# symbol_packer

symbol_packer/clock_wires.png
The bar under the picture is 10 um long.
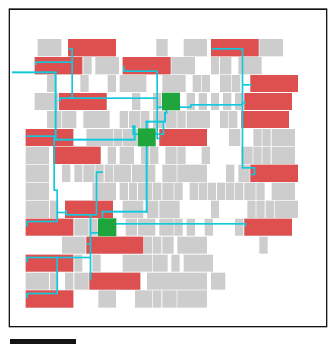
symbol_packer/placed.png
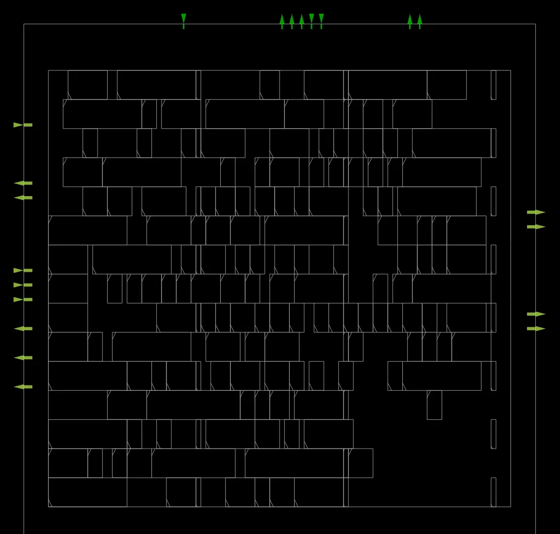
### config.mk
export PLATFORM = sky130hd
export DESIGN_NAME = symbol_packer
export DESIGN_NICKNAME = d
export VERILOG_FILES = /design/src/rtl/symbol_packer.sv
export SDC_FILE = /design/constraint.sdc
export NUM_CORES = 1
export LEC_CHECK = 0
export ABC_AREA = 1
export CAP_MARGIN = 40
export CORE_MARGIN = 2
export CORE_UTILIZATION = 48
export DETAILED_ROUTE_END_ITERATION = 12
export GPL_TIMING_DRIVEN = 0
export PLACE_DENSITY = 0.76
export SLEW_MARGIN = 20
export SYNTH_ARGS = -nofsm -noshare
export SYNTH_HDL_FRONTEND = slang
export SYNTH_SLANG_ARGS = --single-unit
export TNS_END_PERCENT = 10
### constraint.sdc
create_clock -name clk -period 1.8 [get_ports clk]
set_input_delay 0.45 -clock clk [delete_from_list [all_inputs] [get_ports clk]]
set_output_delay 0.45 -clock clk [all_outputs]
set_load 0.01 [all_outputs]
### src/rtl/symbol_packer.sv
// symbol_packer: pops SYM_W-bit symbols from a registered-empty queue and packs
// them LSB-first into WORD_SYMS-symbol words on a valid/ready port.
//   clk, rst (sync, active-high)
//   q_empty, q_dout  -> queue status/data in; q_dequeue -> pop request out
//   flush            -> pulse: emit the zero-padded partial word once drained
//   out_data/out_count/out_valid <- word port, out_ready -> consumer accept
//   busy             <- FSM not idle or symbols held
module symbol_packer #(
    parameter int SYM_W     = 2,
    parameter int WORD_SYMS = 4,
    localparam int DW       = SYM_W * WORD_SYMS,
    localparam int CW       = $clog2(WORD_SYMS + 1)
) (
    input  logic          clk,
    input  logic          rst,
    input  logic          q_empty,
    input  logic [SYM_W-1:0] q_dout,
    output logic          q_dequeue,
    input  logic          flush,
    output logic [DW-1:0] out_data,
    output logic [CW-1:0] out_count,
    output logic          out_valid,
    input  logic          out_ready,
    output logic          busy
);

    typedef enum logic [1:0] {
        IDLE = 2'd0,
        REQ  = 2'd1,
        CAP  = 2'd2,
        OUT  = 2'd3
    } state_t;

    localparam logic [CW-1:0] FULL = CW'(WORD_SYMS);

    state_t        state_q, state_d;
    logic [CW-1:0] sym_cnt_q, sym_cnt_d;
    logic [DW-1:0] data_q, data_d;
    logic          flush_pend_q, flush_pend_d;
    logic          q_dequeue_q, q_dequeue_d;
    logic          out_valid_q, out_valid_d;
    logic [CW-1:0] out_count_q, out_count_d;
    logic          handshake;

    always_comb begin
        state_d      = state_q;
        sym_cnt_d    = sym_cnt_q;
        data_d       = data_q;
        flush_pend_d = flush_pend_q;
        handshake    = out_valid_q && out_ready;

        unique case (state_q)
            IDLE: begin
                if (!q_empty) begin
                    state_d = REQ;
                end else if (flush_pend_q && sym_cnt_q != '0) begin
                    state_d = OUT;
                end else if (flush_pend_q) begin
                    flush_pend_d = 1'b0;
                end
            end
            REQ: begin
                state_d = CAP;
            end
            CAP: begin
                // q_dout is valid now; empty is deliberately not re-checked.
                for (int k = 0; k < WORD_SYMS; k++) begin
                    if (sym_cnt_q == CW'(k)) begin
                        data_d[k*SYM_W +: SYM_W] = q_dout;
                    end
                end
                if (sym_cnt_q != FULL) begin
                    sym_cnt_d = sym_cnt_q + CW'(1);
                end
                state_d = (sym_cnt_d == FULL) ? OUT : IDLE;
            end
            OUT: begin
                if (handshake) begin
                    state_d   = IDLE;
                    sym_cnt_d = '0;
                    data_d    = '0;
                    if (sym_cnt_q < FULL || q_empty) begin
                        flush_pend_d = 1'b0;
                    end
                end
            end
            default: begin
                state_d = IDLE;
            end
        endcase

        // A new flush request wins over any clear in the same cycle.
        if (flush) begin
            flush_pend_d = 1'b1;
        end

        q_dequeue_d = (state_d == REQ);
        out_valid_d = (state_d == OUT);
        out_count_d = out_valid_d ? sym_cnt_d : '0;
    end

    always_ff @(posedge clk) begin
        if (rst) begin
            state_q      <= IDLE;
            sym_cnt_q    <= '0;
            data_q       <= '0;
            flush_pend_q <= 1'b0;
            q_dequeue_q  <= 1'b0;
            out_valid_q  <= 1'b0;
            out_count_q  <= '0;
        end else begin
            state_q      <= state_d;
            sym_cnt_q    <= sym_cnt_d;
            data_q       <= data_d;
            flush_pend_q <= flush_pend_d;
            q_dequeue_q  <= q_dequeue_d;
            out_valid_q  <= out_valid_d;
            out_count_q  <= out_count_d;
        end
    end

    assign q_dequeue = q_dequeue_q;
    assign out_valid = out_valid_q;
    assign out_data  = data_q;
    assign out_count = out_count_q;
    assign busy      = (state_q != IDLE) || (sym_cnt_q != '0);

endmodule

==> impl_metrics.py <==
# Auto-generated metrics
metrics = {
    "cts": {
        "root_buffer": "clkbuf_4",
        "cts_tree": "built",
    },
    "power": {
        "comb_power_share": 0.250,
        "power_frac_seq": 0.510,
        "intPower_uw": 640.6,
    },
    "timing": {
        "setup_violations": 0,
        "hold_slack_ns": 0.4915,
        "period_minus_slack_ns": 1.708,
    },
    "finish": {
        "fin_area_sq_um": 1217,
        "nNonClkBuffers": 22,
        "seq_share": 0.3165,
        "combGateArea_sq_um": 486.7,
    },
    "min_path": {
        "hp-class": "register to register",
    },
    "critical_path": {
        "worst-path-stages": 10,
    },
    "global_route": {
        "grt_pass1_vias": 788,
    },
    "synthesis": {
        "synth_area_per_cell_sq_um": 7.328,
        "ys_sh_xor": 0,
    },
    "placed_design": {
        "placed_area_sq_um": 1155,
        "place_congestion": 0.8525,
    },
    "drt": {
        "wirelength_met1_um": 813,
    },
    "status": {
        "status": "finished, final reports clean",
    },
}
## Picture notes: symbol_packer/clock_wires.png
[clock-net drivers] green | count: 3
[clock wires] cyan | length: 243 um
[flip-flops] red | count: 19
routed clock nets: 4

## Picture notes: symbol_packer/placed.png
# Taps: 25
post-layout util: 0.6901
FILL cells: 146


# external_input

external_input/layers.png
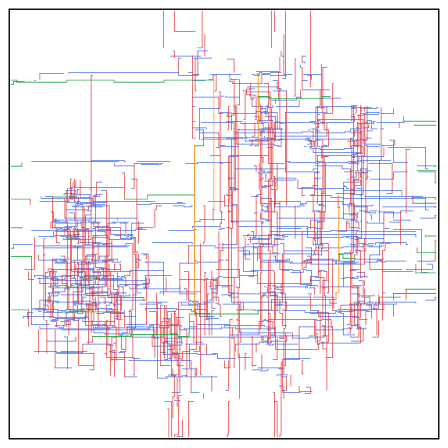
$ cat src/rtl/external_input_pkg.sv
// Shared definitions for the external input block: data width, default
// parameters and the debounce state encoding.
package external_input_pkg;

    // Width of the DIP-switch word delivered to the CPU.
    localparam int unsigned DATA_W = 16;

    // Width of the debounce counter.
    localparam int unsigned DEB_CNT_W = 16;

    // Default number of stable cycles that qualify a button edge.
    localparam int unsigned DEFAULT_DEBOUNCE_CYCLES = 50000;

    // Default number of buffered words (power of two).
    localparam int unsigned DEFAULT_FIFO_DEPTH = 4;

    // Debounce FSM states.
    typedef enum logic [1:0] {
        IDLE         = 2'd0,
        PRESS_WAIT   = 2'd1,
        HELD         = 2'd2,
        RELEASE_WAIT = 2'd3
    } deb_state_e;

endpackage : external_input_pkg

$ cat src/rtl/input_fifo.sv
// Small FIFO holding captured switch words until the CPU reads them.
// Ports:
//   clock, reset   : clock and asynchronous active-low reset
//   wr_en, wr_data : capture request and word to store
//   rd_en          : read request (ignored while empty)
//   rd_data        : current head entry (combinational from storage)
//   count          : registered number of stored entries
// A write while full is accepted only when a read happens at the same edge.
module input_fifo
    import external_input_pkg::*;
#(
    parameter int unsigned DEPTH = DEFAULT_FIFO_DEPTH
) (
    input  logic                        clock,
    input  logic                        reset,
    input  logic                        wr_en,
    input  logic [DATA_W-1:0]           wr_data,
    input  logic                        rd_en,
    output logic [DATA_W-1:0]           rd_data,
    output logic [$clog2(DEPTH):0]      count
);

    localparam int unsigned PTR_W = $clog2(DEPTH);
    localparam int unsigned CNT_W = PTR_W + 1;

    logic [DATA_W-1:0] mem [DEPTH];
    logic [PTR_W-1:0]  wr_ptr_q;
    logic [PTR_W-1:0]  rd_ptr_q;
    logic [CNT_W-1:0]  count_q;
    logic              do_rd;
    logic              do_wr;

    // Read only when something is stored; write when there is room, or when
    // a simultaneous read frees the slot.
    assign do_rd = rd_en && (count_q != '0);
    assign do_wr = wr_en && ((count_q != CNT_W'(DEPTH)) || do_rd);

    // Storage needs no reset; contents are don't-care after reset.
    always_ff @(posedge clock) begin
        if (do_wr) begin
            mem[wr_ptr_q] <= wr_data;
        end
    end

    // Pointers wrap naturally modulo DEPTH; count tracks occupancy.
    always_ff @(posedge clock or negedge reset) begin
        if (!reset) begin
            wr_ptr_q <= '0;
            rd_ptr_q <= '0;
            count_q  <= '0;
        end else begin
            if (do_wr) begin
                wr_ptr_q <= wr_ptr_q + PTR_W'(1);
            end
            if (do_rd) begin
                rd_ptr_q <= rd_ptr_q + PTR_W'(1);
            end
            case ({do_wr, do_rd})
                2'b10:   count_q <= count_q + CNT_W'(1);
                2'b01:   count_q <= count_q - CNT_W'(1);
                default: count_q <= count_q;
            endcase
        end
    end

    assign rd_data = mem[rd_ptr_q];
    assign count   = count_q;

endmodule : input_fifo

$ cat src/rtl/external_input.sv
// External input port: synchronizes a DIP-switch word and a bouncing enter
// button, debounces the button, buffers one switch word per press in a FIFO
// and hands words to the CPU on IN-instruction reads.
// Ports:
//   clock, reset               : clock and asynchronous active-low reset
//   switch                     : raw switch word (asynchronous)
//   enterButton                : raw push button (asynchronous, bouncing)
//   inputEnable, changeEnable  : a read happens when both are high
//   DR                         : registered word delivered to the CPU
//   dataReady, full            : FIFO non-empty / FIFO full (from count)
//   overflow                   : sticky, a captured word was dropped
module external_input
    import external_input_pkg::*;
#(
    parameter int unsigned DEBOUNCE_CYCLES = DEFAULT_DEBOUNCE_CYCLES,
    parameter int unsigned FIFO_DEPTH      = DEFAULT_FIFO_DEPTH
) (
    input  logic              clock,
    input  logic              reset,
    input  logic [DATA_W-1:0] switch,
    input  logic              enterButton,
    input  logic              inputEnable,
    input  logic              changeEnable,
    output logic [DATA_W-1:0] DR,
    output logic              dataReady,
    output logic              full,
    output logic              overflow
);

    localparam int unsigned FIFO_CNT_W = $clog2(FIFO_DEPTH) + 1;
    localparam logic [DEB_CNT_W-1:0] DEB_LAST = DEB_CNT_W'(DEBOUNCE_CYCLES - 1);

    logic [DATA_W-1:0]     sw_meta;
    logic [DATA_W-1:0]     sw_sync;
    logic                  btn_meta;
    logic                  btn_sync;

    deb_state_e            state_q;
    deb_state_e            state_d;
    logic [DEB_CNT_W-1:0]  cnt_q;
    logic [DEB_CNT_W-1:0]  cnt_d;
    logic                  capture_c;

    logic                  rd_req;
    logic [DATA_W-1:0]     fifo_head;
    logic [FIFO_CNT_W-1:0] fifo_count;

    // Two-flop synchronizers for the button and every switch bit.
    always_ff @(posedge clock or negedge reset) begin
        if (!reset) begin
            sw_meta  <= '0;
            sw_sync  <= '0;
            btn_meta <= 1'b0;
            btn_sync <= 1'b0;
        end else begin
            sw_meta  <= switch;
            sw_sync  <= sw_meta;
            btn_meta <= enterButton;
            btn_sync <= btn_meta;
        end
    end

    // Debounce state register.
    always_ff @(posedge clock or negedge reset) begin
        if (!reset) begin
            state_q <= IDLE;
            cnt_q   <= '0;
        end else begin
            state_q <= state_d;
            cnt_q   <= cnt_d;
        end
    end

    // Debounce next state: a press must be stable for DEBOUNCE_CYCLES to
    // issue one capture; release must be equally stable before re-arming.
    always_comb begin
        state_d   = state_q;
        cnt_d     = cnt_q;
        capture_c = 1'b0;
        case (state_q)
            IDLE: begin
                if (btn_sync) begin
                    state_d = PRESS_WAIT;
                    cnt_d   = '0;
                end
            end
            PRESS_WAIT: begin
                if (!btn_sync) begin
                    state_d = IDLE;
                end else if (cnt_q == DEB_LAST) begin
                    state_d   = HELD;
                    capture_c = 1'b1;
                end else begin
                    cnt_d = cnt_q + DEB_CNT_W'(1);
                end
            end
            HELD: begin
                if (!btn_sync) begin
                    state_d = RELEASE_WAIT;
                    cnt_d   = '0;
                end
            end
            RELEASE_WAIT: begin
                if (btn_sync) begin
                    state_d = HELD;
                end else if (cnt_q == DEB_LAST) begin
                    state_d = IDLE;
                end else begin
                    cnt_d = cnt_q + DEB_CNT_W'(1);
                end
            end
            default: begin
                state_d = IDLE;
                cnt_d   = '0;
            end
        endcase
    end

    assign rd_req = inputEnable && changeEnable;

    input_fifo #(
        .DEPTH (FIFO_DEPTH)
    ) u_fifo (
        .clock   (clock),
        .reset   (reset),
        .wr_en   (capture_c),
        .wr_data (sw_sync),
        .rd_en   (rd_req),
        .rd_data (fifo_head),
        .count   (fifo_count)
    );

    assign dataReady = (fifo_count != '0);
    assign full      = (fifo_count == FIFO_CNT_W'(FIFO_DEPTH));

    // DR takes the head word at the same edge the FIFO pops it.
    always_ff @(posedge clock or negedge reset) begin
        if (!reset) begin
            DR <= '0;
        end else if (rd_req && dataReady) begin
            DR <= fifo_head;
        end
    end

    // A capture is dropped only when full with no read freeing a slot.
    always_ff @(posedge clock or negedge reset) begin
        if (!reset) begin
            overflow <= 1'b0;
        end else if (capture_c && full && !rd_req) begin
            overflow <= 1'b1;
        end
    end

endmodule : external_input

$ cat config.mk
export PLATFORM = sky130hd
export DESIGN_NAME = external_input
export DESIGN_NICKNAME = d
export VERILOG_FILES = /design/src/rtl/external_input_pkg.sv /design/src/rtl/input_fifo.sv /design/src/rtl/external_input.sv
export SDC_FILE = /design/constraint.sdc
export NUM_CORES = 1
export LEC_CHECK = 0
export ABC_AREA = 1
export CAP_MARGIN = 20
export CORE_MARGIN = 3
export CORE_UTILIZATION = 30
export CTS_BUF_LIST = sky130_fd_sc_hd__clkbuf_8
export CTS_CLUSTER_SIZE = 8
export DETAILED_ROUTE_END_ITERATION = 10
export SYNTH_ARGS = -nofsm -noshare
export SYNTH_HDL_FRONTEND = slang
export SYNTH_SLANG_ARGS = --single-unit
$ cat constraint.sdc
create_clock -name clock -period 3.9 [get_ports clock]
set_clock_uncertainty 0.2 [all_clocks]
set_input_delay 0.585 -clock clock [delete_from_list [all_inputs] [get_ports clock]]
set_output_delay 0.585 -clock clock [all_outputs]
set_load 0.02 [all_outputs]
==> impl_metrics.py <==
# Auto-generated metrics
metrics = {
    "global_route": {
        "grt_max_degree": 77,
        "grt_use_met2": 0.1747,
        "gr-usage-met1": 0.1355,
        "grt_util_met3": 0.03640,
    },
    "placed_design": {
        "place_congestion": 0.8697,
    },
    "finish": {
        "clk_share": 0.06219,
        "buf_share": 0.07221,
        "fin_area_sq_um": 6619,
        "largest_reg_flops": 64,
        "instances_no_fill": 770,
    },
    "job": {
        "warnings": 29,
    },
    "synthesis": {
        "syn_inst": 477,
        "synthTopCellsByCount": "nor2_1, dfrtp_1, edfxtp_1",
        "yosysUniqueCellTypes": 34,
        "topCellsByArea": "edfxtp_1, dfrtp_1, nor2_1",
        "yosysWarningCount": 0,
        "syn-cell-area_sq_um": 5543,
        "ys_area_sq_um": 5543,
        "synth_area_per_cell_sq_um": 11.62,
    },
    "timing": {
        "setup_ws_ns": 1.236,
        "relSlewSlack": 0.6335,
        "rsz0062_at_grt": "false",
        "worst_pin_slew_ns": 0.5491,
    },
    "power": {
        "peakVddDrop_v": 0.0002105,
        "comb_power_share": 0.238,
    },
    "critical_path": {
        "path_class": "register to primary output",
        "rr_worst_depth": 10,
        "max_stage_delay_ns": 0.67,
    },
    "cts": {
        "clock_latency_ns": 0.44,
        "clk_pin_slew_ns": 0.08,
    },
    "drt": {
        "first_pass_iters": 5,
    },
    "min_path": {
        "min_from": "sw_meta[11]",
    },
    "floorplanning": {
        "coreArea_sq_um": 18090,
    },
    "status": {
        "status": "finished, final reports clean",
    },
}
## Picture notes: external_input/layers.png
| layer | colour | wire length |
|---|---|---|
| M2 | red | 4830 um |
| M4 | orange | 154 um |
| M1 | blue | 4730 um |
| M3 | green | 429 um |


# bar_shift_pipe

<file path="config.mk">
export PLATFORM = sky130hd
export DESIGN_NAME = bar_shift_pipe
export DESIGN_NICKNAME = d
export VERILOG_FILES = /design/src/rtl/bar_shift_pipe.sv
export SDC_FILE = /design/constraint.sdc
export NUM_CORES = 1
export LEC_CHECK = 0
export CAP_MARGIN = 20
export CORE_UTILIZATION = 54
export CTS_BUF_LIST = sky130_fd_sc_hd__clkbuf_4
export CTS_CLUSTER_DIAMETER = 40
export DETAILED_ROUTE_END_ITERATION = 16
export PLACE_DENSITY = 0.79
export SYNTH_ARGS = -nofsm -noshare
export SYNTH_HDL_FRONTEND = slang
export SYNTH_SLANG_ARGS = --single-unit
export TNS_END_PERCENT = 10
</file>
<file path="constraint.sdc">
create_clock -name clk -period 2.5 [get_ports clk]
set_input_delay 0.375 -clock clk [delete_from_list [all_inputs] [get_ports clk]]
set_output_delay 0.375 -clock clk [all_outputs]
set_load 0.01 [all_outputs]
</file>
<file path="src/rtl/bar_shift_pipe.sv">
// Pipelined barrel shifter: SLL/ROL/SRL/SRA on a WIDTH-bit operand, one mux layer per
// register stage, with a last-bit-out carry and a zero flag for the ALU flag logic.
module bar_shift_pipe #(
  parameter int WIDTH = 16,
  parameter int SHW   = $clog2(WIDTH)
) (
  input  logic             clk,
  input  logic             rst,
  input  logic             in_valid,
  output logic             in_ready,
  input  logic [WIDTH-1:0] in_data,
  input  logic [SHW:0]     in_amt,
  input  logic [1:0]       in_op,
  output logic             out_valid,
  input  logic             out_ready,
  output logic [WIDTH-1:0] out_data,
  output logic             out_carry,
  output logic             out_zero
);

  typedef enum logic [1:0] {
    OP_SLL = 2'b00,
    OP_ROL = 2'b01,
    OP_SRL = 2'b10,
    OP_SRA = 2'b11
  } op_e;

  function automatic logic [WIDTH-1:0] bit_rev(input logic [WIDTH-1:0] x);
    for (int i = 0; i < WIDTH; i++) begin
      bit_rev[i] = x[WIDTH-1-i];
    end
  endfunction

  logic en;

  // Capture-side values feeding layer 0.
  logic             c_rot;
  logic             c_rev;
  logic             c_fill;
  logic             c_carry;
  logic             ge_w;
  logic [SHW-1:0]   c_amt;
  logic [WIDTH-1:0] c_data;
  logic [SHW-1:0]   sll_idx;
  logic [SHW-1:0]   srl_idx;

  // Per-layer inputs (from capture or the previous stage register) and layer outputs.
  logic [WIDTH-1:0] l_data  [SHW];
  logic [WIDTH-1:0] l_out   [SHW];
  logic [SHW-1:0]   l_amt   [SHW];
  logic             l_rot   [SHW];
  logic             l_rev   [SHW];
  logic             l_fill  [SHW];
  logic             l_carry [SHW];
  logic [WIDTH-1:0] fin_data;

  // Stage registers; control fields are only needed by the layers that follow them.
  logic             st_valid [SHW];
  logic [WIDTH-1:0] st_data  [SHW];
  logic             st_carry [SHW];
  logic             st_zero;
  logic [SHW-1:0]   st_amt   [SHW-1];
  logic             st_rot   [SHW-1];
  logic             st_rev   [SHW-1];
  logic             st_fill  [SHW-1];

  assign en       = ~out_valid | out_ready;
  assign in_ready = en;

  // Bit index of the last bit shifted out, valid for 1 <= amt <= WIDTH.
  assign sll_idx = SHW'((SHW+1)'(WIDTH) - in_amt);
  assign srl_idx = SHW'(in_amt - (SHW+1)'(1));

  always_comb begin
    c_rot  = (in_op == OP_ROL);
    c_rev  = ~in_op[1];
    c_fill = (in_op == OP_SRA) & in_data[WIDTH-1];
    ge_w   = in_amt[SHW];
    c_amt  = in_amt[SHW-1:0];
    c_data = c_rev ? bit_rev(in_data) : in_data;
    // Oversized non-rotate shifts saturate to the fill pattern; layers then pass it through.
    if (ge_w && !c_rot) begin
      c_amt  = '0;
      c_data = {WIDTH{c_fill}};
    end
    c_carry = 1'b0;
    if (in_amt != '0 && !c_rot) begin
      if (in_amt > (SHW+1)'(WIDTH)) begin
        c_carry = c_fill;
      end else if (c_rev) begin
        c_carry = in_data[sll_idx];
      end else begin
        c_carry = in_data[srl_idx];
      end
    end
  end

  for (genvar k = 0; k < SHW; k++) begin : g_layer
    localparam int SH = 1 << (SHW - 1 - k);
    if (k == 0) begin : g_first
      assign l_data[k]  = c_data;
      assign l_amt[k]   = c_amt;
      assign l_rot[k]   = c_rot;
      assign l_rev[k]   = c_rev;
      assign l_fill[k]  = c_fill;
      assign l_carry[k] = c_carry;
    end else begin : g_next
      assign l_data[k]  = st_data[k-1];
      assign l_amt[k]   = st_amt[k-1];
      assign l_rot[k]   = st_rot[k-1];
      assign l_rev[k]   = st_rev[k-1];
      assign l_fill[k]  = st_fill[k-1];
      assign l_carry[k] = st_carry[k-1];
    end
    assign l_out[k] = !l_amt[k][SHW-1-k] ? l_data[k]
                    : l_rot[k] ? {l_data[k][SH-1:0], l_data[k][WIDTH-1:SH]}
                    : {{SH{l_fill[k]}}, l_data[k][WIDTH-1:SH]};
  end

  assign fin_data = l_rev[SHW-1] ? bit_rev(l_out[SHW-1]) : l_out[SHW-1];

  // NOTE: datapath registers are reset too because out_data/out_carry/out_zero must read 0 in reset.
  always_ff @(posedge clk or posedge rst) begin
    if (rst) begin
      for (int k = 0; k < SHW; k++) begin
        st_valid[k] <= 1'b0;
        st_data[k]  <= '0;
        st_carry[k] <= 1'b0;
      end
      for (int k = 0; k < SHW - 1; k++) begin
        st_amt[k]  <= '0;
        st_rot[k]  <= 1'b0;
        st_rev[k]  <= 1'b0;
        st_fill[k] <= 1'b0;
      end
      st_zero <= 1'b0;
    end else if (en) begin
      st_valid[0] <= in_valid & in_ready;
      for (int k = 1; k < SHW; k++) begin
        st_valid[k] <= st_valid[k-1];
      end
      for (int k = 0; k < SHW - 1; k++) begin
        st_data[k]  <= l_out[k];
        st_carry[k] <= l_carry[k];
        st_amt[k]   <= l_amt[k];
        st_rot[k]   <= l_rot[k];
        st_rev[k]   <= l_rev[k];
        st_fill[k]  <= l_fill[k];
      end
      st_data[SHW-1]  <= fin_data;
      st_carry[SHW-1] <= l_carry[SHW-1];
      st_zero         <= (fin_data == '0);
    end
  end

  assign out_valid = st_valid[SHW-1];
  assign out_data  = st_data[SHW-1];
  assign out_carry = st_carry[SHW-1];
  assign out_zero  = st_zero;

endmodule

</file>
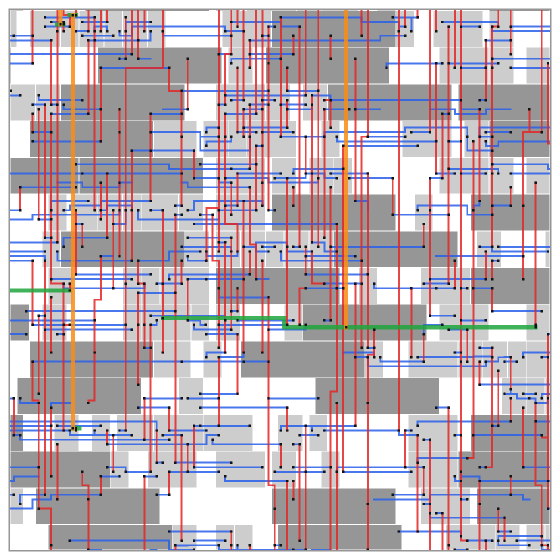
bar_shift_pipe/closeup.png
Region (28, 9) to (68, 49) um. Cells in grey, sequential cells in the stronger grey; small squares are vias.
| layer | colour |
|---|---|
| M2 | red |
| M1 | blue |
| M3 | green |
| M4 | orange |
sequential cells in the window: 28
netlist names of flops here include: l_data (28)
cells with their middle in the window: 123
most frequent: dfrtp_1 (28), o21ai_0 (23), mux2i_1 (22)

==> impl_metrics.py <==
# Auto-generated metrics
metrics = {
    "cts": {
        "postCtsSetupRepairBufs": 0,
        "cts_sinks": 88,
        "clock_latency_ns": 0.42,
        "cts_tree": "built",
        "cts_resized": 0,
    },
    "floorplanning": {
        "coreArea_sq_um": 8678,
        "io-pin-count": 47,
        "die_h_um": 96.46,
        "dieWidth_um": 96.46,
    },
    "finish": {
        "final_util": 0.6476,
        "n_antenna_cell": 0,
        "inverters": 8,
        "flops": 88,
        "instances_no_fill": 670,
        "area_growth_pct": 16.65,
        "comb_share": 0.4339,
        "drive_above_1_share": 0.1192,
        "layout.cells.most_common": "nand2_1",
        "combGateArea_sq_um": 2439,
    },
    "synthesis": {
        "synth-edff-count": 0,
        "simple_gate_area_frac": 0.1516,
        "fa_ha_area_frac": 0.005193,
        "yosysUniqueCellTypes": 37,
        "ys_cells": 513,
        "topCellsByArea": "dfrtp_1, mux2i_1, nand2_1",
        "ys_sh_xor": 0.01091,
        "ys_area_sq_um": 4818,
        "mux_area_frac": 0.2012,
        "synth_area_per_cell_sq_um": 9.393,
    },
    "power": {
        "intPower_mw": 3.630,
        "sw_frac_of_total": 0.3834,
        "seq-power_mw": 2.61,
        "p_sw_mw": 2.257,
        "power_mw": 5.888,
        "peakVddDrop_v": 0.0003667,
    },
    "drt": {
        "ant_nets": 0,
        "first_pass_iters": 4,
        "wirelength_um": 10400,
    },
    "critical_path": {
        "r2r-start": "l_amt[0]",
        "setup.worst_path.start": "in_amt[0]",
        "arrival_ns": 2.47,
        "max_stage_delay_ns": 0.54,
        "rr_worst_depth": 6,
        "worst-path-stages": 8,
        "end_kind": "register",
    },
    "timing": {
        "finalCritPeriodShare": 0.8634,
        "relSlewSlack": 0.4579,
    },
    "placed_design": {
        "dp_hpwl_um": 7749,
        "place_ws_ns": -0.1016,
    },
    "job": {
        "drv_cap": 0,
    },
    "status": {
        "status": "finished, final reports clean",
    },
    "global_route": {
        "grt_pass1_vias": 3671,
        "grt_use_met2": 0.4173,
        "antenna_found_initial": 0,
    },
}
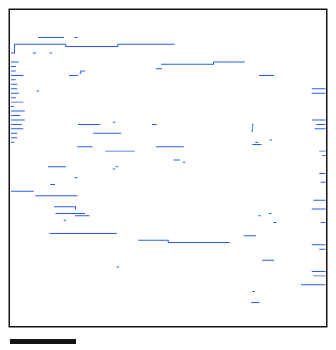
bar_shift_pipe/m3.png
The bar under the picture is 20 um long.
share of all routed wire: 3.3%
wire length on this layer: 342 um
longest straight run: 20.2 um
main direction: horizontal
nets with wire on the layer: 60


# cu_mux_unit

cu_mux_unit/layers.png
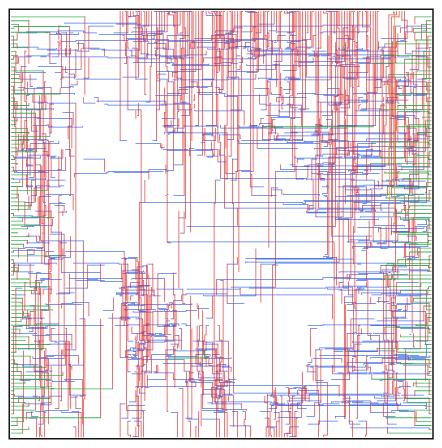
<file path="config.mk">
export PLATFORM = sky130hd
export DESIGN_NAME = cu_mux_unit
export DESIGN_NICKNAME = d
export VERILOG_FILES = /design/src/rtl/cu_pkg.sv /design/src/rtl/cu_mux_unit_mux2.sv /design/src/rtl/cu_mux_unit.sv
export SDC_FILE = /design/constraint.sdc
export NUM_CORES = 1
export LEC_CHECK = 0
export CAP_MARGIN = 25
export CORE_AREA = 2 2 147 149
export DETAILED_ROUTE_END_ITERATION = 12
export DIE_AREA = 0 0 149 151
export PLACE_DENSITY_LB_ADDON = 0.08
export SKIP_CTS_REPAIR_TIMING = 1
export SYNTH_ARGS = -nofsm -noshare
export SYNTH_HDL_FRONTEND = slang
export SYNTH_SLANG_ARGS = --single-unit
</file>
<file path="constraint.sdc">
create_clock -name clk -period 1.8 [get_ports clk]
set_clock_uncertainty 0.05 [all_clocks]
set_input_delay 0.18 -clock clk [delete_from_list [all_inputs] [get_ports clk]]
set_output_delay 0.18 -clock clk [all_outputs]
set_load 0.01 [all_outputs]
</file>
<file path="src/rtl/cu_pkg.sv">
// ============================================================================
// cu_pkg -- MIPS-I opcode/funct/ALU-code constants for the control/mux unit.
// Rev 1.0
// ============================================================================
`default_nettype none

package cu_pkg;

  localparam logic [5:0] OP_RTYPE = 6'h00;
  localparam logic [5:0] OP_J     = 6'h02;
  localparam logic [5:0] OP_JAL   = 6'h03;
  localparam logic [5:0] OP_BEQ   = 6'h04;
  localparam logic [5:0] OP_BNE   = 6'h05;
  localparam logic [5:0] OP_ADDI  = 6'h08;
  localparam logic [5:0] OP_ADDIU = 6'h09;
  localparam logic [5:0] OP_SLTI  = 6'h0A;
  localparam logic [5:0] OP_ANDI  = 6'h0C;
  localparam logic [5:0] OP_ORI   = 6'h0D;
  localparam logic [5:0] OP_LUI   = 6'h0F;
  localparam logic [5:0] OP_LW    = 6'h23;
  localparam logic [5:0] OP_SW    = 6'h2B;

  localparam logic [5:0] FN_SLL  = 6'h00;
  localparam logic [5:0] FN_SRL  = 6'h02;
  localparam logic [5:0] FN_SRA  = 6'h03;
  localparam logic [5:0] FN_ADD  = 6'h20;
  localparam logic [5:0] FN_ADDU = 6'h21;
  localparam logic [5:0] FN_SUB  = 6'h22;
  localparam logic [5:0] FN_SUBU = 6'h23;
  localparam logic [5:0] FN_AND  = 6'h24;
  localparam logic [5:0] FN_OR   = 6'h25;
  localparam logic [5:0] FN_XOR  = 6'h26;
  localparam logic [5:0] FN_NOR  = 6'h27;
  localparam logic [5:0] FN_SLT  = 6'h2A;

  localparam logic [3:0] ALU_ADD = 4'h0;
  localparam logic [3:0] ALU_SUB = 4'h1;
  localparam logic [3:0] ALU_AND = 4'h2;
  localparam logic [3:0] ALU_OR  = 4'h3;
  localparam logic [3:0] ALU_XOR = 4'h4;
  localparam logic [3:0] ALU_NOR = 4'h5;
  localparam logic [3:0] ALU_SLT = 4'h6;
  localparam logic [3:0] ALU_SLL = 4'h7;
  localparam logic [3:0] ALU_SRL = 4'h8;
  localparam logic [3:0] ALU_SRA = 4'h9;
  localparam logic [3:0] ALU_LUI = 4'hA;

  typedef enum logic [1:0] {
    RD_RT  = 2'b00,
    RD_RD  = 2'b01,
    RD_R31 = 2'b10,
    RD_RSV = 2'b11
  } regdst_e;

endpackage

`default_nettype wire

</file>
<file path="src/rtl/cu_mux_unit_mux2.sv">
// ============================================================================
// mux2 -- DW-wide 2:1 multiplexer; y = b when sel is high, else a.
// Rev 1.0
// ============================================================================
`default_nettype none

module mux2 #(
  parameter int DW = 32
) (
  input  logic          sel,
  input  logic [DW-1:0] a,
  input  logic [DW-1:0] b,
  output logic [DW-1:0] y
);

  assign y = sel ? b : a;

endmodule

`default_nettype wire

</file>
<file path="src/rtl/cu_mux_unit.sv">
// ============================================================================
// cu_mux_unit -- MIPS-I main decoder plus datapath muxes and sticky illegal flag.
// Rev 1.0
// ============================================================================
`default_nettype none

module cu_mux_unit
  import cu_pkg::*;
#(
  parameter int DW = 32
) (
  input  logic          clk,
  input  logic          rst,
  input  logic [31:0]   instr,
  input  logic [DW-1:0] rdata2,
  input  logic [DW-1:0] imm_ext,
  input  logic [DW-1:0] alu_result,
  input  logic [DW-1:0] mem_rdata,
  input  logic [DW-1:0] pc_plus4,
  input  logic [DW-1:0] branch_target,
  input  logic [DW-1:0] jump_target,
  input  logic          zero,
  output logic [1:0]    regdst,
  output logic          jump,
  output logic          regwr,
  output logic          alusrc,
  output logic          memrd,
  output logic          memwr,
  output logic          memtoreg,
  output logic          branch,
  output logic          bne,
  output logic [3:0]    aluop,
  output logic [4:0]    waddr,
  output logic [DW-1:0] alu_b,
  output logic [DW-1:0] wdata,
  output logic [DW-1:0] next_pc,
  output logic          illegal
);

  logic [5:0]    op;
  logic [5:0]    funct;
  regdst_e       regdst_sel;
  logic          illegal_det;
  logic          illegal_d;
  logic          illegal_q;
  logic          take;
  logic [DW-1:0] pc_mux;
  logic          unused_fields;

  assign op            = instr[31:26];
  assign funct         = instr[5:0];
  assign unused_fields = ^{instr[25:21], instr[10:6]};

  // Legal encodings clear illegal_det; anything falling through leaves all strobes low.
  always_comb begin
    regdst_sel  = RD_RT;
    jump        = 1'b0;
    regwr       = 1'b0;
    alusrc      = 1'b0;
    memrd       = 1'b0;
    memwr       = 1'b0;
    memtoreg    = 1'b0;
    branch      = 1'b0;
    bne         = 1'b0;
    aluop       = ALU_ADD;
    illegal_det = 1'b0;
    case (op)
      OP_RTYPE: begin
        regdst_sel = RD_RD;
        regwr      = 1'b1;
        case (funct)
          FN_ADD, FN_ADDU: aluop = ALU_ADD;
          FN_SUB, FN_SUBU: aluop = ALU_SUB;
          FN_AND:          aluop = ALU_AND;
          FN_OR:           aluop = ALU_OR;
          FN_XOR:          aluop = ALU_XOR;
          FN_NOR:          aluop = ALU_NOR;
          FN_SLT:          aluop = ALU_SLT;
          FN_SLL:          aluop = ALU_SLL;
          FN_SRL:          aluop = ALU_SRL;
          FN_SRA:          aluop = ALU_SRA;
          default: begin
            regdst_sel  = RD_RT;
            regwr       = 1'b0;
            illegal_det = 1'b1;
          end
        endcase
      end
      OP_ADDI, OP_ADDIU, OP_SLTI, OP_ANDI, OP_ORI, OP_LUI: begin
        alusrc = 1'b1;
        regwr  = 1'b1;
        case (op)
          OP_SLTI: aluop = ALU_SLT;
          OP_ANDI: aluop = ALU_AND;
          OP_ORI:  aluop = ALU_OR;
          OP_LUI:  aluop = ALU_LUI;
          default: aluop = ALU_ADD;
        endcase
      end
      OP_LW: begin
        alusrc   = 1'b1;
        memrd    = 1'b1;
        memtoreg = 1'b1;
        regwr    = 1'b1;
      end
      OP_SW: begin
        alusrc = 1'b1;
        memwr  = 1'b1;
      end
      OP_BEQ: begin
        branch = 1'b1;
        aluop  = ALU_SUB;
      end
      OP_BNE: begin
        bne   = 1'b1;
        aluop = ALU_SUB;
      end
      OP_J: jump = 1'b1;
      OP_JAL: begin
        jump       = 1'b1;
        regwr      = 1'b1;
        regdst_sel = RD_R31;
      end
      default: illegal_det = 1'b1;
    endcase
  end

  assign regdst = regdst_sel;

  always_comb begin
    waddr = 5'd0;
    case (regdst_sel)
      RD_RT:   waddr = instr[20:16];
      RD_RD:   waddr = instr[15:11];
      RD_R31:  waddr = 5'd31;
      default: waddr = 5'd0;
    endcase
  end

  assign take  = (branch & zero) | (bne & ~zero);
  assign wdata = (regdst_sel == RD_R31) ? pc_plus4 :
                 memtoreg               ? mem_rdata : alu_result;

  mux2 #(.DW(DW)) u_mux_alu_b (.sel(alusrc), .a(rdata2),   .b(imm_ext),       .y(alu_b));
  mux2 #(.DW(DW)) u_mux_pc    (.sel(take),   .a(pc_plus4), .b(branch_target), .y(pc_mux));
  mux2 #(.DW(DW)) u_mux_next  (.sel(jump),   .a(pc_mux),   .b(jump_target),   .y(next_pc));

  always_comb begin
    illegal_d = illegal_q | illegal_det;
  end

  always_ff @(posedge clk) begin
    if (rst) illegal_q <= 1'b0;
    else     illegal_q <= illegal_d;
  end

  assign illegal = illegal_q;

endmodule

`default_nettype wire

</file>
==> impl_metrics.py <==
# Auto-generated metrics
metrics = {
    "power": {
        "p_leak_nw": 3.694,
        "clockPowerShare": 0,
        "power_mw": 1.598,
        "comb-power_mw": 1.57,
        "sw_frac_of_total": 0.3436,
        "powerClk_uw": 0,
    },
    "drt": {
        "ant_nets": 0,
        "route.met2.wl_um": 10860,
        "wirelength_um": 20290,
        "wl_met3_um": 1608,
    },
    "synthesis": {
        "simple_gate_area_frac": 0.1940,
        "syn_nets": 595,
        "synth.largest_area_cell": "mux2i_1",
        "synthTopCellsByCount": "nand2_1, mux2i_1, mux2_1",
        "fa_ha_area_frac": 0,
        "flop_cell": "dfxtp_1",
        "most_common_cell": "nand2_1",
    },
    "timing": {
        "setup_ws_ns": -0.4106,
        "setup_violations": 108,
        "drv_slew": 0,
        "setup_tns_ns": -27.83,
        "hold_slack_ns": 0.5552,
    },
    "floorplanning": {
        "dieWidth_um": 149,
        "fp_util": 0.1149,
        "die_area_sq_um": 22500,
    },
    "critical_path": {
        "cp_common_cell": "buf_4",
        "rr_worst_depth": 3,
        "critPathSlowestCell": "or3b_4",
        "path_class": "input pin to primary output",
        "r2r-start": "illegal",
    },
    "finish": {
        "largest_class": "non-clock buffers",
        "drive_above_1_share": 0.4962,
        "inverters": 10,
        "fin_area_sq_um": 8029,
        "final_util": 0.3856,
        "fin_nets": 1057,
    },
    "global_route": {
        "grt_use_met2": 0.2581,
        "grt_max_degree": 40,
        "grt_overflow_total": 0,
    },
    "status": {
        "violations": "negative setup slack",
        "status": "finished, violations left",
    },
    "placed_design": {
        "place_ws_ns": -1.175,
    },
}
About cu_mux_unit/layers.png:
| layer | colour | wire length |
|---|---|---|
| M4 | orange | 116 um |
| M3 | green | 1610 um |
| M2 | red | 10900 um |
| M1 | blue | 7710 um |


# axi_rdata_router

**src/rtl/axi_rdata_pkg.sv**
```systemverilog
// Shared definitions for the read-data return router: response code,
// burst framing states and one-hot tag helpers.
package axi_rdata_pkg;

    localparam logic [1:0] RESP_OKAY   = 2'b00;

    // Upper bound on the master count the tag helpers can handle.
    localparam int         MAX_MASTERS = 32;
    localparam int         IDX_W       = 5;

    typedef enum logic [0:0] {
        IDLE  = 1'b0,
        BURST = 1'b1
    } burst_state_t;

    // True when exactly one bit of the (zero-extended) tag is set.
    function automatic logic onehot_legal(input logic [MAX_MASTERS-1:0] vec);
        return (vec != '0) &&
               ((vec & (vec - {{(MAX_MASTERS-1){1'b0}}, 1'b1})) == '0);
    endfunction

    // Position of the set bit of a legal one-hot tag.
    function automatic logic [IDX_W-1:0] onehot_index(input logic [MAX_MASTERS-1:0] vec);
        logic [IDX_W-1:0] idx;
        idx = '0;
        for (int i = 0; i < MAX_MASTERS; i++) begin
            if (vec[i]) idx = IDX_W'(i);
        end
        return idx;
    endfunction

endpackage

```
**src/rtl/axi_rdata_router_rslice.sv**
```systemverilog
// One-entry register slice for a single master's R channel, plus the
// burst framing tracker that catches ID interleave inside a burst.
module axi_rslice
    import axi_rdata_pkg::*;
#(
    parameter int id_bits    = 2,
    parameter int data_width = 64
) (
    input  logic                  clk,
    input  logic                  reset,
    input  logic                  load,
    input  logic [id_bits-1:0]    beat_id,
    input  logic [data_width-1:0] beat_data,
    input  logic                  beat_last,
    input  logic                  r_ready,
    output logic                  space,
    output logic                  id_error,
    output logic                  r_valid,
    output logic [id_bits-1:0]    r_id,
    output logic [data_width-1:0] r_data,
    output logic                  r_last
);

    burst_state_t       state;
    logic [id_bits-1:0] burst_id;

    // The slot can take a beat when empty or when it drains this cycle,
    // which gives one beat per cycle with no bubble.
    assign space    = !r_valid || r_ready;
    assign id_error = load && (state == BURST) && (beat_id != burst_id);

    // Slot storage: load wins over drain, drain alone empties the slot.
    always_ff @(posedge clk) begin
        // NOTE: sequential state uses non-blocking assignments so every
        // register samples pre-edge values regardless of statement order.
        if (reset) begin
            // NOTE: the payload is cleared on reset as well as the valid bit,
            // so stale data never shows up on R_DATA after a reset.
            r_valid <= 1'b0;
            r_id    <= '0;
            r_data  <= '0;
            r_last  <= 1'b0;
        end else if (load) begin
            r_valid <= 1'b1;
            r_id    <= beat_id;
            r_data  <= beat_data;
            r_last  <= beat_last;
        end else if (r_ready) begin
            r_valid <= 1'b0;
        end
    end

    // Burst framing: remember the ID of an open burst until its LAST beat.
    always_ff @(posedge clk) begin
        if (reset) begin
            state    <= IDLE;
            burst_id <= '0;
        end else if (load) begin
            case (state)
                IDLE: begin
                    if (!beat_last) begin
                        state    <= BURST;
                        burst_id <= beat_id;
                    end
                end
                BURST: begin
                    if (beat_last) state <= IDLE;
                end
                default: state <= IDLE;
            endcase
        end
    end

endmodule

```
**src/rtl/axi_rdata_router.sv**
```systemverilog
// Return-path demux: routes one-hot tagged read beats to per-master R
// channels through independent register slices, drops badly tagged beats
// and reports framing errors.
module axi_rdata_router
    import axi_rdata_pkg::*;
#(
    parameter int masters    = 4,
    parameter int id_bits    = 2,
    parameter int data_width = 64
) (
    input  logic                          CLK,
    input  logic                          RESET,
    input  logic [masters-1:0]            MASTER,
    input  logic [id_bits-1:0]            ID,
    input  logic [data_width-1:0]         DATA,
    input  logic                          LAST,
    input  logic                          VALID,
    output logic                          READY,
    output logic [masters*id_bits-1:0]    R_ID,
    output logic [masters*data_width-1:0] R_DATA,
    output logic [masters*2-1:0]          R_RESP,
    output logic [masters-1:0]            R_LAST,
    output logic [masters-1:0]            R_VALID,
    input  logic [masters-1:0]            R_READY,
    output logic                          ERR_PULSE,
    output logic [15:0]                   DROP_COUNT
);

    logic [MAX_MASTERS-1:0] tag_pad;
    logic [MAX_MASTERS-1:0] space_pad;
    logic [IDX_W-1:0]       tag_idx;
    logic                   tag_legal;
    logic [masters-1:0]     space;
    logic [masters-1:0]     load;
    logic [masters-1:0]     id_error;
    logic                   ready;
    logic                   accept;
    logic                   drop;
    logic                   err_q;
    logic [15:0]            drop_q;

    assign tag_pad   = MAX_MASTERS'(MASTER);
    assign space_pad = MAX_MASTERS'(space);
    assign tag_legal = onehot_legal(tag_pad);
    assign tag_idx   = onehot_index(tag_pad);

    // Ready depends only on the target slot's state and R_READY; bad tags
    // are always swallowed so they cannot wedge the return path.
    always_comb begin
        // NOTE: default first so every path assigns and no latch is inferred.
        ready = 1'b0;
        if (RESET)           ready = 1'b0;
        else if (!tag_legal) ready = 1'b1;
        else                 ready = space_pad[tag_idx];
    end

    assign READY  = ready;
    assign accept = VALID && ready;
    assign drop   = accept && !tag_legal;
    assign load   = {masters{accept && tag_legal}} & MASTER;
    assign R_RESP = {masters{RESP_OKAY}};

    genvar g;
    generate
        for (g = 0; g < masters; g++) begin : g_slice
            axi_rslice #(
                .id_bits    (id_bits),
                .data_width (data_width)
            ) u_slice (
                .clk       (CLK),
                .reset     (RESET),
                .load      (load[g]),
                .beat_id   (ID),
                .beat_data (DATA),
                .beat_last (LAST),
                .r_ready   (R_READY[g]),
                .space     (space[g]),
                .id_error  (id_error[g]),
                .r_valid   (R_VALID[g]),
                .r_id      (R_ID[g*id_bits +: id_bits]),
                .r_data    (R_DATA[g*data_width +: data_width]),
                .r_last    (R_LAST[g])
            );
        end
    endgenerate

    // Error pulse and saturating drop counter, both registered.
    always_ff @(posedge CLK) begin
        if (RESET) begin
            err_q  <= 1'b0;
            drop_q <= '0;
        end else begin
            err_q <= drop || (|id_error);
            if (drop && (drop_q != 16'hFFFF)) drop_q <= drop_q + 16'd1;
        end
    end

    assign ERR_PULSE  = err_q;
    assign DROP_COUNT = drop_q;

endmodule

```
**config.mk**
```make
export PLATFORM = sky130hd
export DESIGN_NAME = axi_rdata_router
export DESIGN_NICKNAME = d
export VERILOG_FILES = /design/src/rtl/axi_rdata_pkg.sv /design/src/rtl/axi_rdata_router_rslice.sv /design/src/rtl/axi_rdata_router.sv
export SDC_FILE = /design/constraint.sdc
export NUM_CORES = 1
export LEC_CHECK = 0
export ABC_CLOCK_PERIOD_IN_PS = 2400
export CORE_UTILIZATION = 42
export CTS_CLUSTER_SIZE = 10
export DETAILED_ROUTE_END_ITERATION = 6
export PLACE_DENSITY = 0.83
export SLEW_MARGIN = 20
export SYNTH_ARGS = -nofsm -noshare
export SYNTH_HDL_FRONTEND = slang
export SYNTH_SLANG_ARGS = --single-unit
export TNS_END_PERCENT = 5
```
**constraint.sdc**
```tcl
create_clock -name CLK -period 2.4 [get_ports CLK]
set_input_delay 0.24 -clock CLK [delete_from_list [all_inputs] [get_ports CLK]]
set_output_delay 0.24 -clock CLK [all_outputs]
set_load 0.02 [all_outputs]
```
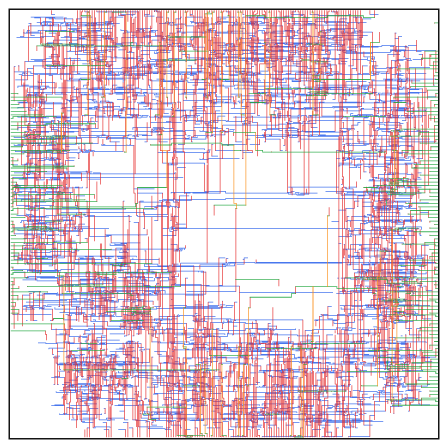
axi_rdata_router/layers.png
| layer | colour | wire length |
|---|---|---|
| M1 | blue | 14100 um |
| M3 | green | 2820 um |
| M4 | orange | 1510 um |
| M2 | red | 17200 um |

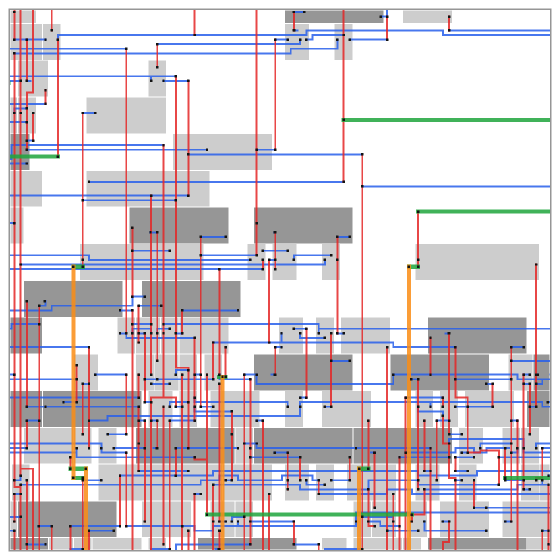
axi_rdata_router/closeup.png
Region (62, 29) to (102, 69) um. Cells in grey, sequential cells in the stronger grey; small squares are vias.
| layer | colour |
|---|---|
| M4 | orange |
| M1 | blue |
| M2 | red |
| M3 | green |
sequential cells in the window: 12
netlist names of flops here include: g_slice.u_slice.r_id (5), g_slice.u_slice.r_data (4), g_slice.u_slice.r_last (3)
most frequent: nand2_1 (29), a21oi_1 (13), dfxtp_1 (12)
cells with their middle in the window: 72

==> impl_metrics.py <==
# Auto-generated metrics
metrics = {
    "status": {
        "status": "finished, final reports clean",
    },
    "placed_design": {
        "place_congestion": 0.8694,
        "placed_area_sq_um": 15090,
    },
    "drt": {
        "wl_met3_um": 2820,
        "wirelength_um": 35620,
        "route.met2.wl_um": 17160,
        "first_pass_iters": 5,
        "top_layer": "met4",
    },
    "cts": {
        "cts_sinks": 301,
    },
    "timing": {
        "max_freq_mhz": 449.8,
        "setup_ws_ns": 0.1770,
        "hold_viol": 0,
        "setup_tns_ns": 0,
        "finalCritPeriodShare": 0.9263,
    },
    "global_route": {
        "grt_max_degree": 163,
        "track_usage": 0.2529,
        "grt_use_met2": 0.4294,
    },
    "synthesis": {
        "synth.largest_area_cell": "dfxtp_1",
        "simple_gate_area_frac": 0.2267,
        "ys_area_sq_um": 11080,
        "synth_area_per_cell_sq_um": 8.014,
        "yosysUniqueCellTypes": 47,
    },
    "finish": {
        "area_growth_pct": 44.96,
        "largest_reg_flops": 256,
        "nClkBuffers": 41,
        "largest_class": "sequential cells",
        "nMultiInputCombCells": 967,
        "combGateArea_sq_um": 4466,
        "final_util": 0.6179,
        "clk_share": 0.05977,
        "fin_nets": 1794,
    },
    "power": {
        "comb_power_share": 0.071,
        "powerClk_mw": 4.65,
        "p_leak_nw": 5.377,
        "comb-power_uw": 750,
    },
    "critical_path": {
        "max_stage_delay_ns": 0.56,
        "cp_num_buf_inv": 3,
        "worst-path-stages": 7,
    },
    "floorplanning": {
        "die_area_sq_um": 27020,
        "io-pin-count": 376,
    },
    "min_path": {
        "min_from": "RESET",
    },
}
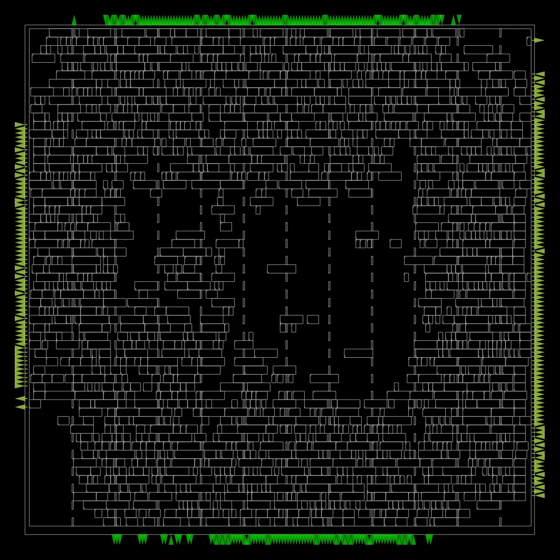
axi_rdata_router/placed.png
row count: 59
Seq cells: 301
FILL cells: 2203


# updown_button_counter

[config.mk]
export PLATFORM = sky130hd
export DESIGN_NAME = updown_button_counter
export DESIGN_NICKNAME = d
export VERILOG_FILES = /design/src/rtl/button_pkg.sv /design/src/rtl/button_debouncer.sv /design/src/rtl/updown_button_counter.sv
export SDC_FILE = /design/constraint.sdc
export NUM_CORES = 1
export LEC_CHECK = 0
export CAP_MARGIN = 25
export CORE_MARGIN = 10
export CORE_UTILIZATION = 30
export DETAILED_ROUTE_END_ITERATION = 6
export PLACE_DENSITY = 0.5
export SETUP_SLACK_MARGIN = 0.02
export SLEW_MARGIN = 5
export SYNTH_ARGS = -nofsm -noshare
export SYNTH_HDL_FRONTEND = slang
export SYNTH_HIERARCHICAL = 1
export SYNTH_SLANG_ARGS = --single-unit
[constraint.sdc]
create_clock -name clk -period 3.1 [get_ports clk]
set_input_delay 0.62 -clock clk [delete_from_list [all_inputs] [get_ports clk]]
set_output_delay 0.62 -clock clk [all_outputs]
set_load 0.01 [all_outputs]
[src/rtl/button_pkg.sv]
// rtl/button_pkg.sv - shared types and sizing helpers for the button counter
package button_pkg;

  typedef enum logic [1:0] {
    IDLE      = 2'd0,
    PRESS_CHK = 2'd1,
    HELD      = 2'd2,
    REL_CHK   = 2'd3
  } deb_state_t;

  // Width of a counter that must hold values 0..n
  function automatic int cnt_width(input int n);
    return (n < 1) ? 1 : $clog2(n + 1);
  endfunction

endpackage

[src/rtl/button_debouncer.sv]
// rtl/button_debouncer.sv - synchronizer, debounce FSM and auto-repeat for one button
module button_debouncer
  import button_pkg::*;
#(
  parameter int DEBOUNCE_CYCLES = 4,
  parameter int REPEAT_DELAY    = 0,
  parameter int REPEAT_PERIOD   = 8
) (
  input  logic clk,
  input  logic rst,
  input  logic raw,
  output logic pulse,
  output logic level
);

  localparam int CW = cnt_width(DEBOUNCE_CYCLES);
  localparam int TW = cnt_width((REPEAT_DELAY > REPEAT_PERIOD) ? REPEAT_DELAY : REPEAT_PERIOD);

  deb_state_t    state, state_d;
  logic          sync1, sync2;
  logic [CW-1:0] stab, stab_d;
  logic [TW-1:0] rpt, rpt_d;
  logic          rpt_on, rpt_on_d;
  logic          pulse_d;
  logic          stable_done;
  logic          rpt_hit;

  always_ff @(posedge clk or posedge rst) begin
    if (rst) begin
      sync1  <= 1'b0;
      sync2  <= 1'b0;
      state  <= IDLE;
      stab   <= '0;
      rpt    <= '0;
      rpt_on <= 1'b0;
      pulse  <= 1'b0;
    end else begin
      sync1  <= raw;
      sync2  <= sync1;
      state  <= state_d;
      stab   <= stab_d;
      rpt    <= rpt_d;
      rpt_on <= rpt_on_d;
      pulse  <= pulse_d;
    end
  end

  // stab counts stable samples already seen; the current one completes the run
  assign stable_done = (32'(stab) + 32'd1 >= DEBOUNCE_CYCLES);
  assign rpt_hit     = (32'(rpt) + 32'd1 == (rpt_on ? REPEAT_PERIOD : REPEAT_DELAY));
  assign level       = (state == HELD) || (state == REL_CHK);

  always_comb begin
    state_d  = state;
    stab_d   = '0;
    rpt_d    = rpt;
    rpt_on_d = rpt_on;
    pulse_d  = 1'b0;
    case (state)
      IDLE: begin
        rpt_d    = '0;
        rpt_on_d = 1'b0;
        if (sync2) begin
          if (stable_done) begin
            state_d = HELD;
            pulse_d = 1'b1;
          end else begin
            state_d = PRESS_CHK;
            stab_d  = CW'(1);
          end
        end
      end
      PRESS_CHK: begin
        if (!sync2) begin
          state_d = IDLE;
        end else if (stable_done) begin
          state_d = HELD;
          pulse_d = 1'b1;
        end else begin
          stab_d = stab + 1'b1;
        end
      end
      HELD: begin
        if (!sync2) begin
          if (stable_done) begin
            state_d = IDLE;
          end else begin
            state_d = REL_CHK;
            stab_d  = CW'(1);
          end
        end else if (REPEAT_DELAY > 0) begin
          // repeat timer only advances while solidly held, so release bounce pauses it
          if (rpt_hit) begin
            pulse_d  = 1'b1;
            rpt_d    = '0;
            rpt_on_d = 1'b1;
          end else begin
            rpt_d = rpt + 1'b1;
          end
        end
      end
      REL_CHK: begin
        if (sync2) begin
          state_d = HELD;
        end else if (stable_done) begin
          state_d = IDLE;
        end else begin
          stab_d = stab + 1'b1;
        end
      end
      default: state_d = IDLE;
    endcase
  end

endmodule

[src/rtl/updown_button_counter.sv]
// rtl/updown_button_counter.sv - up/down/clear button counter with wrap or saturate
module updown_button_counter
  import button_pkg::*;
#(
  parameter int WIDTH           = 16,
  parameter int DEBOUNCE_CYCLES = 4,
  parameter int REPEAT_DELAY    = 0,
  parameter int REPEAT_PERIOD   = 8,
  parameter int WRAP            = 1
) (
  input  logic             clk,
  input  logic             rst,
  input  logic             btn_up,
  input  logic             btn_down,
  input  logic             btn_clr,
  output logic [WIDTH-1:0] count,
  output logic             up_evt,
  output logic             down_evt,
  output logic             at_max,
  output logic             at_min
);

  localparam logic [WIDTH-1:0] MAX_COUNT = '1;

  logic       up_p, down_p, clr_p;
  logic [2:0] unused_levels;

  button_debouncer #(
    .DEBOUNCE_CYCLES(DEBOUNCE_CYCLES),
    .REPEAT_DELAY   (REPEAT_DELAY),
    .REPEAT_PERIOD  (REPEAT_PERIOD)
  ) u_up (
    .clk(clk), .rst(rst), .raw(btn_up), .pulse(up_p), .level(unused_levels[0])
  );

  button_debouncer #(
    .DEBOUNCE_CYCLES(DEBOUNCE_CYCLES),
    .REPEAT_DELAY   (REPEAT_DELAY),
    .REPEAT_PERIOD  (REPEAT_PERIOD)
  ) u_down (
    .clk(clk), .rst(rst), .raw(btn_down), .pulse(down_p), .level(unused_levels[1])
  );

  button_debouncer #(
    .DEBOUNCE_CYCLES(DEBOUNCE_CYCLES),
    .REPEAT_DELAY   (0),
    .REPEAT_PERIOD  (REPEAT_PERIOD)
  ) u_clr (
    .clk(clk), .rst(rst), .raw(btn_clr), .pulse(clr_p), .level(unused_levels[2])
  );

  // Clear dominates; simultaneous up and down cancel without an event
  always_ff @(posedge clk or posedge rst) begin
    if (rst) begin
      count    <= '0;
      up_evt   <= 1'b0;
      down_evt <= 1'b0;
    end else begin
      up_evt   <= 1'b0;
      down_evt <= 1'b0;
      if (clr_p) begin
        count <= '0;
      end else if (up_p && !down_p) begin
        if (WRAP != 0 || count != MAX_COUNT) begin
          count  <= count + 1'b1;
          up_evt <= 1'b1;
        end
      end else if (down_p && !up_p) begin
        if (WRAP != 0 || count != '0) begin
          count    <= count - 1'b1;
          down_evt <= 1'b1;
        end
      end
    end
  end

  assign at_max = (count == MAX_COUNT);
  assign at_min = (count == '0);

endmodule

==> impl_metrics.py <==
# Auto-generated metrics
metrics = {
    "status": {
        "status": "finished, final reports clean",
    },
    "finish": {
        "mostFrequentLayoutCells": "dfrtp_1, clkdlybuf4s50_1, ha_1",
        "fin_area_sq_um": 2913,
        "largest_reg_flops": 16,
        "clk_share": 0.04725,
        "instances_no_fill": 368,
        "comb_share": 0.4540,
        "regMostFlops": "count",
        "nNonClkBuffers": 26,
        "n_fill_cell": 774,
        "seq_area_sq_um": 1051,
        "inverters": 5,
    },
    "timing": {
        "rsz0062_at_grt": "false",
        "drv_slew": 0,
        "hold_viol": 0,
        "finalCritPeriodShare": 0.8345,
        "setup_ws_ns": 0.5130,
    },
    "floorplanning": {
        "num_tap_cells": 102,
        "die_area_sq_um": 12120,
    },
    "cts": {
        "htree_levels": 2,
        "cts_buffer_depth": 2,
    },
    "min_path": {
        "min_delay_worst_endpoint": "u_up/sync2",
        "hold_depth": 0,
        "min_from": "u_up/sync1",
    },
    "critical_path": {
        "r2r-start": "u_down/pulse",
        "rrSetupSlack_ns": 0.51,
        "end_kind": "register",
        "cp_cell_sequence": "nand2b_1, buf_4, ha_1, a21o_1, a21o_1, a221o_1, or3_1, a32o_1",
        "worst-path-max-fanout": 22,
        "critical-path-top-delay-family": "AND-OR/OR-AND gates",
        "max_stage_delay_ns": 0.44,
        "critPathSlowestCell": "ha_1",
        "r2r_end": "count[14]",
    },
    "drt": {
        "drc": 0,
        "top_layer": "met4",
        "first_pass_iters": 4,
        "wl_met3_um": 298,
        "wirelength_um": 5566,
        "routedWlPerCell_um": 15.13,
    },
    "power": {
        "peakVddDrop_v": 0.0002480,
        "power_mw": 2.742,
        "power_leader": "combinational logic",
        "p_leak_nw": 1.272,
        "power_frac_seq": 0.303,
        "powerClk_uw": 520,
    },
    "synthesis": {
        "syn_nets": 264,
        "yosysWarningCount": 6,
        "synth_area_per_cell_sq_um": 10.24,
    },
    "placed_design": {
        "port_buffers": 24,
        "dp_cells": 360,
        "place_congestion": 0.8772,
    },
    "global_route": {
        "gr-usage-met1": 0.1244,
        "grt_overflow_total": 0,
        "top_usage_layer": "met2",
    },
}
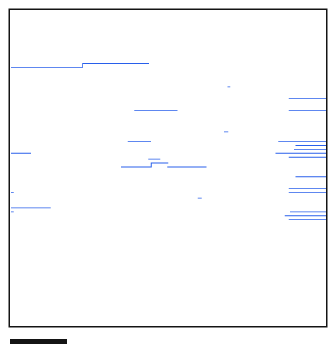
updown_button_counter/m3.png
The bar under the picture is 20 um long.
main direction: horizontal
nets with wire on the layer: 21
wire length on this layer: 298 um
longest straight run: 24.8 um
share of all routed wire: 5.4%

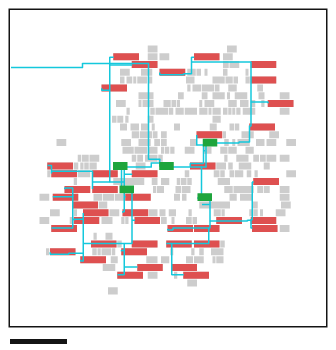
updown_button_counter/clock_wires.png
The bar under the picture is 20 um long.
[clock-net drivers] green | count: 5
[flip-flops] red | count: 42
[clock wires] cyan | length: 593 um
routed clock nets: 6


# ls161_chain_ctrl

$ cat config.mk
export PLATFORM = sky130hd
export DESIGN_NAME = ls161_chain_ctrl
export DESIGN_NICKNAME = d
export VERILOG_FILES = /design/src/rtl/ls161_chain_ctrl.sv
export SDC_FILE = /design/constraint.sdc
export NUM_CORES = 1
export LEC_CHECK = 0
export CAP_MARGIN = 30
export CELL_PAD_IN_SITES_DETAIL_PLACEMENT = 0
export CELL_PAD_IN_SITES_GLOBAL_PLACEMENT = 2
export CORE_UTILIZATION = 28
export CTS_BUF_LIST = sky130_fd_sc_hd__clkbuf_8
export DETAILED_ROUTE_END_ITERATION = 16
export PLACE_DENSITY_LB_ADDON = 0.1
export SYNTH_ARGS = -nofsm -noshare
export SYNTH_HDL_FRONTEND = slang
export SYNTH_SLANG_ARGS = --single-unit
export TNS_END_PERCENT = 5
$ cat constraint.sdc
create_clock -name clk -period 4.9 [get_ports clk]
set_input_delay 0.49 -clock clk [delete_from_list [all_inputs] [get_ports clk]]
set_output_delay 0.49 -clock clk [all_outputs]
set_load 0.005 [all_outputs]
$ cat src/rtl/ls161_chain_ctrl.sv
// rtl/ls161_chain_ctrl.sv - sequencer for a cascaded 74LS161 chain used as a modulo-N divider
module ls161_chain_ctrl #(
   parameter  int STAGES = 2,
   localparam int W      = 4 * STAGES
) (
   input  logic         clk,
   input  logic         rst_n,
   input  logic         start,
   input  logic         stop,
   input  logic         cont,
   input  logic [W-1:0] modulus,
   output logic         busy,
   output logic         done,
   output logic         tick,
   output logic         err,
   output logic         ctr_clr_n,
   output logic         ctr_load_n,
   output logic         ctr_enp,
   output logic         ctr_ent,
   output logic [W-1:0] ctr_d,
   input  logic [W-1:0] ctr_q,
   input  logic         ctr_rco
);

   typedef enum logic [1:0] {
      S_IDLE  = 2'd0,
      S_LOAD  = 2'd1,
      S_RUN   = 2'd2,
      S_CLEAR = 2'd3
   } state_t;

   state_t       state_q, state_d;
   logic [W-1:0] p_q, p_d;
   logic         cont_q, cont_d;
   logic         tick_q, tick_d;
   logic         done_q, done_d;
   logic         err_q, err_d;
   logic         term;

   // Terminal count is taken only when the chain's Q agrees with its RCO.
   assign term = (state_q == S_RUN) & ctr_rco & (&ctr_q);

   always_ff @(posedge clk or negedge rst_n) begin
      if (!rst_n) begin
         state_q <= S_IDLE;
         p_q     <= '0;
         cont_q  <= 1'b0;
         tick_q  <= 1'b0;
         done_q  <= 1'b0;
         err_q   <= 1'b0;
      end else begin
         state_q <= state_d;
         p_q     <= p_d;
         cont_q  <= cont_d;
         tick_q  <= tick_d;
         done_q  <= done_d;
         err_q   <= err_d;
      end
   end

   always_comb begin
      state_d = state_q;
      p_d     = p_q;
      cont_d  = cont_q;
      tick_d  = 1'b0;
      done_d  = 1'b0;
      err_d   = 1'b0;
      unique case (state_q)
         S_IDLE: begin
            if (start) begin
               if (modulus >= W'(2)) begin
                  p_d     = ~modulus + W'(1);
                  cont_d  = cont;
                  state_d = S_LOAD;
               end else begin
                  err_d = 1'b1;
               end
            end
         end
         S_LOAD: begin
            state_d = stop ? S_CLEAR : S_RUN;
         end
         S_RUN: begin
            if (stop) begin
               state_d = S_CLEAR;
            end else if (term) begin
               tick_d = 1'b1;
               if (!cont_q) begin
                  done_d  = 1'b1;
                  state_d = S_IDLE;
               end
            end
         end
         S_CLEAR: begin
            state_d = S_IDLE;
         end
         default: begin
            state_d = S_IDLE;
         end
      endcase
   end

   // A stop coinciding with terminal count is resolved by the CLEAR cycle that follows.
   always_comb begin
      busy       = (state_q != S_IDLE);
      done       = done_q;
      tick       = tick_q;
      err        = err_q;
      ctr_clr_n  = rst_n & (state_q != S_CLEAR);
      ctr_ent    = (state_q == S_RUN);
      ctr_enp    = (state_q == S_RUN) & ~(term & ~cont_q);
      ctr_load_n = ~((state_q == S_LOAD) | (term & cont_q));
      ctr_d      = ((state_q == S_LOAD) || (state_q == S_RUN)) ? p_q : '0;
   end

endmodule

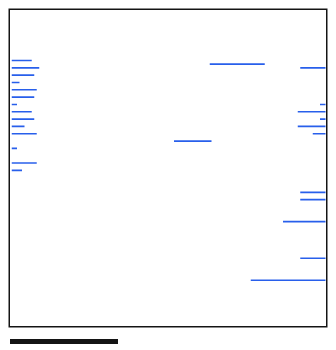
ls161_chain_ctrl/m3.png
The bar under the picture is 20 um long.
share of all routed wire: 6.1%
longest straight run: 13.6 um
main direction: horizontal
wire length on this layer: 111 um

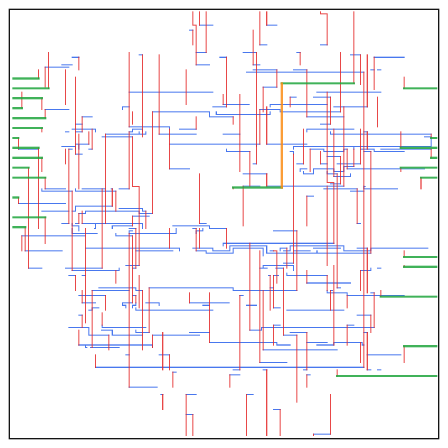
ls161_chain_ctrl/layers.png
| layer | colour | wire length |
|---|---|---|
| M2 | red | 868 um |
| M4 | orange | 14.3 um |
| M3 | green | 111 um |
| M1 | blue | 833 um |

==> impl_metrics.py <==
# Auto-generated metrics
metrics = {
    "status": {
        "status": "finished, final reports clean",
    },
    "timing": {
        "worst_pin_slew_ns": 0.6626,
        "setup_violations": 0,
        "setup_tns_ns": 0,
    },
    "placed_design": {
        "placed_area_sq_um": 1325,
        "place_congestion": 0.6766,
    },
    "cts": {
        "cts_tree": "built",
        "clk_pin_slew_ns": 0.05,
    },
    "floorplanning": {
        "fp_util": 0.2947,
    },
    "finish": {
        "layout.cells.most_common": "clkdlybuf4s50_1",
        "nClkBuffers": 3,
        "instances_no_fill": 169,
        "fin_area_sq_um": 1366,
        "nNonClkBuffers": 37,
        "seq_share": 0.2564,
        "drive_above_1_share": 0.1520,
        "area_growth_pct": 51.88,
    },
    "critical_path": {
        "critical-path-top-delay-family": "buffers and inverters",
        "rr_worst_depth": 5,
        "rrSetupSlack_ns": 3.05,
        "arrival_ns": 2.09,
        "worst-path-stages": 3,
        "r2r_end": "p_q[7]",
        "max_stage_delay_ns": 0.90,
        "path_class": "input pin to primary output",
    },
    "global_route": {
        "antenna_found_initial": 0,
        "grt_util_met3": 0.01538,
        "top_usage_layer": "met2",
        "grt_pass1_wl_um": 2849,
        "gr-usage-met1": 0.1352,
    },
    "min_path": {
        "hp-class": "register to register",
    },
    "power": {
        "seq-power_uw": 192,
    },
    "drt": {
        "route.met2.wl_um": 867,
        "drtIter0Drc": 3,
        "wirelength_um": 1826,
    },
    "synthesis": {
        "ys_cells": 85,
        "topCellsByArea": "dfrtp_1, mux2_2, ha_1",
        "fa_ha_area_frac": 0.09736,
        "syn_nets": 114,
    },
}

# game_next_state_flat

game_next_state_flat/m3.png
The bar under the picture is 20 um long.
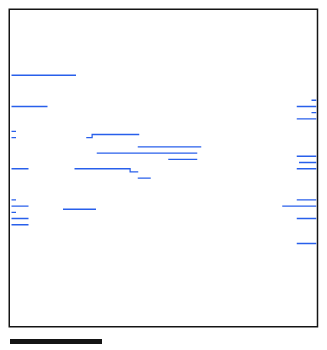
game_next_state_flat/layers.png
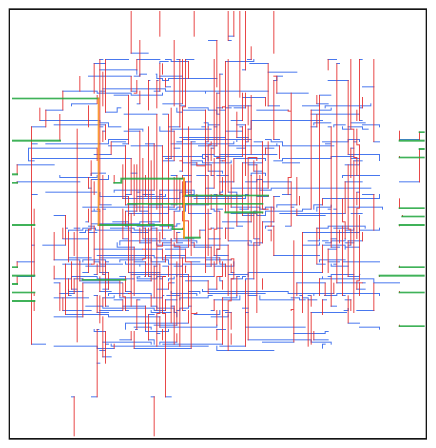
### src/rtl/game_next_state_if.sv
// Signal bundle between the game loop's state register / player inputs and the
// next-state controller. Clk and Reset stay as plain module ports.
interface game_next_state_if #(
  parameter int TIMER_W = 10
);
  logic [3:0]         state;
  logic               frame_tick;
  logic               key_start;
  logic               key_fire;
  logic               hit_p1;
  logic               hit_p2;
  logic [3:0]         next_state;
  logic [TIMER_W-1:0] timer;
  logic [1:0]         p1_hp;
  logic [1:0]         p2_hp;
  logic [1:0]         winner;

  modport master (
    output state, frame_tick, key_start, key_fire, hit_p1, hit_p2,
    input  next_state, timer, p1_hp, p2_hp, winner
  );

  modport slave (
    input  state, frame_tick, key_start, key_fire, hit_p1, hit_p2,
    output next_state, timer, p1_hp, p2_hp, winner
  );
endinterface

### src/rtl/game_next_state.sv
// Next-state logic for the turn-based game loop, plus the phase timer, hit
// points, turn hand-off memory and winner flag shown by the HUD.
module game_next_state #(
  parameter int TIMER_W      = 10,
  parameter int TURN_FRAMES  = 600,
  parameter int SLEEP_FRAMES = 60,
  parameter int DOWN_FRAMES  = 90,
  parameter int MAX_HP       = 3
) (
  input  logic             Clk,
  input  logic             Reset,
  game_next_state_if.slave bus
);

  typedef enum logic [3:0] {
    S_IDLE    = 4'h0,
    S_P1TURN  = 4'h1,
    S_P2TURN  = 4'h2,
    S_SLEEP   = 4'h3,
    S_P1DOWN  = 4'h4,
    S_P2DOWN  = 4'h5,
    S_ENDGAME = 4'h6,
    S_MENU    = 4'hF
  } state_t;

  typedef enum logic {
    PL_P1 = 1'b0,
    PL_P2 = 1'b1
  } player_t;

  localparam logic [1:0]         WIN_NONE = 2'b00;
  localparam logic [1:0]         WIN_P1   = 2'b01;
  localparam logic [1:0]         WIN_P2   = 2'b10;
  localparam logic [1:0]         HP_INIT  = 2'(MAX_HP);
  localparam logic [TIMER_W-1:0] T_TURN   = TIMER_W'(TURN_FRAMES);
  localparam logic [TIMER_W-1:0] T_SLEEP  = TIMER_W'(SLEEP_FRAMES);
  localparam logic [TIMER_W-1:0] T_DOWN   = TIMER_W'(DOWN_FRAMES);

  logic [TIMER_W-1:0] timer_q;
  logic [TIMER_W-1:0] timer_load;
  logic [1:0]         p1_hp_q;
  logic [1:0]         p2_hp_q;
  logic [1:0]         winner_q;
  player_t            last_q;
  logic               start_prev;
  logic               fire_prev;

  state_t nxt;
  logic   start_pe;
  logic   fire_pe;
  logic   expired;
  logic   changing;

  assign start_pe = bus.key_start & ~start_prev;
  assign fire_pe  = bus.key_fire  & ~fire_prev;
  assign expired  = (timer_q == '0);
  assign changing = (nxt != bus.state);

  // NOTE: nxt gets a value on every path (default item), so no latch is inferred.
  always_comb begin
    case (bus.state)
      S_IDLE:    nxt = S_MENU;
      S_MENU:    nxt = start_pe ? S_P1TURN : S_MENU;
      S_P1TURN:  nxt = bus.hit_p2 ? S_P2DOWN
                     : (fire_pe || expired) ? S_SLEEP : S_P1TURN;
      S_P2TURN:  nxt = bus.hit_p1 ? S_P1DOWN
                     : (fire_pe || expired) ? S_SLEEP : S_P2TURN;
      S_SLEEP:   nxt = !expired ? S_SLEEP
                     : (last_q == PL_P1) ? S_P2TURN : S_P1TURN;
      S_P1DOWN:  nxt = !expired ? S_P1DOWN
                     : (p1_hp_q == 2'd0) ? S_ENDGAME : S_SLEEP;
      S_P2DOWN:  nxt = !expired ? S_P2DOWN
                     : (p2_hp_q == 2'd0) ? S_ENDGAME : S_SLEEP;
      S_ENDGAME: nxt = start_pe ? S_MENU : S_ENDGAME;
      default:   nxt = S_IDLE;
    endcase
  end

  always_comb begin
    case (nxt)
      S_P1TURN, S_P2TURN: timer_load = T_TURN;
      S_SLEEP:            timer_load = T_SLEEP;
      S_P1DOWN, S_P2DOWN: timer_load = T_DOWN;
      default:            timer_load = '0;
    endcase
  end

  // NOTE: registers use non-blocking assignments so every update reads the
  // pre-edge values, regardless of statement order.
  always_ff @(posedge Clk or posedge Reset) begin
    if (Reset) begin
      timer_q    <= '0;
      p1_hp_q    <= 2'd0;
      p2_hp_q    <= 2'd0;
      winner_q   <= WIN_NONE;
      last_q     <= PL_P2;
      start_prev <= 1'b0;
      fire_prev  <= 1'b0;
    end else begin
      start_prev <= bus.key_start;
      fire_prev  <= bus.key_fire;
      if (changing) begin
        // A state change reloads the timer; a frame tick on this clock is lost.
        timer_q <= timer_load;
        if (bus.state == S_MENU && nxt == S_P1TURN) begin
          p1_hp_q  <= HP_INIT;
          p2_hp_q  <= HP_INIT;
          winner_q <= WIN_NONE;
          last_q   <= PL_P2;
        end
        if (bus.state == S_P1TURN) last_q <= PL_P1;
        if (bus.state == S_P2TURN) last_q <= PL_P2;
        if (nxt == S_P1DOWN && p1_hp_q != 2'd0) p1_hp_q <= p1_hp_q - 2'd1;
        if (nxt == S_P2DOWN && p2_hp_q != 2'd0) p2_hp_q <= p2_hp_q - 2'd1;
        if (nxt == S_ENDGAME && bus.state == S_P2DOWN) winner_q <= WIN_P1;
        if (nxt == S_ENDGAME && bus.state == S_P1DOWN) winner_q <= WIN_P2;
      end else if (bus.frame_tick && !expired) begin
        timer_q <= timer_q - TIMER_W'(1);
      end
    end
  end

  assign bus.next_state = nxt;
  assign bus.timer      = timer_q;
  assign bus.p1_hp      = p1_hp_q;
  assign bus.p2_hp      = p2_hp_q;
  assign bus.winner     = winner_q;

endmodule

### src/flat_wrapper.sv
// flat-port wrapper written by rule: the top's interface ports become plain ports
module game_next_state_flat 
#(
  parameter int TIMER_W      = 10,
  parameter int TURN_FRAMES  = 600,
  parameter int SLEEP_FRAMES = 60,
  parameter int DOWN_FRAMES  = 90,
  parameter int MAX_HP       = 3
)
  (Clk, Reset, bus_state, bus_frame_tick, bus_key_start, bus_key_fire, bus_hit_p1, bus_hit_p2, bus_next_state, bus_timer, bus_p1_hp, bus_p2_hp, bus_winner);
  game_next_state_if #(.TIMER_W(TIMER_W)) bus_i ();
  input  logic Clk;
  input  logic Reset;
  input wire logic [$bits(bus_i.state)-1:0] bus_state;
  input wire logic [$bits(bus_i.frame_tick)-1:0] bus_frame_tick;
  input wire logic [$bits(bus_i.key_start)-1:0] bus_key_start;
  input wire logic [$bits(bus_i.key_fire)-1:0] bus_key_fire;
  input wire logic [$bits(bus_i.hit_p1)-1:0] bus_hit_p1;
  input wire logic [$bits(bus_i.hit_p2)-1:0] bus_hit_p2;
  output wire logic [$bits(bus_i.next_state)-1:0] bus_next_state;
  output wire logic [$bits(bus_i.timer)-1:0] bus_timer;
  output wire logic [$bits(bus_i.p1_hp)-1:0] bus_p1_hp;
  output wire logic [$bits(bus_i.p2_hp)-1:0] bus_p2_hp;
  output wire logic [$bits(bus_i.winner)-1:0] bus_winner;
  assign bus_i.state = bus_state;
  assign bus_i.frame_tick = bus_frame_tick;
  assign bus_i.key_start = bus_key_start;
  assign bus_i.key_fire = bus_key_fire;
  assign bus_i.hit_p1 = bus_hit_p1;
  assign bus_i.hit_p2 = bus_hit_p2;
  assign bus_next_state = bus_i.next_state;
  assign bus_timer = bus_i.timer;
  assign bus_p1_hp = bus_i.p1_hp;
  assign bus_p2_hp = bus_i.p2_hp;
  assign bus_winner = bus_i.winner;
  game_next_state #(.TIMER_W(TIMER_W), .TURN_FRAMES(TURN_FRAMES), .SLEEP_FRAMES(SLEEP_FRAMES), .DOWN_FRAMES(DOWN_FRAMES), .MAX_HP(MAX_HP)) u_core (.Clk(Clk), .Reset(Reset), .bus(bus_i));
endmodule
### config.mk
export PLATFORM = sky130hd
export DESIGN_NAME = game_next_state_flat
export DESIGN_NICKNAME = d
export VERILOG_FILES = /design/src/rtl/game_next_state_if.sv /design/src/rtl/game_next_state.sv /design/src/flat_wrapper.sv
export SDC_FILE = /design/constraint.sdc
export NUM_CORES = 1
export LEC_CHECK = 0
export CORE_AREA = 3 3 64 66
export CTS_CLUSTER_DIAMETER = 200
export CTS_CLUSTER_SIZE = 30
export DETAILED_ROUTE_END_ITERATION = 6
export DIE_AREA = 0 0 67 69
export GPL_ROUTABILITY_DRIVEN = 0
export GPL_TIMING_DRIVEN = 0
export PLACE_DENSITY = 0.79
export SLEW_MARGIN = 20
export SYNTH_ARGS = -nofsm -noshare
export SYNTH_HDL_FRONTEND = slang
export SYNTH_SLANG_ARGS = --single-unit
### constraint.sdc
create_clock -name Clk -period 5.26 [get_ports Clk]
set_clock_uncertainty 0.1 [all_clocks]
set_input_delay 0.789 -clock Clk [delete_from_list [all_inputs] [get_ports Clk]]
set_output_delay 0.789 -clock Clk [all_outputs]
set_load 0.1 [all_outputs]
==> impl_metrics.py <==
# Auto-generated metrics
metrics = {
    "synthesis": {
        "synthAoiAreaFrac": 0.2050,
        "ys_sh_xor": 0.04891,
        "syn-cell-area_sq_um": 1612,
        "syn_inst": 185,
        "simple_gate_area_frac": 0.2981,
        "synth_area_per_cell_sq_um": 8.711,
        "syn_nets": 199,
        "yosysUniqueCellTypes": 57,
        "async_flop_share": 1.000,
        "ys_cells": 185,
        "synth-edff-count": 0,
        "ys_area_sq_um": 1612,
    },
    "critical_path": {
        "crit_required_ns": 4.37,
        "cp_cell_sequence": "clkdlybuf4s50_1, clkbuf_1, or3b_2, a211o_1, o211a_1, inv_1, nand2_1, nor2_1, clkdlybuf4s50_1",
        "r2r-start": "u_core.bus.timer[4]",
        "worst-path-stages": 9,
        "setup.worst_path.start": "bus_state[0]",
        "worst-path-max-fanout": 10,
        "worstSetupEndpoint": "bus_next_state[3]",
        "cp_num_buf_inv": 4,
    },
    "placed_design": {
        "dp_cells": 263,
        "place_ws_ns": 0.2079,
        "placed_area_sq_um": 1972,
    },
    "floorplanning": {
        "die_area_sq_um": 4623,
        "die_h_um": 69,
        "num_tap_cells": 48,
        "dieWidth_um": 67,
        "coreArea_sq_um": 3633,
    },
    "finish": {
        "comb_share": 0.5195,
        "combGateArea_sq_um": 1049,
        "nMultiInputCombCells": 146,
        "largest_reg_flops": 10,
        "final_util": 0.5554,
        "inverters": 13,
        "nClkBuffers": 3,
    },
    "power": {
        "seq-power_uw": 215,
        "intPower_uw": 373.5,
        "power_leader": "combinational logic",
        "p_leak_nw": 0.8165,
        "power_uw": 814.9,
    },
    "global_route": {
        "grt_pass1_vias": 1403,
    },
    "status": {
        "status": "finished, final reports clean",
    },
    "timing": {
        "hold_slack_ns": 0.4085,
        "setup_ws_ns": 0.2244,
    },
    "drt": {
        "wl_met3_um": 154,
        "route.met2.wl_um": 1830,
        "viasPerCell": 5.569,
        "drtIter0Drc": 59,
        "wirelength_met1_um": 1619,
    },
    "cts": {
        "postCtsSetupRepairBufs": 0,
        "cts_resized": 0,
        "hold_buffers": 0,
        "cts_tree": "built",
    },
    "job": {
        "warnings": 26,
    },
    "min_path": {
        "hold_depth": 1,
    },
}
About game_next_state_flat/m3.png:
nets with wire on the layer: 25
share of all routed wire: 4.2%

About game_next_state_flat/layers.png:
| layer | colour | wire length |
|---|---|---|
| M4 | orange | 29.9 um |
| M3 | green | 154 um |
| M2 | red | 1830 um |
| M1 | blue | 1620 um |


# regfile_mp

regfile_mp/closeup.png
Region (130, 136) to (170, 176) um. Cells in grey, sequential cells in the stronger grey; small squares are vias.
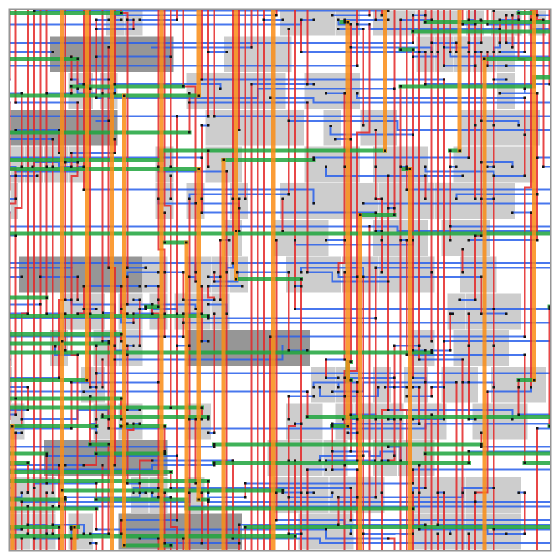
`config.mk`:
```
export PLATFORM = sky130hd
export DESIGN_NAME = regfile_mp
export DESIGN_NICKNAME = d
export VERILOG_FILES = /design/src/rtl/regfile_mp.sv
export SDC_FILE = /design/constraint.sdc
export NUM_CORES = 2
export LEC_CHECK = 0
export ABC_AREA = 1
export CAP_MARGIN = 0
export CORE_ASPECT_RATIO = 1.75
export CORE_MARGIN = 4
export CORE_UTILIZATION = 40
export DETAILED_ROUTE_END_ITERATION = 8
export DONT_BUFFER_PORTS = 1
export PLACE_DENSITY_LB_ADDON = 0.15
export SYNTH_ARGS = -nofsm -noshare
export SYNTH_HDL_FRONTEND = slang
export SYNTH_SLANG_ARGS = --single-unit
```
`constraint.sdc`:
```
create_clock -name clk -period 3.92 [get_ports clk]
set_input_delay 0.784 -clock clk [delete_from_list [all_inputs] [get_ports clk]]
set_output_delay 0.784 -clock clk [all_outputs]
set_load 0.02 [all_outputs]
```
`src/rtl/regfile_mp.sv`:
```
// Multi-port integer register file with write bypass and a pending-write (busy) scoreboard.
// Optional macro RF_RDREG_EN registers the read outputs for one cycle of read latency.
module regfile_mp #(
  parameter int                DWIDTH  = 32,
  parameter int                NREGS   = 32,
  parameter int                AWIDTH  = $clog2(NREGS),
  parameter int                NRD     = 2,
  parameter int                NWR     = 1,
  parameter int                SP_IDX  = 2,
  parameter logic [DWIDTH-1:0] SP_INIT = 32'h0110_0000
) (
  input  logic                    clk,
  input  logic                    rst_n,
  input  logic [NRD*AWIDTH-1:0]   rs_addr_i,
  output logic [NRD*DWIDTH-1:0]   rs_data_o,
  output logic [NRD-1:0]          rs_busy_o,
  input  logic [NWR-1:0]          wr_en_i,
  input  logic [NWR*AWIDTH-1:0]   wr_addr_i,
  input  logic [NWR*DWIDTH-1:0]   wr_data_i,
  input  logic                    busy_set_i,
  input  logic [AWIDTH-1:0]       busy_addr_i,
  input  logic                    flush_i
);

  if (NREGS < 2 || NREGS > 64 || (NREGS & (NREGS - 1)) != 0) begin : g_bad_nregs
    $error("regfile_mp: NREGS must be a power of two in 2..64");
  end
  if (AWIDTH != $clog2(NREGS)) begin : g_bad_awidth
    $error("regfile_mp: AWIDTH must equal clog2(NREGS)");
  end
  if (NRD < 1 || NRD > 4) begin : g_bad_nrd
    $error("regfile_mp: NRD must be in 1..4");
  end
  if (NWR < 1 || NWR > 2) begin : g_bad_nwr
    $error("regfile_mp: NWR must be in 1..2");
  end
  if (SP_IDX < 1 || SP_IDX >= NREGS) begin : g_bad_sp
    $error("regfile_mp: SP_IDX must be a nonzero register index");
  end

  logic [DWIDTH-1:0] regs [NREGS];
  logic [NREGS-1:0]  busy;
  logic [NREGS-1:0]  busy_nxt;

  logic [AWIDTH-1:0] wa [NWR];
  logic [DWIDTH-1:0] wd [NWR];
  logic [AWIDTH-1:0] ra [NRD];
  logic [DWIDTH-1:0] rd_c [NRD];
  logic [NRD-1:0]    rb_c;
  logic [NRD*DWIDTH-1:0] rd_flat;

  always_comb begin
    for (int w = 0; w < NWR; w++) begin
      wa[w] = wr_addr_i[w*AWIDTH +: AWIDTH];
      wd[w] = wr_data_i[w*DWIDTH +: DWIDTH];
    end
  end

  // Ascending port order: a later non-blocking write wins, so port NWR-1 has priority.
  always_ff @(posedge clk or negedge rst_n) begin
    if (!rst_n) begin
      for (int i = 0; i < NREGS; i++) begin
        regs[i] <= (i == SP_IDX) ? SP_INIT : '0;
      end
    end else begin
      for (int w = 0; w < NWR; w++) begin
        if (wr_en_i[w] && wa[w] != '0) begin
          regs[wa[w]] <= wd[w];
        end
      end
    end
  end

  // Flush beats everything; a new producer (set) supersedes a completing one (clear).
  always_comb begin
    busy_nxt = busy;
    if (flush_i) begin
      busy_nxt = '0;
    end else begin
      for (int w = 0; w < NWR; w++) begin
        if (wr_en_i[w]) begin
          busy_nxt[wa[w]] = 1'b0;
        end
      end
      if (busy_set_i) begin
        busy_nxt[busy_addr_i] = 1'b1;
      end
      busy_nxt[0] = 1'b0;
    end
  end

  always_ff @(posedge clk or negedge rst_n) begin
    if (!rst_n) begin
      busy <= '0;
    end else begin
      busy <= busy_nxt;
    end
  end

  // Read with bypass: a register being written back this cycle shows the new data and is not busy.
  always_comb begin
    rb_c = '0;
    for (int k = 0; k < NRD; k++) begin
      ra[k]   = rs_addr_i[k*AWIDTH +: AWIDTH];
      rd_c[k] = regs[ra[k]];
      rb_c[k] = busy[ra[k]];
      for (int w = 0; w < NWR; w++) begin
        if (wr_en_i[w] && wa[w] == ra[k]) begin
          rd_c[k] = wd[w];
          rb_c[k] = 1'b0;
        end
      end
      if (ra[k] == '0) begin
        rd_c[k] = '0;
        rb_c[k] = 1'b0;
      end
    end
  end

  always_comb begin
    rd_flat = '0;
    for (int k = 0; k < NRD; k++) begin
      rd_flat[k*DWIDTH +: DWIDTH] = rd_c[k];
    end
  end

`ifdef RF_RDREG_EN
  always_ff @(posedge clk or negedge rst_n) begin
    if (!rst_n) begin
      rs_data_o <= '0;
      rs_busy_o <= '0;
    end else begin
      rs_data_o <= rd_flat;
      rs_busy_o <= rb_c;
    end
  end
`else
  assign rs_data_o = rd_flat;
  assign rs_busy_o = rb_c;
`endif

endmodule
```
==> impl_metrics.py <==
# Auto-generated metrics
metrics = {
    "status": {
        "violations": "max-slew violations, negative setup slack",
        "status": "finished, violations left",
    },
    "synthesis": {
        "async_flop_share": 1.000,
        "synth_area_per_cell_sq_um": 7.024,
        "synthTopCellsByCount": "nand2_1, o21ai_0, dfrtp_1",
        "most_common_cell": "nand2_1",
        "syn-cell-area_sq_um": 60070,
        "ys_area_sq_um": 60070,
        "flop_cell": "dfrtp_1",
    },
    "timing": {
        "drv_slew": 614,
        "rsz0062_at_grt": "false",
        "worst_pin_slew_ns": 4.227,
        "hold_viol": 0,
        "setup_ws_ns": -2.292,
        "setup_violations": 29,
    },
    "drt": {
        "drtIter0Drc": 7074,
        "route.met2.wl_um": 117700,
    },
    "finish": {
        "nMultiInputCombCells": 6026,
        "largest_class": "combinational gates",
        "seq_share": 0.4043,
        "inverters": 706,
    },
    "power": {
        "comb_power_share": 0.191,
    },
    "critical_path": {
        "cp_common_cell": "nand2_1",
        "r2r_end": "regs[552]",
        "rr_worst_depth": 2,
        "cp_cell_sequence": "or2_2, nand3_1, nand3_1, nand2_1, nand2_1, nand2_1, nand2_1, nor2_1, nor2_1, buf_4",
        "worstSetupEndpoint": "rs_data_o[28]",
        "worst-path-stages": 10,
    },
    "cts": {
        "hold_buffers": 1,
    },
    "global_route": {
        "grt_util_met3": 0.04927,
    },
}
About regfile_mp/closeup.png:
| layer | colour |
|---|---|
| M4 | orange |
| M1 | blue |
| M3 | green |
| M2 | red |
most frequent: nand2_4 (20), nand2_1 (17), nand3_1 (9)
netlist names of flops here include: regs (6)
cells with their middle in the window: 104
sequential cells in the window: 6


# sobel_frame_sequencer

===== src/rtl/sobel_frame_sequencer_pkg.sv =====
// Shared types and defaults for the Sobel frame sequencer.
// Result pixels carry the Sobel magnitude, so they are wider than the 8-bit gray input.
package sobel_frame_sequencer_pkg;

    localparam int MAX_PIXEL_BITS    = 16;
    localparam int IMG_WIDTH_DEF     = 64;
    localparam int IMG_HEIGHT_DEF    = 64;
    localparam int SOBEL_LATENCY_DEF = 2;

    typedef enum logic [2:0] {
        ST_IDLE  = 3'd0,
        ST_FILL  = 3'd1,
        ST_RUN   = 3'd2,
        ST_DRAIN = 3'd3,
        ST_DONE  = 3'd4
    } seq_state_e;

endpackage


===== src/rtl/sobel_frame_sequencer_seq_tag_pipe.sv =====
// Delay line for the {shift, valid} tag of each accepted pixel.
// It runs alongside the Sobel datapath so that each result can be matched to the pixel that produced it.
module seq_tag_pipe #(
    parameter int DEPTH = 2
) (
    input  logic clk_i,
    input  logic nreset_i,
    input  logic flush_i,
    input  logic shift_i,
    input  logic valid_i,
    output logic shift_o,
    output logic valid_o
);

    logic [DEPTH-1:0] shift_q;
    logic [DEPTH-1:0] valid_q;

    always_ff @(posedge clk_i or negedge nreset_i) begin
        if (!nreset_i) begin
            shift_q <= '0;
            valid_q <= '0;
        end else if (flush_i) begin
            shift_q <= '0;
            valid_q <= '0;
        end else begin
            shift_q[0] <= shift_i;
            valid_q[0] <= valid_i;
            for (int i = 1; i < DEPTH; i++) begin
                shift_q[i] <= shift_q[i-1];
                valid_q[i] <= valid_q[i-1];
            end
        end
    end

    assign shift_o = shift_q[DEPTH-1];
    assign valid_o = valid_q[DEPTH-1];

endmodule


===== src/rtl/sobel_frame_sequencer.sv =====
// Frame scheduler between spi_control and the Sobel line-buffer/window datapath.
//
//   state    | meaning
//   ---------+--------------------------------------------------------------
//   ST_IDLE  | waiting for frame_start_i
//   ST_FILL  | accepting rows 0..1; no interior window is possible yet
//   ST_RUN   | accepting rows 2..H-1; interior windows are strobed
//   ST_DRAIN | waiting SOBEL_LATENCY+2 cycles for the last results to leave
//   ST_DONE  | frame_done_o for one cycle
module sobel_frame_sequencer
    import sobel_frame_sequencer_pkg::*;
#(
    parameter int IMG_WIDTH     = IMG_WIDTH_DEF,
    parameter int IMG_HEIGHT    = IMG_HEIGHT_DEF,
    parameter int SOBEL_LATENCY = SOBEL_LATENCY_DEF
) (
    input  logic                          clk_i,
    input  logic                          nreset_i,
    input  logic                          frame_start_i,
    input  logic [MAX_PIXEL_BITS-1:0]     px_in_i,
    input  logic                          px_in_rdy_i,
    output logic                          win_shift_o,
    output logic [MAX_PIXEL_BITS-1:0]     win_px_o,
    output logic                          win_valid_o,
    input  logic [MAX_PIXEL_BITS-1:0]     sobel_px_i,
    output logic [MAX_PIXEL_BITS-1:0]     px_out_o,
    output logic                          px_out_rdy_o,
    output logic [$clog2(IMG_WIDTH)-1:0]  col_o,
    output logic [$clog2(IMG_HEIGHT)-1:0] row_o,
    output logic [2:0]                    state_o,
    output logic                          frame_done_o,
    output logic                          overrun_o
);

    localparam int CW = $clog2(IMG_WIDTH);
    localparam int RW = $clog2(IMG_HEIGHT);
    localparam int DW = $clog2(SOBEL_LATENCY + 2);

    seq_state_e state_q, state_d;

    logic [CW-1:0]             col_q;
    logic [RW-1:0]             row_q;
    logic [DW-1:0]             drain_q;
    logic                      win_shift_q;
    logic                      win_valid_q;
    logic [MAX_PIXEL_BITS-1:0] win_px_q;
    logic [MAX_PIXEL_BITS-1:0] px_out_q;
    logic                      px_out_rdy_q;
    logic                      overrun_q;
    logic                      tag_shift;
    logic                      tag_valid;

    logic accept;
    logic last_col;
    logic fill_end;
    logic frame_end;

    assign accept    = px_in_rdy_i && !frame_start_i &&
                       (state_q == ST_FILL || state_q == ST_RUN);
    assign last_col  = (col_q == CW'(IMG_WIDTH - 1));
    assign fill_end  = accept && last_col && (row_q == RW'(1));
    assign frame_end = accept && last_col && (row_q == RW'(IMG_HEIGHT - 1));

    always_ff @(posedge clk_i or negedge nreset_i) begin
        if (!nreset_i) begin
            state_q <= ST_IDLE;
        end else begin
            state_q <= state_d;
        end
    end

    always_comb begin
        state_d = state_q;
        case (state_q)
            ST_IDLE:  state_d = ST_IDLE;
            ST_FILL:  if (fill_end) state_d = ST_RUN;
            ST_RUN:   if (frame_end) state_d = ST_DRAIN;
            ST_DRAIN: if (drain_q == '0) state_d = ST_DONE;
            ST_DONE:  state_d = ST_IDLE;
            default:  state_d = ST_IDLE;
        endcase
        // A start pulse aborts whatever is in progress, including a pending done.
        if (frame_start_i) state_d = ST_FILL;
    end

    always_ff @(posedge clk_i or negedge nreset_i) begin
        if (!nreset_i) begin
            drain_q <= '0;
        end else if (frame_start_i) begin
            drain_q <= '0;
        end else if (state_q == ST_RUN && frame_end) begin
            drain_q <= DW'(SOBEL_LATENCY + 1);
        end else if (state_q == ST_DRAIN && drain_q != '0) begin
            drain_q <= drain_q - DW'(1);
        end
    end

    // The row counter stays at the last row; the FSM leaves RUN on that pixel.
    always_ff @(posedge clk_i or negedge nreset_i) begin
        if (!nreset_i) begin
            col_q <= '0;
            row_q <= '0;
        end else if (frame_start_i) begin
            col_q <= '0;
            row_q <= '0;
        end else if (accept) begin
            if (last_col) begin
                col_q <= '0;
                if (row_q != RW'(IMG_HEIGHT - 1)) row_q <= row_q + RW'(1);
            end else begin
                col_q <= col_q + CW'(1);
            end
        end
    end

    always_ff @(posedge clk_i or negedge nreset_i) begin
        if (!nreset_i) begin
            win_shift_q <= 1'b0;
            win_valid_q <= 1'b0;
            win_px_q    <= '0;
        end else begin
            win_shift_q <= accept;
            win_valid_q <= accept && (row_q >= RW'(2)) && (col_q >= CW'(2));
            if (accept) win_px_q <= px_in_i;
        end
    end

    seq_tag_pipe #(
        .DEPTH (SOBEL_LATENCY)
    ) u_tag_pipe (
        .clk_i    (clk_i),
        .nreset_i (nreset_i),
        .flush_i  (frame_start_i),
        .shift_i  (win_shift_q),
        .valid_i  (win_valid_q),
        .shift_o  (tag_shift),
        .valid_o  (tag_valid)
    );

    // Border pixels still produce a result (zero) so the output stream stays one-for-one.
    always_ff @(posedge clk_i or negedge nreset_i) begin
        if (!nreset_i) begin
            px_out_q     <= '0;
            px_out_rdy_q <= 1'b0;
        end else if (frame_start_i) begin
            px_out_rdy_q <= 1'b0;
        end else begin
            px_out_rdy_q <= tag_shift;
            if (tag_shift) px_out_q <= tag_valid ? sobel_px_i : '0;
        end
    end

    always_ff @(posedge clk_i or negedge nreset_i) begin
        if (!nreset_i) begin
            overrun_q <= 1'b0;
        end else if (frame_start_i) begin
            overrun_q <= 1'b0;
        end else if (px_in_rdy_i && !accept) begin
            overrun_q <= 1'b1;
        end
    end

    assign win_shift_o  = win_shift_q;
    assign win_valid_o  = win_valid_q;
    assign win_px_o     = win_px_q;
    assign px_out_o     = px_out_q;
    assign px_out_rdy_o = px_out_rdy_q;
    assign col_o        = col_q;
    assign row_o        = row_q;
    assign state_o      = state_q;
    assign frame_done_o = (state_q == ST_DONE);
    assign overrun_o    = overrun_q;

endmodule

===== config.mk =====
export PLATFORM = sky130hd
export DESIGN_NAME = sobel_frame_sequencer
export DESIGN_NICKNAME = d
export VERILOG_FILES = /design/src/rtl/sobel_frame_sequencer_pkg.sv /design/src/rtl/sobel_frame_sequencer_seq_tag_pipe.sv /design/src/rtl/sobel_frame_sequencer.sv
export SDC_FILE = /design/constraint.sdc
export NUM_CORES = 1
export LEC_CHECK = 0
export ABC_AREA = 1
export CAP_MARGIN = 20
export CORE_MARGIN = 2
export CORE_UTILIZATION = 46
export CTS_CLUSTER_SIZE = 20
export DETAILED_ROUTE_END_ITERATION = 8
export GPL_ROUTABILITY_DRIVEN = 0
export PLACE_DENSITY_LB_ADDON = 0.3
export SLEW_MARGIN = 20
export SYNTH_ARGS = -nofsm -noshare
export SYNTH_HDL_FRONTEND = slang
export SYNTH_SLANG_ARGS = --single-unit

===== constraint.sdc =====
create_clock -name clk_i -period 1.7 [get_ports clk_i]
set_input_delay 0.34 -clock clk_i [delete_from_list [all_inputs] [get_ports clk_i]]
set_output_delay 0.34 -clock clk_i [all_outputs]
set_load 0.005 [all_outputs]

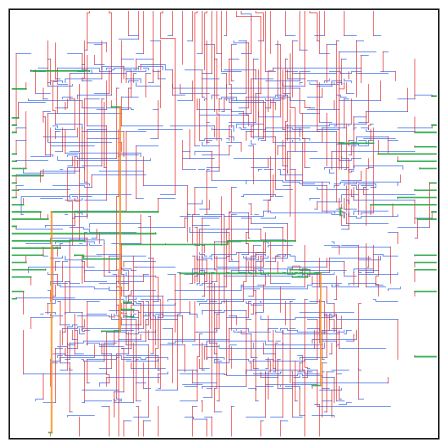
sobel_frame_sequencer/layers.png
| layer | colour | wire length |
|---|---|---|
| M3 | green | 308 um |
| M4 | orange | 105 um |
| M2 | red | 2920 um |
| M1 | blue | 2780 um |

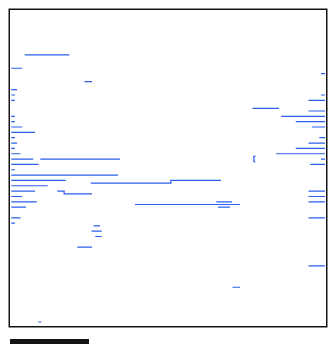
sobel_frame_sequencer/m3.png
The bar under the picture is 20 um long.
nets with wire on the layer: 53
main direction: horizontal

==> impl_metrics.py <==
# Auto-generated metrics
metrics = {
    "status": {
        "status": "finished, final reports clean",
    },
    "power": {
        "peakVddDrop_v": 0.0009134,
        "comb-power_mw": 1.59,
        "power_leader": "sequential cells",
        "powerClk_mw": 1.50,
        "p_leak_nw": 1.909,
    },
    "critical_path": {
        "rrSetupSlack_ns": 0.14,
        "cp-start-kind": "register",
        "cp_num_buf_inv": 1,
    },
    "cts": {
        "cts_sinks": 57,
        "cts_resized": 1,
        "cts_tree": "built",
    },
    "placed_design": {
        "placed_area_sq_um": 3691,
        "dp_cells": 456,
    },
    "synthesis": {
        "synthTopLogicFamily": "simple AND/OR/NAND/NOR gates",
        "numSynthFlops": 57,
        "synth_seq_share": 0.5305,
        "async_flop_share": 1.000,
    },
    "drt": {
        "route.met2.wl_um": 2924,
        "drc": 0,
    },
    "timing": {
        "setup_tns_ns": 0,
        "worst_pin_slew_ns": 0.4940,
        "setup_violations": 0,
        "setup_ws_ns": 0.04317,
    },
    "floorplanning": {
        "fp_util": 0.4824,
    },
    "global_route": {
        "grt_util_met3": 0.04831,
        "grt_pass1_wl_um": 10150,
    },
    "finish": {
        "flops": 57,
        "largest_class": "sequential cells",
        "seq_share": 0.3611,
        "seq_area_sq_um": 1433,
        "area_growth_pct": 47.56,
    },
}

# vga_pattern_gen_flat

vga_pattern_gen_flat/clock_wires.png
The bar under the picture is 20 um long.
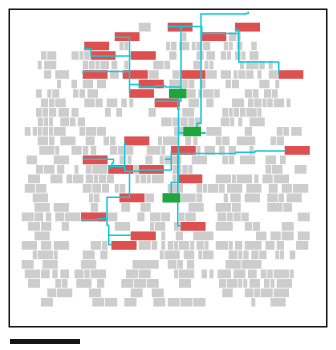
vga_pattern_gen_flat/placed.png
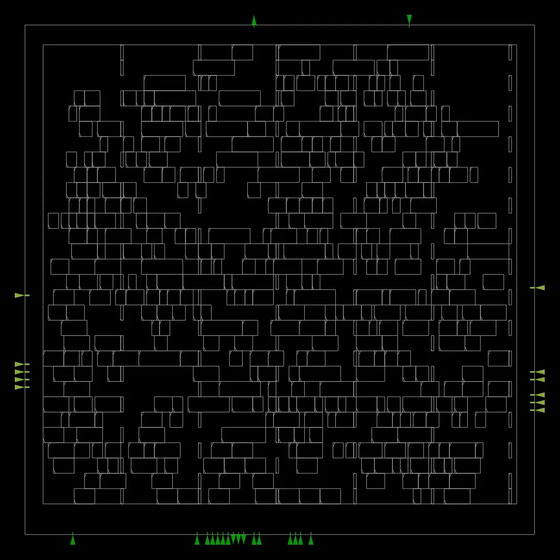
<file path="src/rtl/vga_pattern_gen_pkg.sv">
// Shared constants for the VGA test-pattern renderer:
// default geometry, mode encodings and the colour-bar palette.
package vga_pkg;

  localparam int H_VIDEO_DEF = 640;
  localparam int V_VIDEO_DEF = 480;

  typedef enum logic [1:0] {
    MODE_SOLID = 2'd0,
    MODE_BARS  = 2'd1,
    MODE_CHECK = 2'd2,
    MODE_BOX   = 2'd3
  } mode_e;

  // {R,G,B} per bar, element 0 is the leftmost bar
  localparam logic [7:0][2:0] BAR_RGB = {
    3'b000,
    3'b001,
    3'b100,
    3'b101,
    3'b010,
    3'b011,
    3'b110,
    3'b111
  };

endpackage

</file>
<file path="src/rtl/vga_pattern_gen_if.sv">
// Pixel-position / mode request in, DAC colour pins and frame pulse out.
// master = timing side, slave = renderer.
interface vga_pattern_gen_if #(
  parameter int COLOR_W = 1
);

  logic [9:0]         pixel_x;
  logic [9:0]         pixel_y;
  logic               video_on;
  logic [1:0]         mode_sel;
  logic [COLOR_W-1:0] red;
  logic [COLOR_W-1:0] green;
  logic [COLOR_W-1:0] blue;
  logic               frame_tick;

  modport master (
    output pixel_x,
    output pixel_y,
    output video_on,
    output mode_sel,
    input  red,
    input  green,
    input  blue,
    input  frame_tick
  );

  modport slave (
    input  pixel_x,
    input  pixel_y,
    input  video_on,
    input  mode_sel,
    output red,
    output green,
    output blue,
    output frame_tick
  );

endinterface

</file>
<file path="src/rtl/vga_pattern_gen_box_mover.sv">
// One axis of the bouncing box: position plus direction,
// stepping once per frame and clamping at 0 and LIMIT.
module vga_box_mover #(
  parameter int LIMIT = 608,
  parameter int STEP  = 4
) (
  input  logic        clk_0,
  input  logic        rst,
  input  logic        step_en,
  output logic [10:0] pos
);

  logic        dir;
  logic [10:0] up;

  assign up = pos + 11'(STEP);

  always_ff @(posedge clk_0) begin
    if (!rst) begin
      pos <= '0;
      dir <= 1'b1;
    end else if (step_en) begin
      if (dir) begin
        if (up >= 11'(LIMIT)) begin
          pos <= 11'(LIMIT);
          dir <= 1'b0;
        end else begin
          pos <= up;
        end
      end else begin
        // clamp before subtracting so pos never wraps
        if (pos <= 11'(STEP)) begin
          pos <= '0;
          dir <= 1'b1;
        end else begin
          pos <= pos - 11'(STEP);
        end
      end
    end
  end

endmodule

</file>
<file path="src/rtl/vga_pattern_gen.sv">
// VGA test-pattern renderer: solid, bars, checker, bouncing box.
// Mode and box position only change at the frame boundary.
module vga_pattern_gen
  import vga_pkg::*;
#(
  parameter int H_VIDEO    = H_VIDEO_DEF,
  parameter int V_VIDEO    = V_VIDEO_DEF,
  parameter int COLOR_W    = 1,
  parameter int CHECK_LOG2 = 4,
  parameter int BOX_SIZE   = 32,
  parameter int BOX_STEP   = 4
) (
  input logic              clk_0,
  input logic              rst,
  vga_pattern_gen_if.slave bus
);

  mode_e              mode_q;
  logic               fb;
  logic [10:0]        box_x;
  logic [10:0]        box_y;
  logic [10:0]        px;
  logic [10:0]        py;
  logic [2:0]         bar;
  logic               in_box;
  logic [2:0]         rgb;
  logic [COLOR_W-1:0] red_q;
  logic [COLOR_W-1:0] green_q;
  logic [COLOR_W-1:0] blue_q;
  logic               tick_q;

  assign px = {1'b0, bus.pixel_x};
  assign py = {1'b0, bus.pixel_y};
  assign fb = (px == 11'd0) && (py == 11'(V_VIDEO));

  vga_box_mover #(
    .LIMIT (H_VIDEO - BOX_SIZE),
    .STEP  (BOX_STEP)
  ) u_box_x (
    .clk_0   (clk_0),
    .rst     (rst),
    .step_en (fb),
    .pos     (box_x)
  );

  vga_box_mover #(
    .LIMIT (V_VIDEO - BOX_SIZE),
    .STEP  (BOX_STEP)
  ) u_box_y (
    .clk_0   (clk_0),
    .rst     (rst),
    .step_en (fb),
    .pos     (box_y)
  );

  // bar index = number of constant thresholds passed
  always_comb begin
    bar = '0;
    for (int k = 1; k < 8; k++) begin
      if (px >= 11'(k * H_VIDEO / 8)) begin
        bar = bar + 3'd1;
      end
    end
  end

  assign in_box = (px >= box_x)
               && (px < box_x + 11'(BOX_SIZE))
               && (py >= box_y)
               && (py < box_y + 11'(BOX_SIZE));

  always_comb begin
    rgb = '0;
    if (bus.video_on) begin
      unique case (mode_q)
        MODE_SOLID: rgb = 3'b111;
        MODE_BARS:  rgb = BAR_RGB[bar];
        MODE_CHECK: rgb = (bus.pixel_x[CHECK_LOG2]
                         ^ bus.pixel_y[CHECK_LOG2])
                          ? 3'b000 : 3'b111;
        MODE_BOX:   rgb = in_box ? 3'b111 : 3'b000;
        default:    rgb = '0;
      endcase
    end
  end

  always_ff @(posedge clk_0) begin
    if (!rst) begin
      mode_q  <= MODE_SOLID;
      red_q   <= '0;
      green_q <= '0;
      blue_q  <= '0;
      tick_q  <= 1'b0;
    end else begin
      if (fb) begin
        mode_q <= mode_e'(bus.mode_sel);
      end
      red_q   <= {COLOR_W{rgb[2]}};
      green_q <= {COLOR_W{rgb[1]}};
      blue_q  <= {COLOR_W{rgb[0]}};
      tick_q  <= fb;
    end
  end

  assign bus.red        = red_q;
  assign bus.green      = green_q;
  assign bus.blue       = blue_q;
  assign bus.frame_tick = tick_q;

endmodule

</file>
<file path="src/flat_wrapper.sv">
// flat-port wrapper written by rule: the top's interface ports become plain ports
module vga_pattern_gen_flat import vga_pkg::*;
#(
  parameter int H_VIDEO    = H_VIDEO_DEF,
  parameter int V_VIDEO    = V_VIDEO_DEF,
  parameter int COLOR_W    = 1,
  parameter int CHECK_LOG2 = 4,
  parameter int BOX_SIZE   = 32,
  parameter int BOX_STEP   = 4
)
  (clk_0, rst, bus_pixel_x, bus_pixel_y, bus_video_on, bus_mode_sel, bus_red, bus_green, bus_blue, bus_frame_tick);
  vga_pattern_gen_if #(.COLOR_W(COLOR_W)) bus_i ();
  input logic clk_0;
  input logic rst;
  input wire logic [$bits(bus_i.pixel_x)-1:0] bus_pixel_x;
  input wire logic [$bits(bus_i.pixel_y)-1:0] bus_pixel_y;
  input wire logic [$bits(bus_i.video_on)-1:0] bus_video_on;
  input wire logic [$bits(bus_i.mode_sel)-1:0] bus_mode_sel;
  output wire logic [$bits(bus_i.red)-1:0] bus_red;
  output wire logic [$bits(bus_i.green)-1:0] bus_green;
  output wire logic [$bits(bus_i.blue)-1:0] bus_blue;
  output wire logic [$bits(bus_i.frame_tick)-1:0] bus_frame_tick;
  assign bus_i.pixel_x = bus_pixel_x;
  assign bus_i.pixel_y = bus_pixel_y;
  assign bus_i.video_on = bus_video_on;
  assign bus_i.mode_sel = bus_mode_sel;
  assign bus_red = bus_i.red;
  assign bus_green = bus_i.green;
  assign bus_blue = bus_i.blue;
  assign bus_frame_tick = bus_i.frame_tick;
  vga_pattern_gen #(.H_VIDEO(H_VIDEO), .V_VIDEO(V_VIDEO), .COLOR_W(COLOR_W), .CHECK_LOG2(CHECK_LOG2), .BOX_SIZE(BOX_SIZE), .BOX_STEP(BOX_STEP)) u_core (.clk_0(clk_0), .rst(rst), .bus(bus_i));
endmodule
</file>
<file path="config.mk">
export PLATFORM = sky130hd
export DESIGN_NAME = vga_pattern_gen_flat
export DESIGN_NICKNAME = d
export VERILOG_FILES = /design/src/rtl/vga_pattern_gen_pkg.sv /design/src/rtl/vga_pattern_gen_if.sv /design/src/rtl/vga_pattern_gen_box_mover.sv /design/src/rtl/vga_pattern_gen.sv /design/src/flat_wrapper.sv
export SDC_FILE = /design/constraint.sdc
export NUM_CORES = 1
export LEC_CHECK = 0
export ABC_CLOCK_PERIOD_IN_PS = 9100
export CAP_MARGIN = 20
export CORE_MARGIN = 3
export CORE_UTILIZATION = 45
export CTS_CLUSTER_DIAMETER = 120
export DETAILED_ROUTE_END_ITERATION = 7
export GPL_ROUTABILITY_DRIVEN = 0
export SYNTH_ARGS = -nofsm -noshare
export SYNTH_HDL_FRONTEND = slang
export SYNTH_SLANG_ARGS = --single-unit
</file>
<file path="constraint.sdc">
create_clock -name clk_0 -period 9.1 [get_ports clk_0]
set_clock_uncertainty 0.2 [all_clocks]
set_input_delay 1.82 -clock clk_0 [delete_from_list [all_inputs] [get_ports clk_0]]
set_output_delay 1.82 -clock clk_0 [all_outputs]
set_load 0.01 [all_outputs]
</file>
==> impl_metrics.py <==
# Auto-generated metrics
metrics = {
    "finish": {
        "fin_area_sq_um": 3562,
        "instances_no_fill": 525,
    },
    "timing": {
        "relSlewSlack": 0.3271,
    },
    "cts": {
        "clock_latency_ns": 0.28,
        "root_buffer": "clkbuf_8",
    },
    "job": {
        "warnings": 37,
    },
    "power": {
        "power_uw": 265.9,
    },
    "synthesis": {
        "mux_area_frac": 0.003110,
        "yosysTopAreaCellShare": 0.1672,
    },
    "drt": {
        "ant_nets": 0,
        "first_pass_iters": 4,
        "wl_met3_um": 265,
    },
    "global_route": {
        "antenna_found_initial": 0,
    },
    "status": {
        "status": "finished, final reports clean",
    },
    "critical_path": {
        "crit_required_ns": 9.13,
    },
}
## Picture notes: vga_pattern_gen_flat/clock_wires.png
[clock-net drivers] green | count: 3
[flip-flops] red | count: 26
[clock wires] cyan | length: 389 um
routed clock nets: 4

## Picture notes: vga_pattern_gen_flat/placed.png
FILL cells: 687
row count: 30
# Taps: 96
core box area: 6869 sq um
flop share of the area: 0.1461


# cla16_pipe_adder

cla16_pipe_adder/layers.png
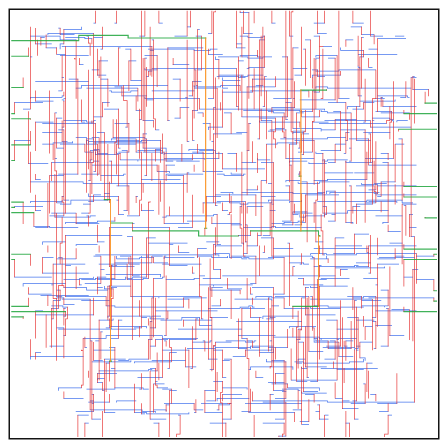
cla16_pipe_adder/m3.png
The bar under the picture is 20 um long.
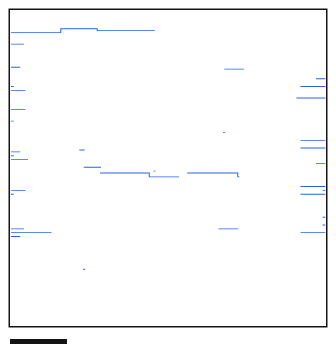
<file path="src/rtl/cla_pkg.sv">
// Shared types and helpers for the pipelined 16-bit carry-lookahead adder.
//   CLA_GRP / CLA_NGRP : bits per lookahead group / number of groups
//   gp_t               : group generate/propagate pair
//   s1_reg_t           : contents of the first pipeline register
//   group_gp()         : 4-bit group generate/propagate from bit-level g/p
package cla_pkg;

  localparam int CLA_GRP   = 4;
  localparam int CLA_NGRP  = 4;
  localparam int CLA_W     = CLA_GRP * CLA_NGRP;
  localparam int CLA_TAG_W = 4;

  typedef struct packed {
    logic g;
    logic p;
  } gp_t;

  typedef struct packed {
    logic [CLA_W-1:0]     a;
    logic [CLA_W-1:0]     b;
    logic                 cin;
    logic [CLA_TAG_W-1:0] tag;
    logic [CLA_W-1:0]     g;
    logic [CLA_W-1:0]     p;
    logic [CLA_NGRP-1:0]  grp_g;
    logic [CLA_NGRP-1:0]  grp_p;
  } s1_reg_t;

  function automatic gp_t group_gp(input logic [3:0] g, input logic [3:0] p);
    gp_t r;
    r.g = g[3] | (p[3] & g[2]) | (p[3] & p[2] & g[1]) | (p[3] & p[2] & p[1] & g[0]);
    r.p = &p;
    return r;
  endfunction

endpackage

</file>
<file path="src/rtl/block_carry_lookahead_unit.sv">
// 4-input carry-lookahead unit. Used both across groups (G/P inputs) and
// inside a group (bit g/p inputs); the structure is identical.
//   g, p   : generate / propagate of the four inputs
//   c0     : carry into position 0
//   c      : carries into positions 0..3 (c[0] = c0)
//   g_star : block generate
//   p_star : block propagate
module block_carry_lookahead_unit
  import cla_pkg::*;
(
  input  logic [3:0] g,
  input  logic [3:0] p,
  input  logic       c0,
  output logic [3:0] c,
  output logic       g_star,
  output logic       p_star
);

  gp_t gp;

  always_comb begin
    c[0]   = c0;
    c[1]   = g[0] | (p[0] & c0);
    c[2]   = g[1] | (p[1] & g[0]) | (p[1] & p[0] & c0);
    c[3]   = g[2] | (p[2] & g[1]) | (p[2] & p[1] & g[0]) | (p[2] & p[1] & p[0] & c0);
    gp     = group_gp(g, p);
    g_star = gp.g;
    p_star = gp.p;
  end

endmodule

</file>
<file path="src/rtl/cla_gp_group4.sv">
// 4-bit generate/propagate slice (combinational).
//   a, b   : 4-bit operand slices
//   g, p   : bit generate (a&b) and propagate (a^b)
//   grp_g  : group generate  G
//   grp_p  : group propagate P
module cla_gp_group4
  import cla_pkg::*;
(
  input  logic [3:0] a,
  input  logic [3:0] b,
  output logic [3:0] g,
  output logic [3:0] p,
  output logic       grp_g,
  output logic       grp_p
);

  gp_t gp;

  always_comb begin
    g     = a & b;
    p     = a ^ b;
    gp    = group_gp(g, p);
    grp_g = gp.g;
    grp_p = gp.p;
  end

endmodule

</file>
<file path="src/rtl/cla16_pipe_adder.sv">
// Pipelined 16-bit two-level carry-lookahead adder, 2-cycle latency,
// one add per cycle, valid/ready on both sides.
//   clk, rst            : clock, asynchronous active-high reset
//   in_valid/in_ready   : operand handshake
//   in_a, in_b, in_cin  : operands and carry-in
//   in_tag              : opaque tag returned with the result
//   out_valid/out_ready : result handshake
//   out_sum, out_cout   : A+B+cin (low 16 bits) and carry out C16
//   out_tag             : tag of this result
//   out_ovf             : signed overflow C16^C15, only when CLA16_OVF_FLAG_EN is defined
module cla16_pipe_adder
  import cla_pkg::*;
#(
  parameter int WIDTH = 16,
  parameter int TAG_W = 4
) (
  input  logic             clk,
  input  logic             rst,
  input  logic             in_valid,
  output logic             in_ready,
  input  logic [WIDTH-1:0] in_a,
  input  logic [WIDTH-1:0] in_b,
  input  logic             in_cin,
  input  logic [TAG_W-1:0] in_tag,
  output logic             out_valid,
  input  logic             out_ready,
  output logic [WIDTH-1:0] out_sum,
  output logic             out_cout,
`ifdef CLA16_OVF_FLAG_EN
  output logic             out_ovf,
`endif
  output logic [TAG_W-1:0] out_tag
);

  if (WIDTH != CLA_W) begin : g_width_chk
    $error("cla16_pipe_adder: WIDTH must be 16");
  end
  if (TAG_W != CLA_TAG_W) begin : g_tag_chk
    $error("cla16_pipe_adder: TAG_W must match cla_pkg::CLA_TAG_W");
  end

  logic    vld_p1, vld_p2;
  logic    s1_adv, s2_adv;
  s1_reg_t s1_n, s1_p1;

  logic [CLA_W-1:0]    g_n, p_n;
  logic [CLA_NGRP-1:0] grp_g_n, grp_p_n;

  // A full output stage can still move if it retires this cycle, so a
  // full pipeline accepts and retires in the same cycle without a bubble.
  assign s2_adv    = !vld_p2 | out_ready;
  assign s1_adv    = !vld_p1 | s2_adv;
  assign in_ready  = s1_adv;
  assign out_valid = vld_p2;

  // ---- stage 1: bit and group generate/propagate ----
  for (genvar j = 0; j < CLA_NGRP; j++) begin : g_grp
    cla_gp_group4 u_gp (
      .a     (in_a[CLA_GRP*j +: CLA_GRP]),
      .b     (in_b[CLA_GRP*j +: CLA_GRP]),
      .g     (g_n[CLA_GRP*j +: CLA_GRP]),
      .p     (p_n[CLA_GRP*j +: CLA_GRP]),
      .grp_g (grp_g_n[j]),
      .grp_p (grp_p_n[j])
    );
  end

  always_comb begin
    s1_n       = '0;
    s1_n.a     = in_a;
    s1_n.b     = in_b;
    s1_n.cin   = in_cin;
    s1_n.tag   = in_tag;
    s1_n.g     = g_n;
    s1_n.p     = p_n;
    s1_n.grp_g = grp_g_n;
    s1_n.grp_p = grp_p_n;
  end

  always_ff @(posedge clk or posedge rst) begin
    if (rst) begin
      vld_p1 <= 1'b0;
      s1_p1  <= '0;
    end else if (s1_adv) begin
      vld_p1 <= in_valid;
      if (in_valid) s1_p1 <= s1_n;
    end
  end

  // ---- stage 2: carry resolution and sum ----
  logic [CLA_NGRP-1:0] grp_c;
  logic                lvl2_g_star, lvl2_p_star;
  logic [CLA_W-1:0]    c_n;
  logic [CLA_NGRP-1:0] bit_g_star_unused, bit_p_star_unused;
  logic [CLA_W-1:0]    sum_n;
  logic                cout_n;

  block_carry_lookahead_unit u_lvl2 (
    .g      (s1_p1.grp_g),
    .p      (s1_p1.grp_p),
    .c0     (s1_p1.cin),
    .c      (grp_c),
    .g_star (lvl2_g_star),
    .p_star (lvl2_p_star)
  );

  for (genvar j = 0; j < CLA_NGRP; j++) begin : g_bit
    block_carry_lookahead_unit u_bit (
      .g      (s1_p1.g[CLA_GRP*j +: CLA_GRP]),
      .p      (s1_p1.p[CLA_GRP*j +: CLA_GRP]),
      .c0     (grp_c[j]),
      .c      (c_n[CLA_GRP*j +: CLA_GRP]),
      .g_star (bit_g_star_unused[j]),
      .p_star (bit_p_star_unused[j])
    );
  end

  // a^b is the latched half-sum, identical to the registered p.
  assign sum_n  = s1_p1.a ^ s1_p1.b ^ c_n;
  assign cout_n = lvl2_g_star | (lvl2_p_star & s1_p1.cin);

  always_ff @(posedge clk or posedge rst) begin
    if (rst) begin
      vld_p2   <= 1'b0;
      out_sum  <= '0;
      out_cout <= 1'b0;
      out_tag  <= '0;
`ifdef CLA16_OVF_FLAG_EN
      out_ovf  <= 1'b0;
`endif
    end else if (s2_adv) begin
      vld_p2 <= vld_p1;
      if (vld_p1) begin
        out_sum  <= sum_n;
        out_cout <= cout_n;
        out_tag  <= s1_p1.tag;
`ifdef CLA16_OVF_FLAG_EN
        out_ovf  <= cout_n ^ c_n[CLA_W-1];
`endif
      end
    end
  end

endmodule
</file>
<file path="config.mk">
export PLATFORM = sky130hd
export DESIGN_NAME = cla16_pipe_adder
export DESIGN_NICKNAME = d
export VERILOG_FILES = /design/src/rtl/cla_pkg.sv /design/src/rtl/block_carry_lookahead_unit.sv /design/src/rtl/cla_gp_group4.sv /design/src/rtl/cla16_pipe_adder.sv
export SDC_FILE = /design/constraint.sdc
export NUM_CORES = 1
export LEC_CHECK = 0
export CAP_MARGIN = 30
export CELL_PAD_IN_SITES_DETAIL_PLACEMENT = 2
export CELL_PAD_IN_SITES_GLOBAL_PLACEMENT = 2
export CORE_MARGIN = 2
export CORE_UTILIZATION = 38
export DETAILED_ROUTE_END_ITERATION = 16
export PLACE_DENSITY_LB_ADDON = 0.1
export SLEW_MARGIN = 25
export SYNTH_ARGS = -nofsm -noshare
export SYNTH_HDL_FRONTEND = slang
export SYNTH_HIERARCHICAL = 1
export SYNTH_SLANG_ARGS = --single-unit
</file>
<file path="constraint.sdc">
create_clock -name clk -period 4.17 [get_ports clk]
set_input_delay 0.6255 -clock clk [delete_from_list [all_inputs] [get_ports clk]]
set_output_delay 0.6255 -clock clk [all_outputs]
set_load 0.01 [all_outputs]
</file>
==> impl_metrics.py <==
# Auto-generated metrics
metrics = {
    "power": {
        "sw_frac_of_total": 0.2681,
        "powerClk_uw": 831,
        "p_sw_uw": 765.7,
        "seq-power_mw": 1.21,
        "power_frac_seq": 0.424,
        "power_mw": 2.856,
        "intPower_mw": 2.090,
        "comb_power_share": 0.285,
    },
    "finish": {
        "largest_registers": "s1_p1 (69), out_sum (16), out_tag (4)",
        "combGateArea_sq_um": 1936,
        "regMostFlops": "s1_p1",
        "instances_no_fill": 523,
        "mostFrequentLayoutCells": "dfrtp_1, mux2_2, clkdlybuf4s50_1",
        "n_fill_cell": 1159,
        "seq_area_sq_um": 2302,
        "nMultiInputCombCells": 201,
        "largest_class": "sequential cells",
        "nNonClkBuffers": 65,
        "area_growth_pct": 22.35,
        "comb_share": 0.3590,
    },
    "cts": {
        "postCtsSetupRepairBufs": 0,
        "htree_levels": 3,
        "clock_latency_ns": 0.34,
        "cts_buffers": 9,
        "hold_buffers": 0,
        "cts_tree": "built",
        "clk_pin_slew_ns": 0.06,
        "cts_resized": 0,
        "cts_sinks": 92,
        "root_buffer": "clkbuf_16",
    },
    "placed_design": {
        "place_congestion": 0.6983,
        "dp_hpwl_um": 5995,
    },
    "critical_path": {
        "critical-path-top-delay-family": "buffers and inverters",
        "rrSetupSlack_ns": 2.12,
        "max_stage_delay_ns": 0.55,
        "cp_common_cell": "clkdlybuf4s50_1",
        "worst-path-stages": 3,
        "worstSetupEndpoint": "in_ready",
        "crit_required_ns": 3.54,
        "critPathSlowestCell": "clkdlybuf4s50_1",
    },
    "timing": {
        "hold_viol": 0,
        "relSlewSlack": 0.5830,
        "setup_ws_ns": 1.731,
        "hold_slack_ns": 0.5048,
        "setup_tns_ns": 0,
        "setup_violations": 0,
        "finalClockSkew_ns": 0.009685,
        "drv_slew": 0,
        "rsz0062_at_grt": "false",
        "period_minus_slack_ns": 2.439,
    },
    "synthesis": {
        "synth_area_per_cell_sq_um": 14.03,
        "syn_nets": 371,
        "syn-cell-area_sq_um": 4407,
    },
    "floorplanning": {
        "coreArea_sq_um": 11370,
        "io-pin-count": 64,
        "die_h_um": 111.7,
        "fp_util": 0.3876,
    },
    "global_route": {
        "grt_max_degree": 70,
        "grt_pass1_vias": 3018,
        "grt_pass1_wl_um": 15480,
        "gr-usage-met1": 0.2044,
    },
    "drt": {
        "drc": 0,
        "wirelength_um": 8856,
        "drtIter0Drc": 50,
        "ant_nets": 0,
        "top_layer": "met4",
        "vias": 2591,
    },
    "status": {
        "status": "finished, final reports clean",
    },
    "min_path": {
        "min_from": "out_sum[7]",
        "hp-class": "register to register",
    },
}
About cla16_pipe_adder/layers.png:
| layer | colour | wire length |
|---|---|---|
| M4 | orange | 147 um |
| M3 | green | 246 um |
| M1 | blue | 3890 um |
| M2 | red | 4580 um |

About cla16_pipe_adder/m3.png:
main direction: horizontal
share of all routed wire: 2.8%



==> screenshots <==
Signal wires by layer.
(a)
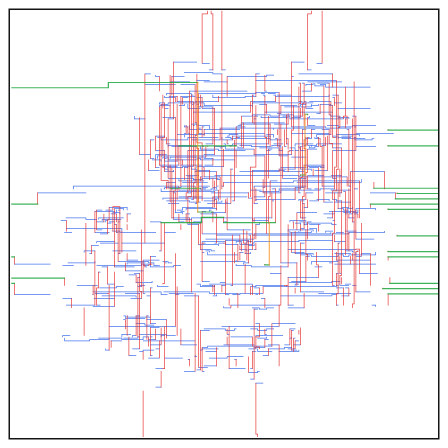
(b)
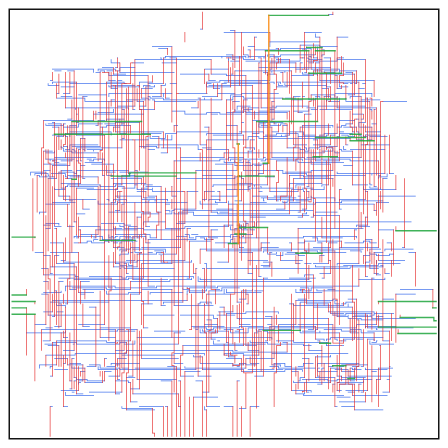
(c)
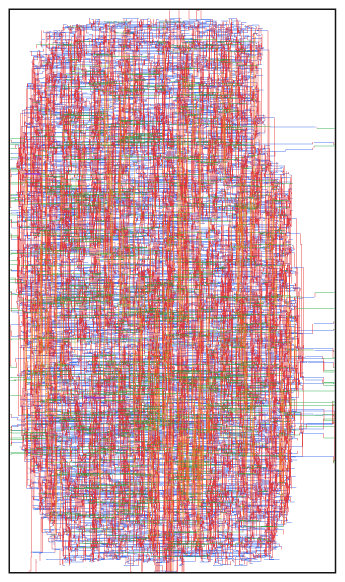
(d)
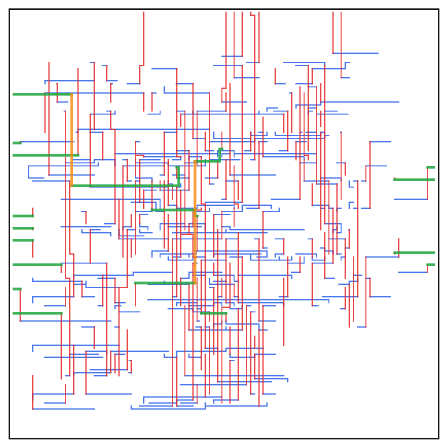
(e)
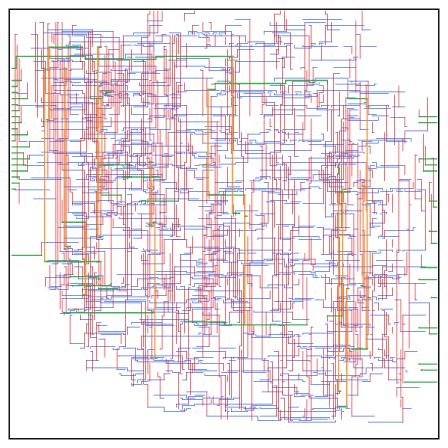
The one with the least wire is (d).
The one with the most wire is (c).
(c) comes from regfile_mp.
(b) comes from vga_pattern_gen_flat.
(d) comes from symbol_packer.
(e) comes from bar_shift_pipe.
(a) comes from updown_button_counter.


## Gallery

Layout detail.
Plate I
Region (20, 4) to (60, 44) um. Cells in grey, sequential cells in the stronger grey; small squares are vias.
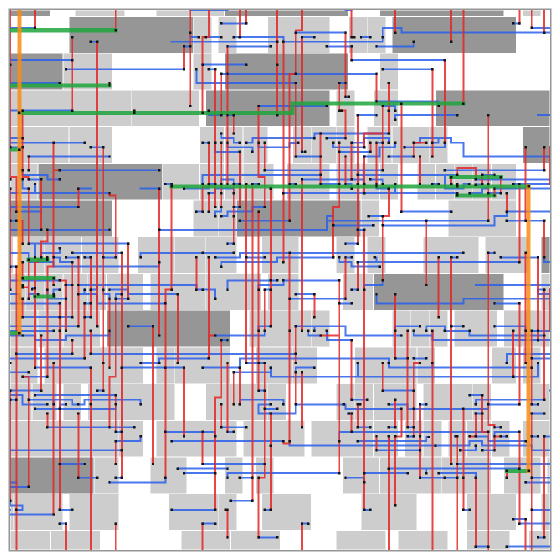
Plate II
Region (54, 25) to (94, 65) um. Cells in grey, sequential cells in the stronger grey; small squares are vias.
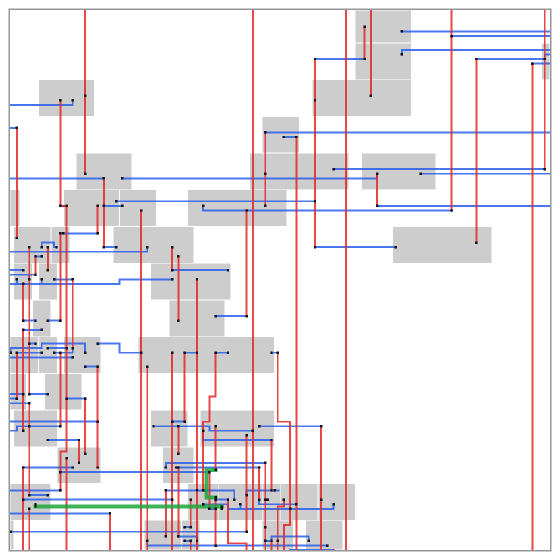
Plate III
Region (36, 14) to (76, 54) um. Cells in grey, sequential cells in the stronger grey; small squares are vias.
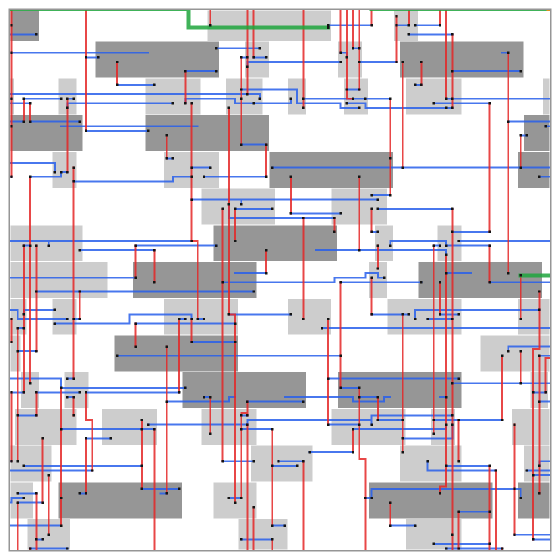
Plate IV
Region (35, 13) to (75, 53) um. Cells in grey, sequential cells in the stronger grey; small squares are vias.
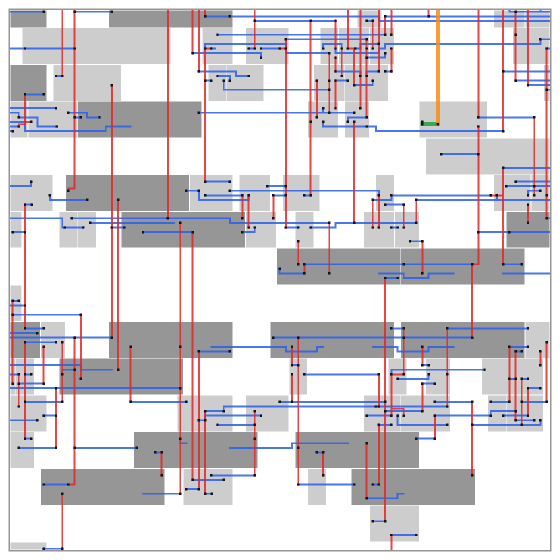
Plate V
Region (51, 23) to (91, 63) um. Cells in grey, sequential cells in the stronger grey; small squares are vias.
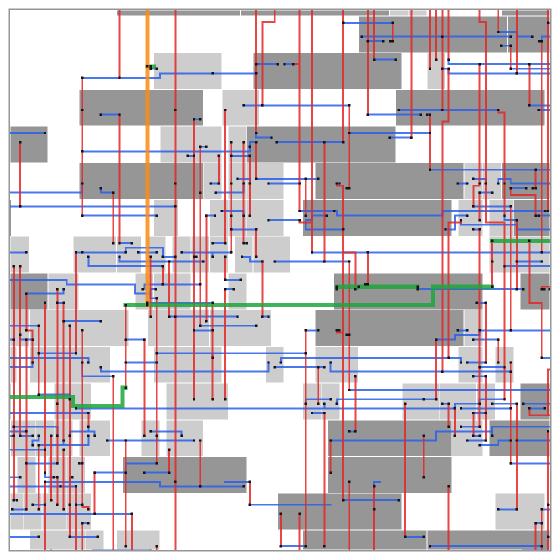
Plate VI
Region (25, 7) to (65, 47) um. Cells in grey, sequential cells in the stronger grey; small squares are vias.
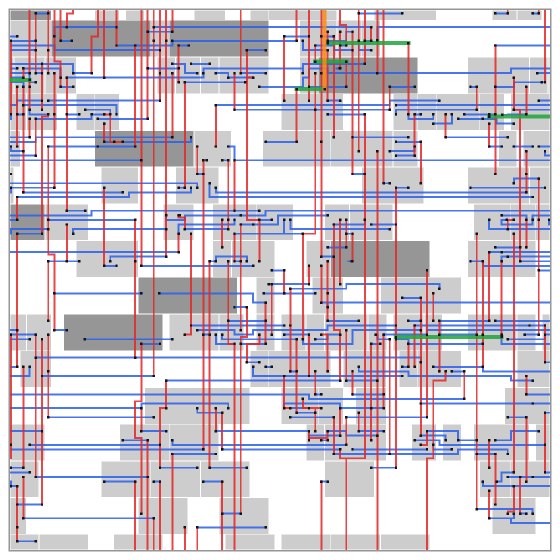
- Plate III = cla16_pipe_adder
- Plate V = external_input
- Plate I = sobel_frame_sequencer
- Plate II = cu_mux_unit
- Plate IV = updown_button_counter
- Plate VI = vga_pattern_gen_flat

Key to Plate I:
| layer | colour |
|---|---|
| M4 | orange |
| M1 | blue |
| M3 | green |
| M2 | red |
netlist names of flops here include: col_o (3), drain_q (2), row_o (2)
cells with their middle in the window: 136
sequential cells in the window: 11
most frequent: nand2_1 (16), clkdlybuf4s50_1 (13)

No activity file was given, so power comes from the tool's default toggle rates.
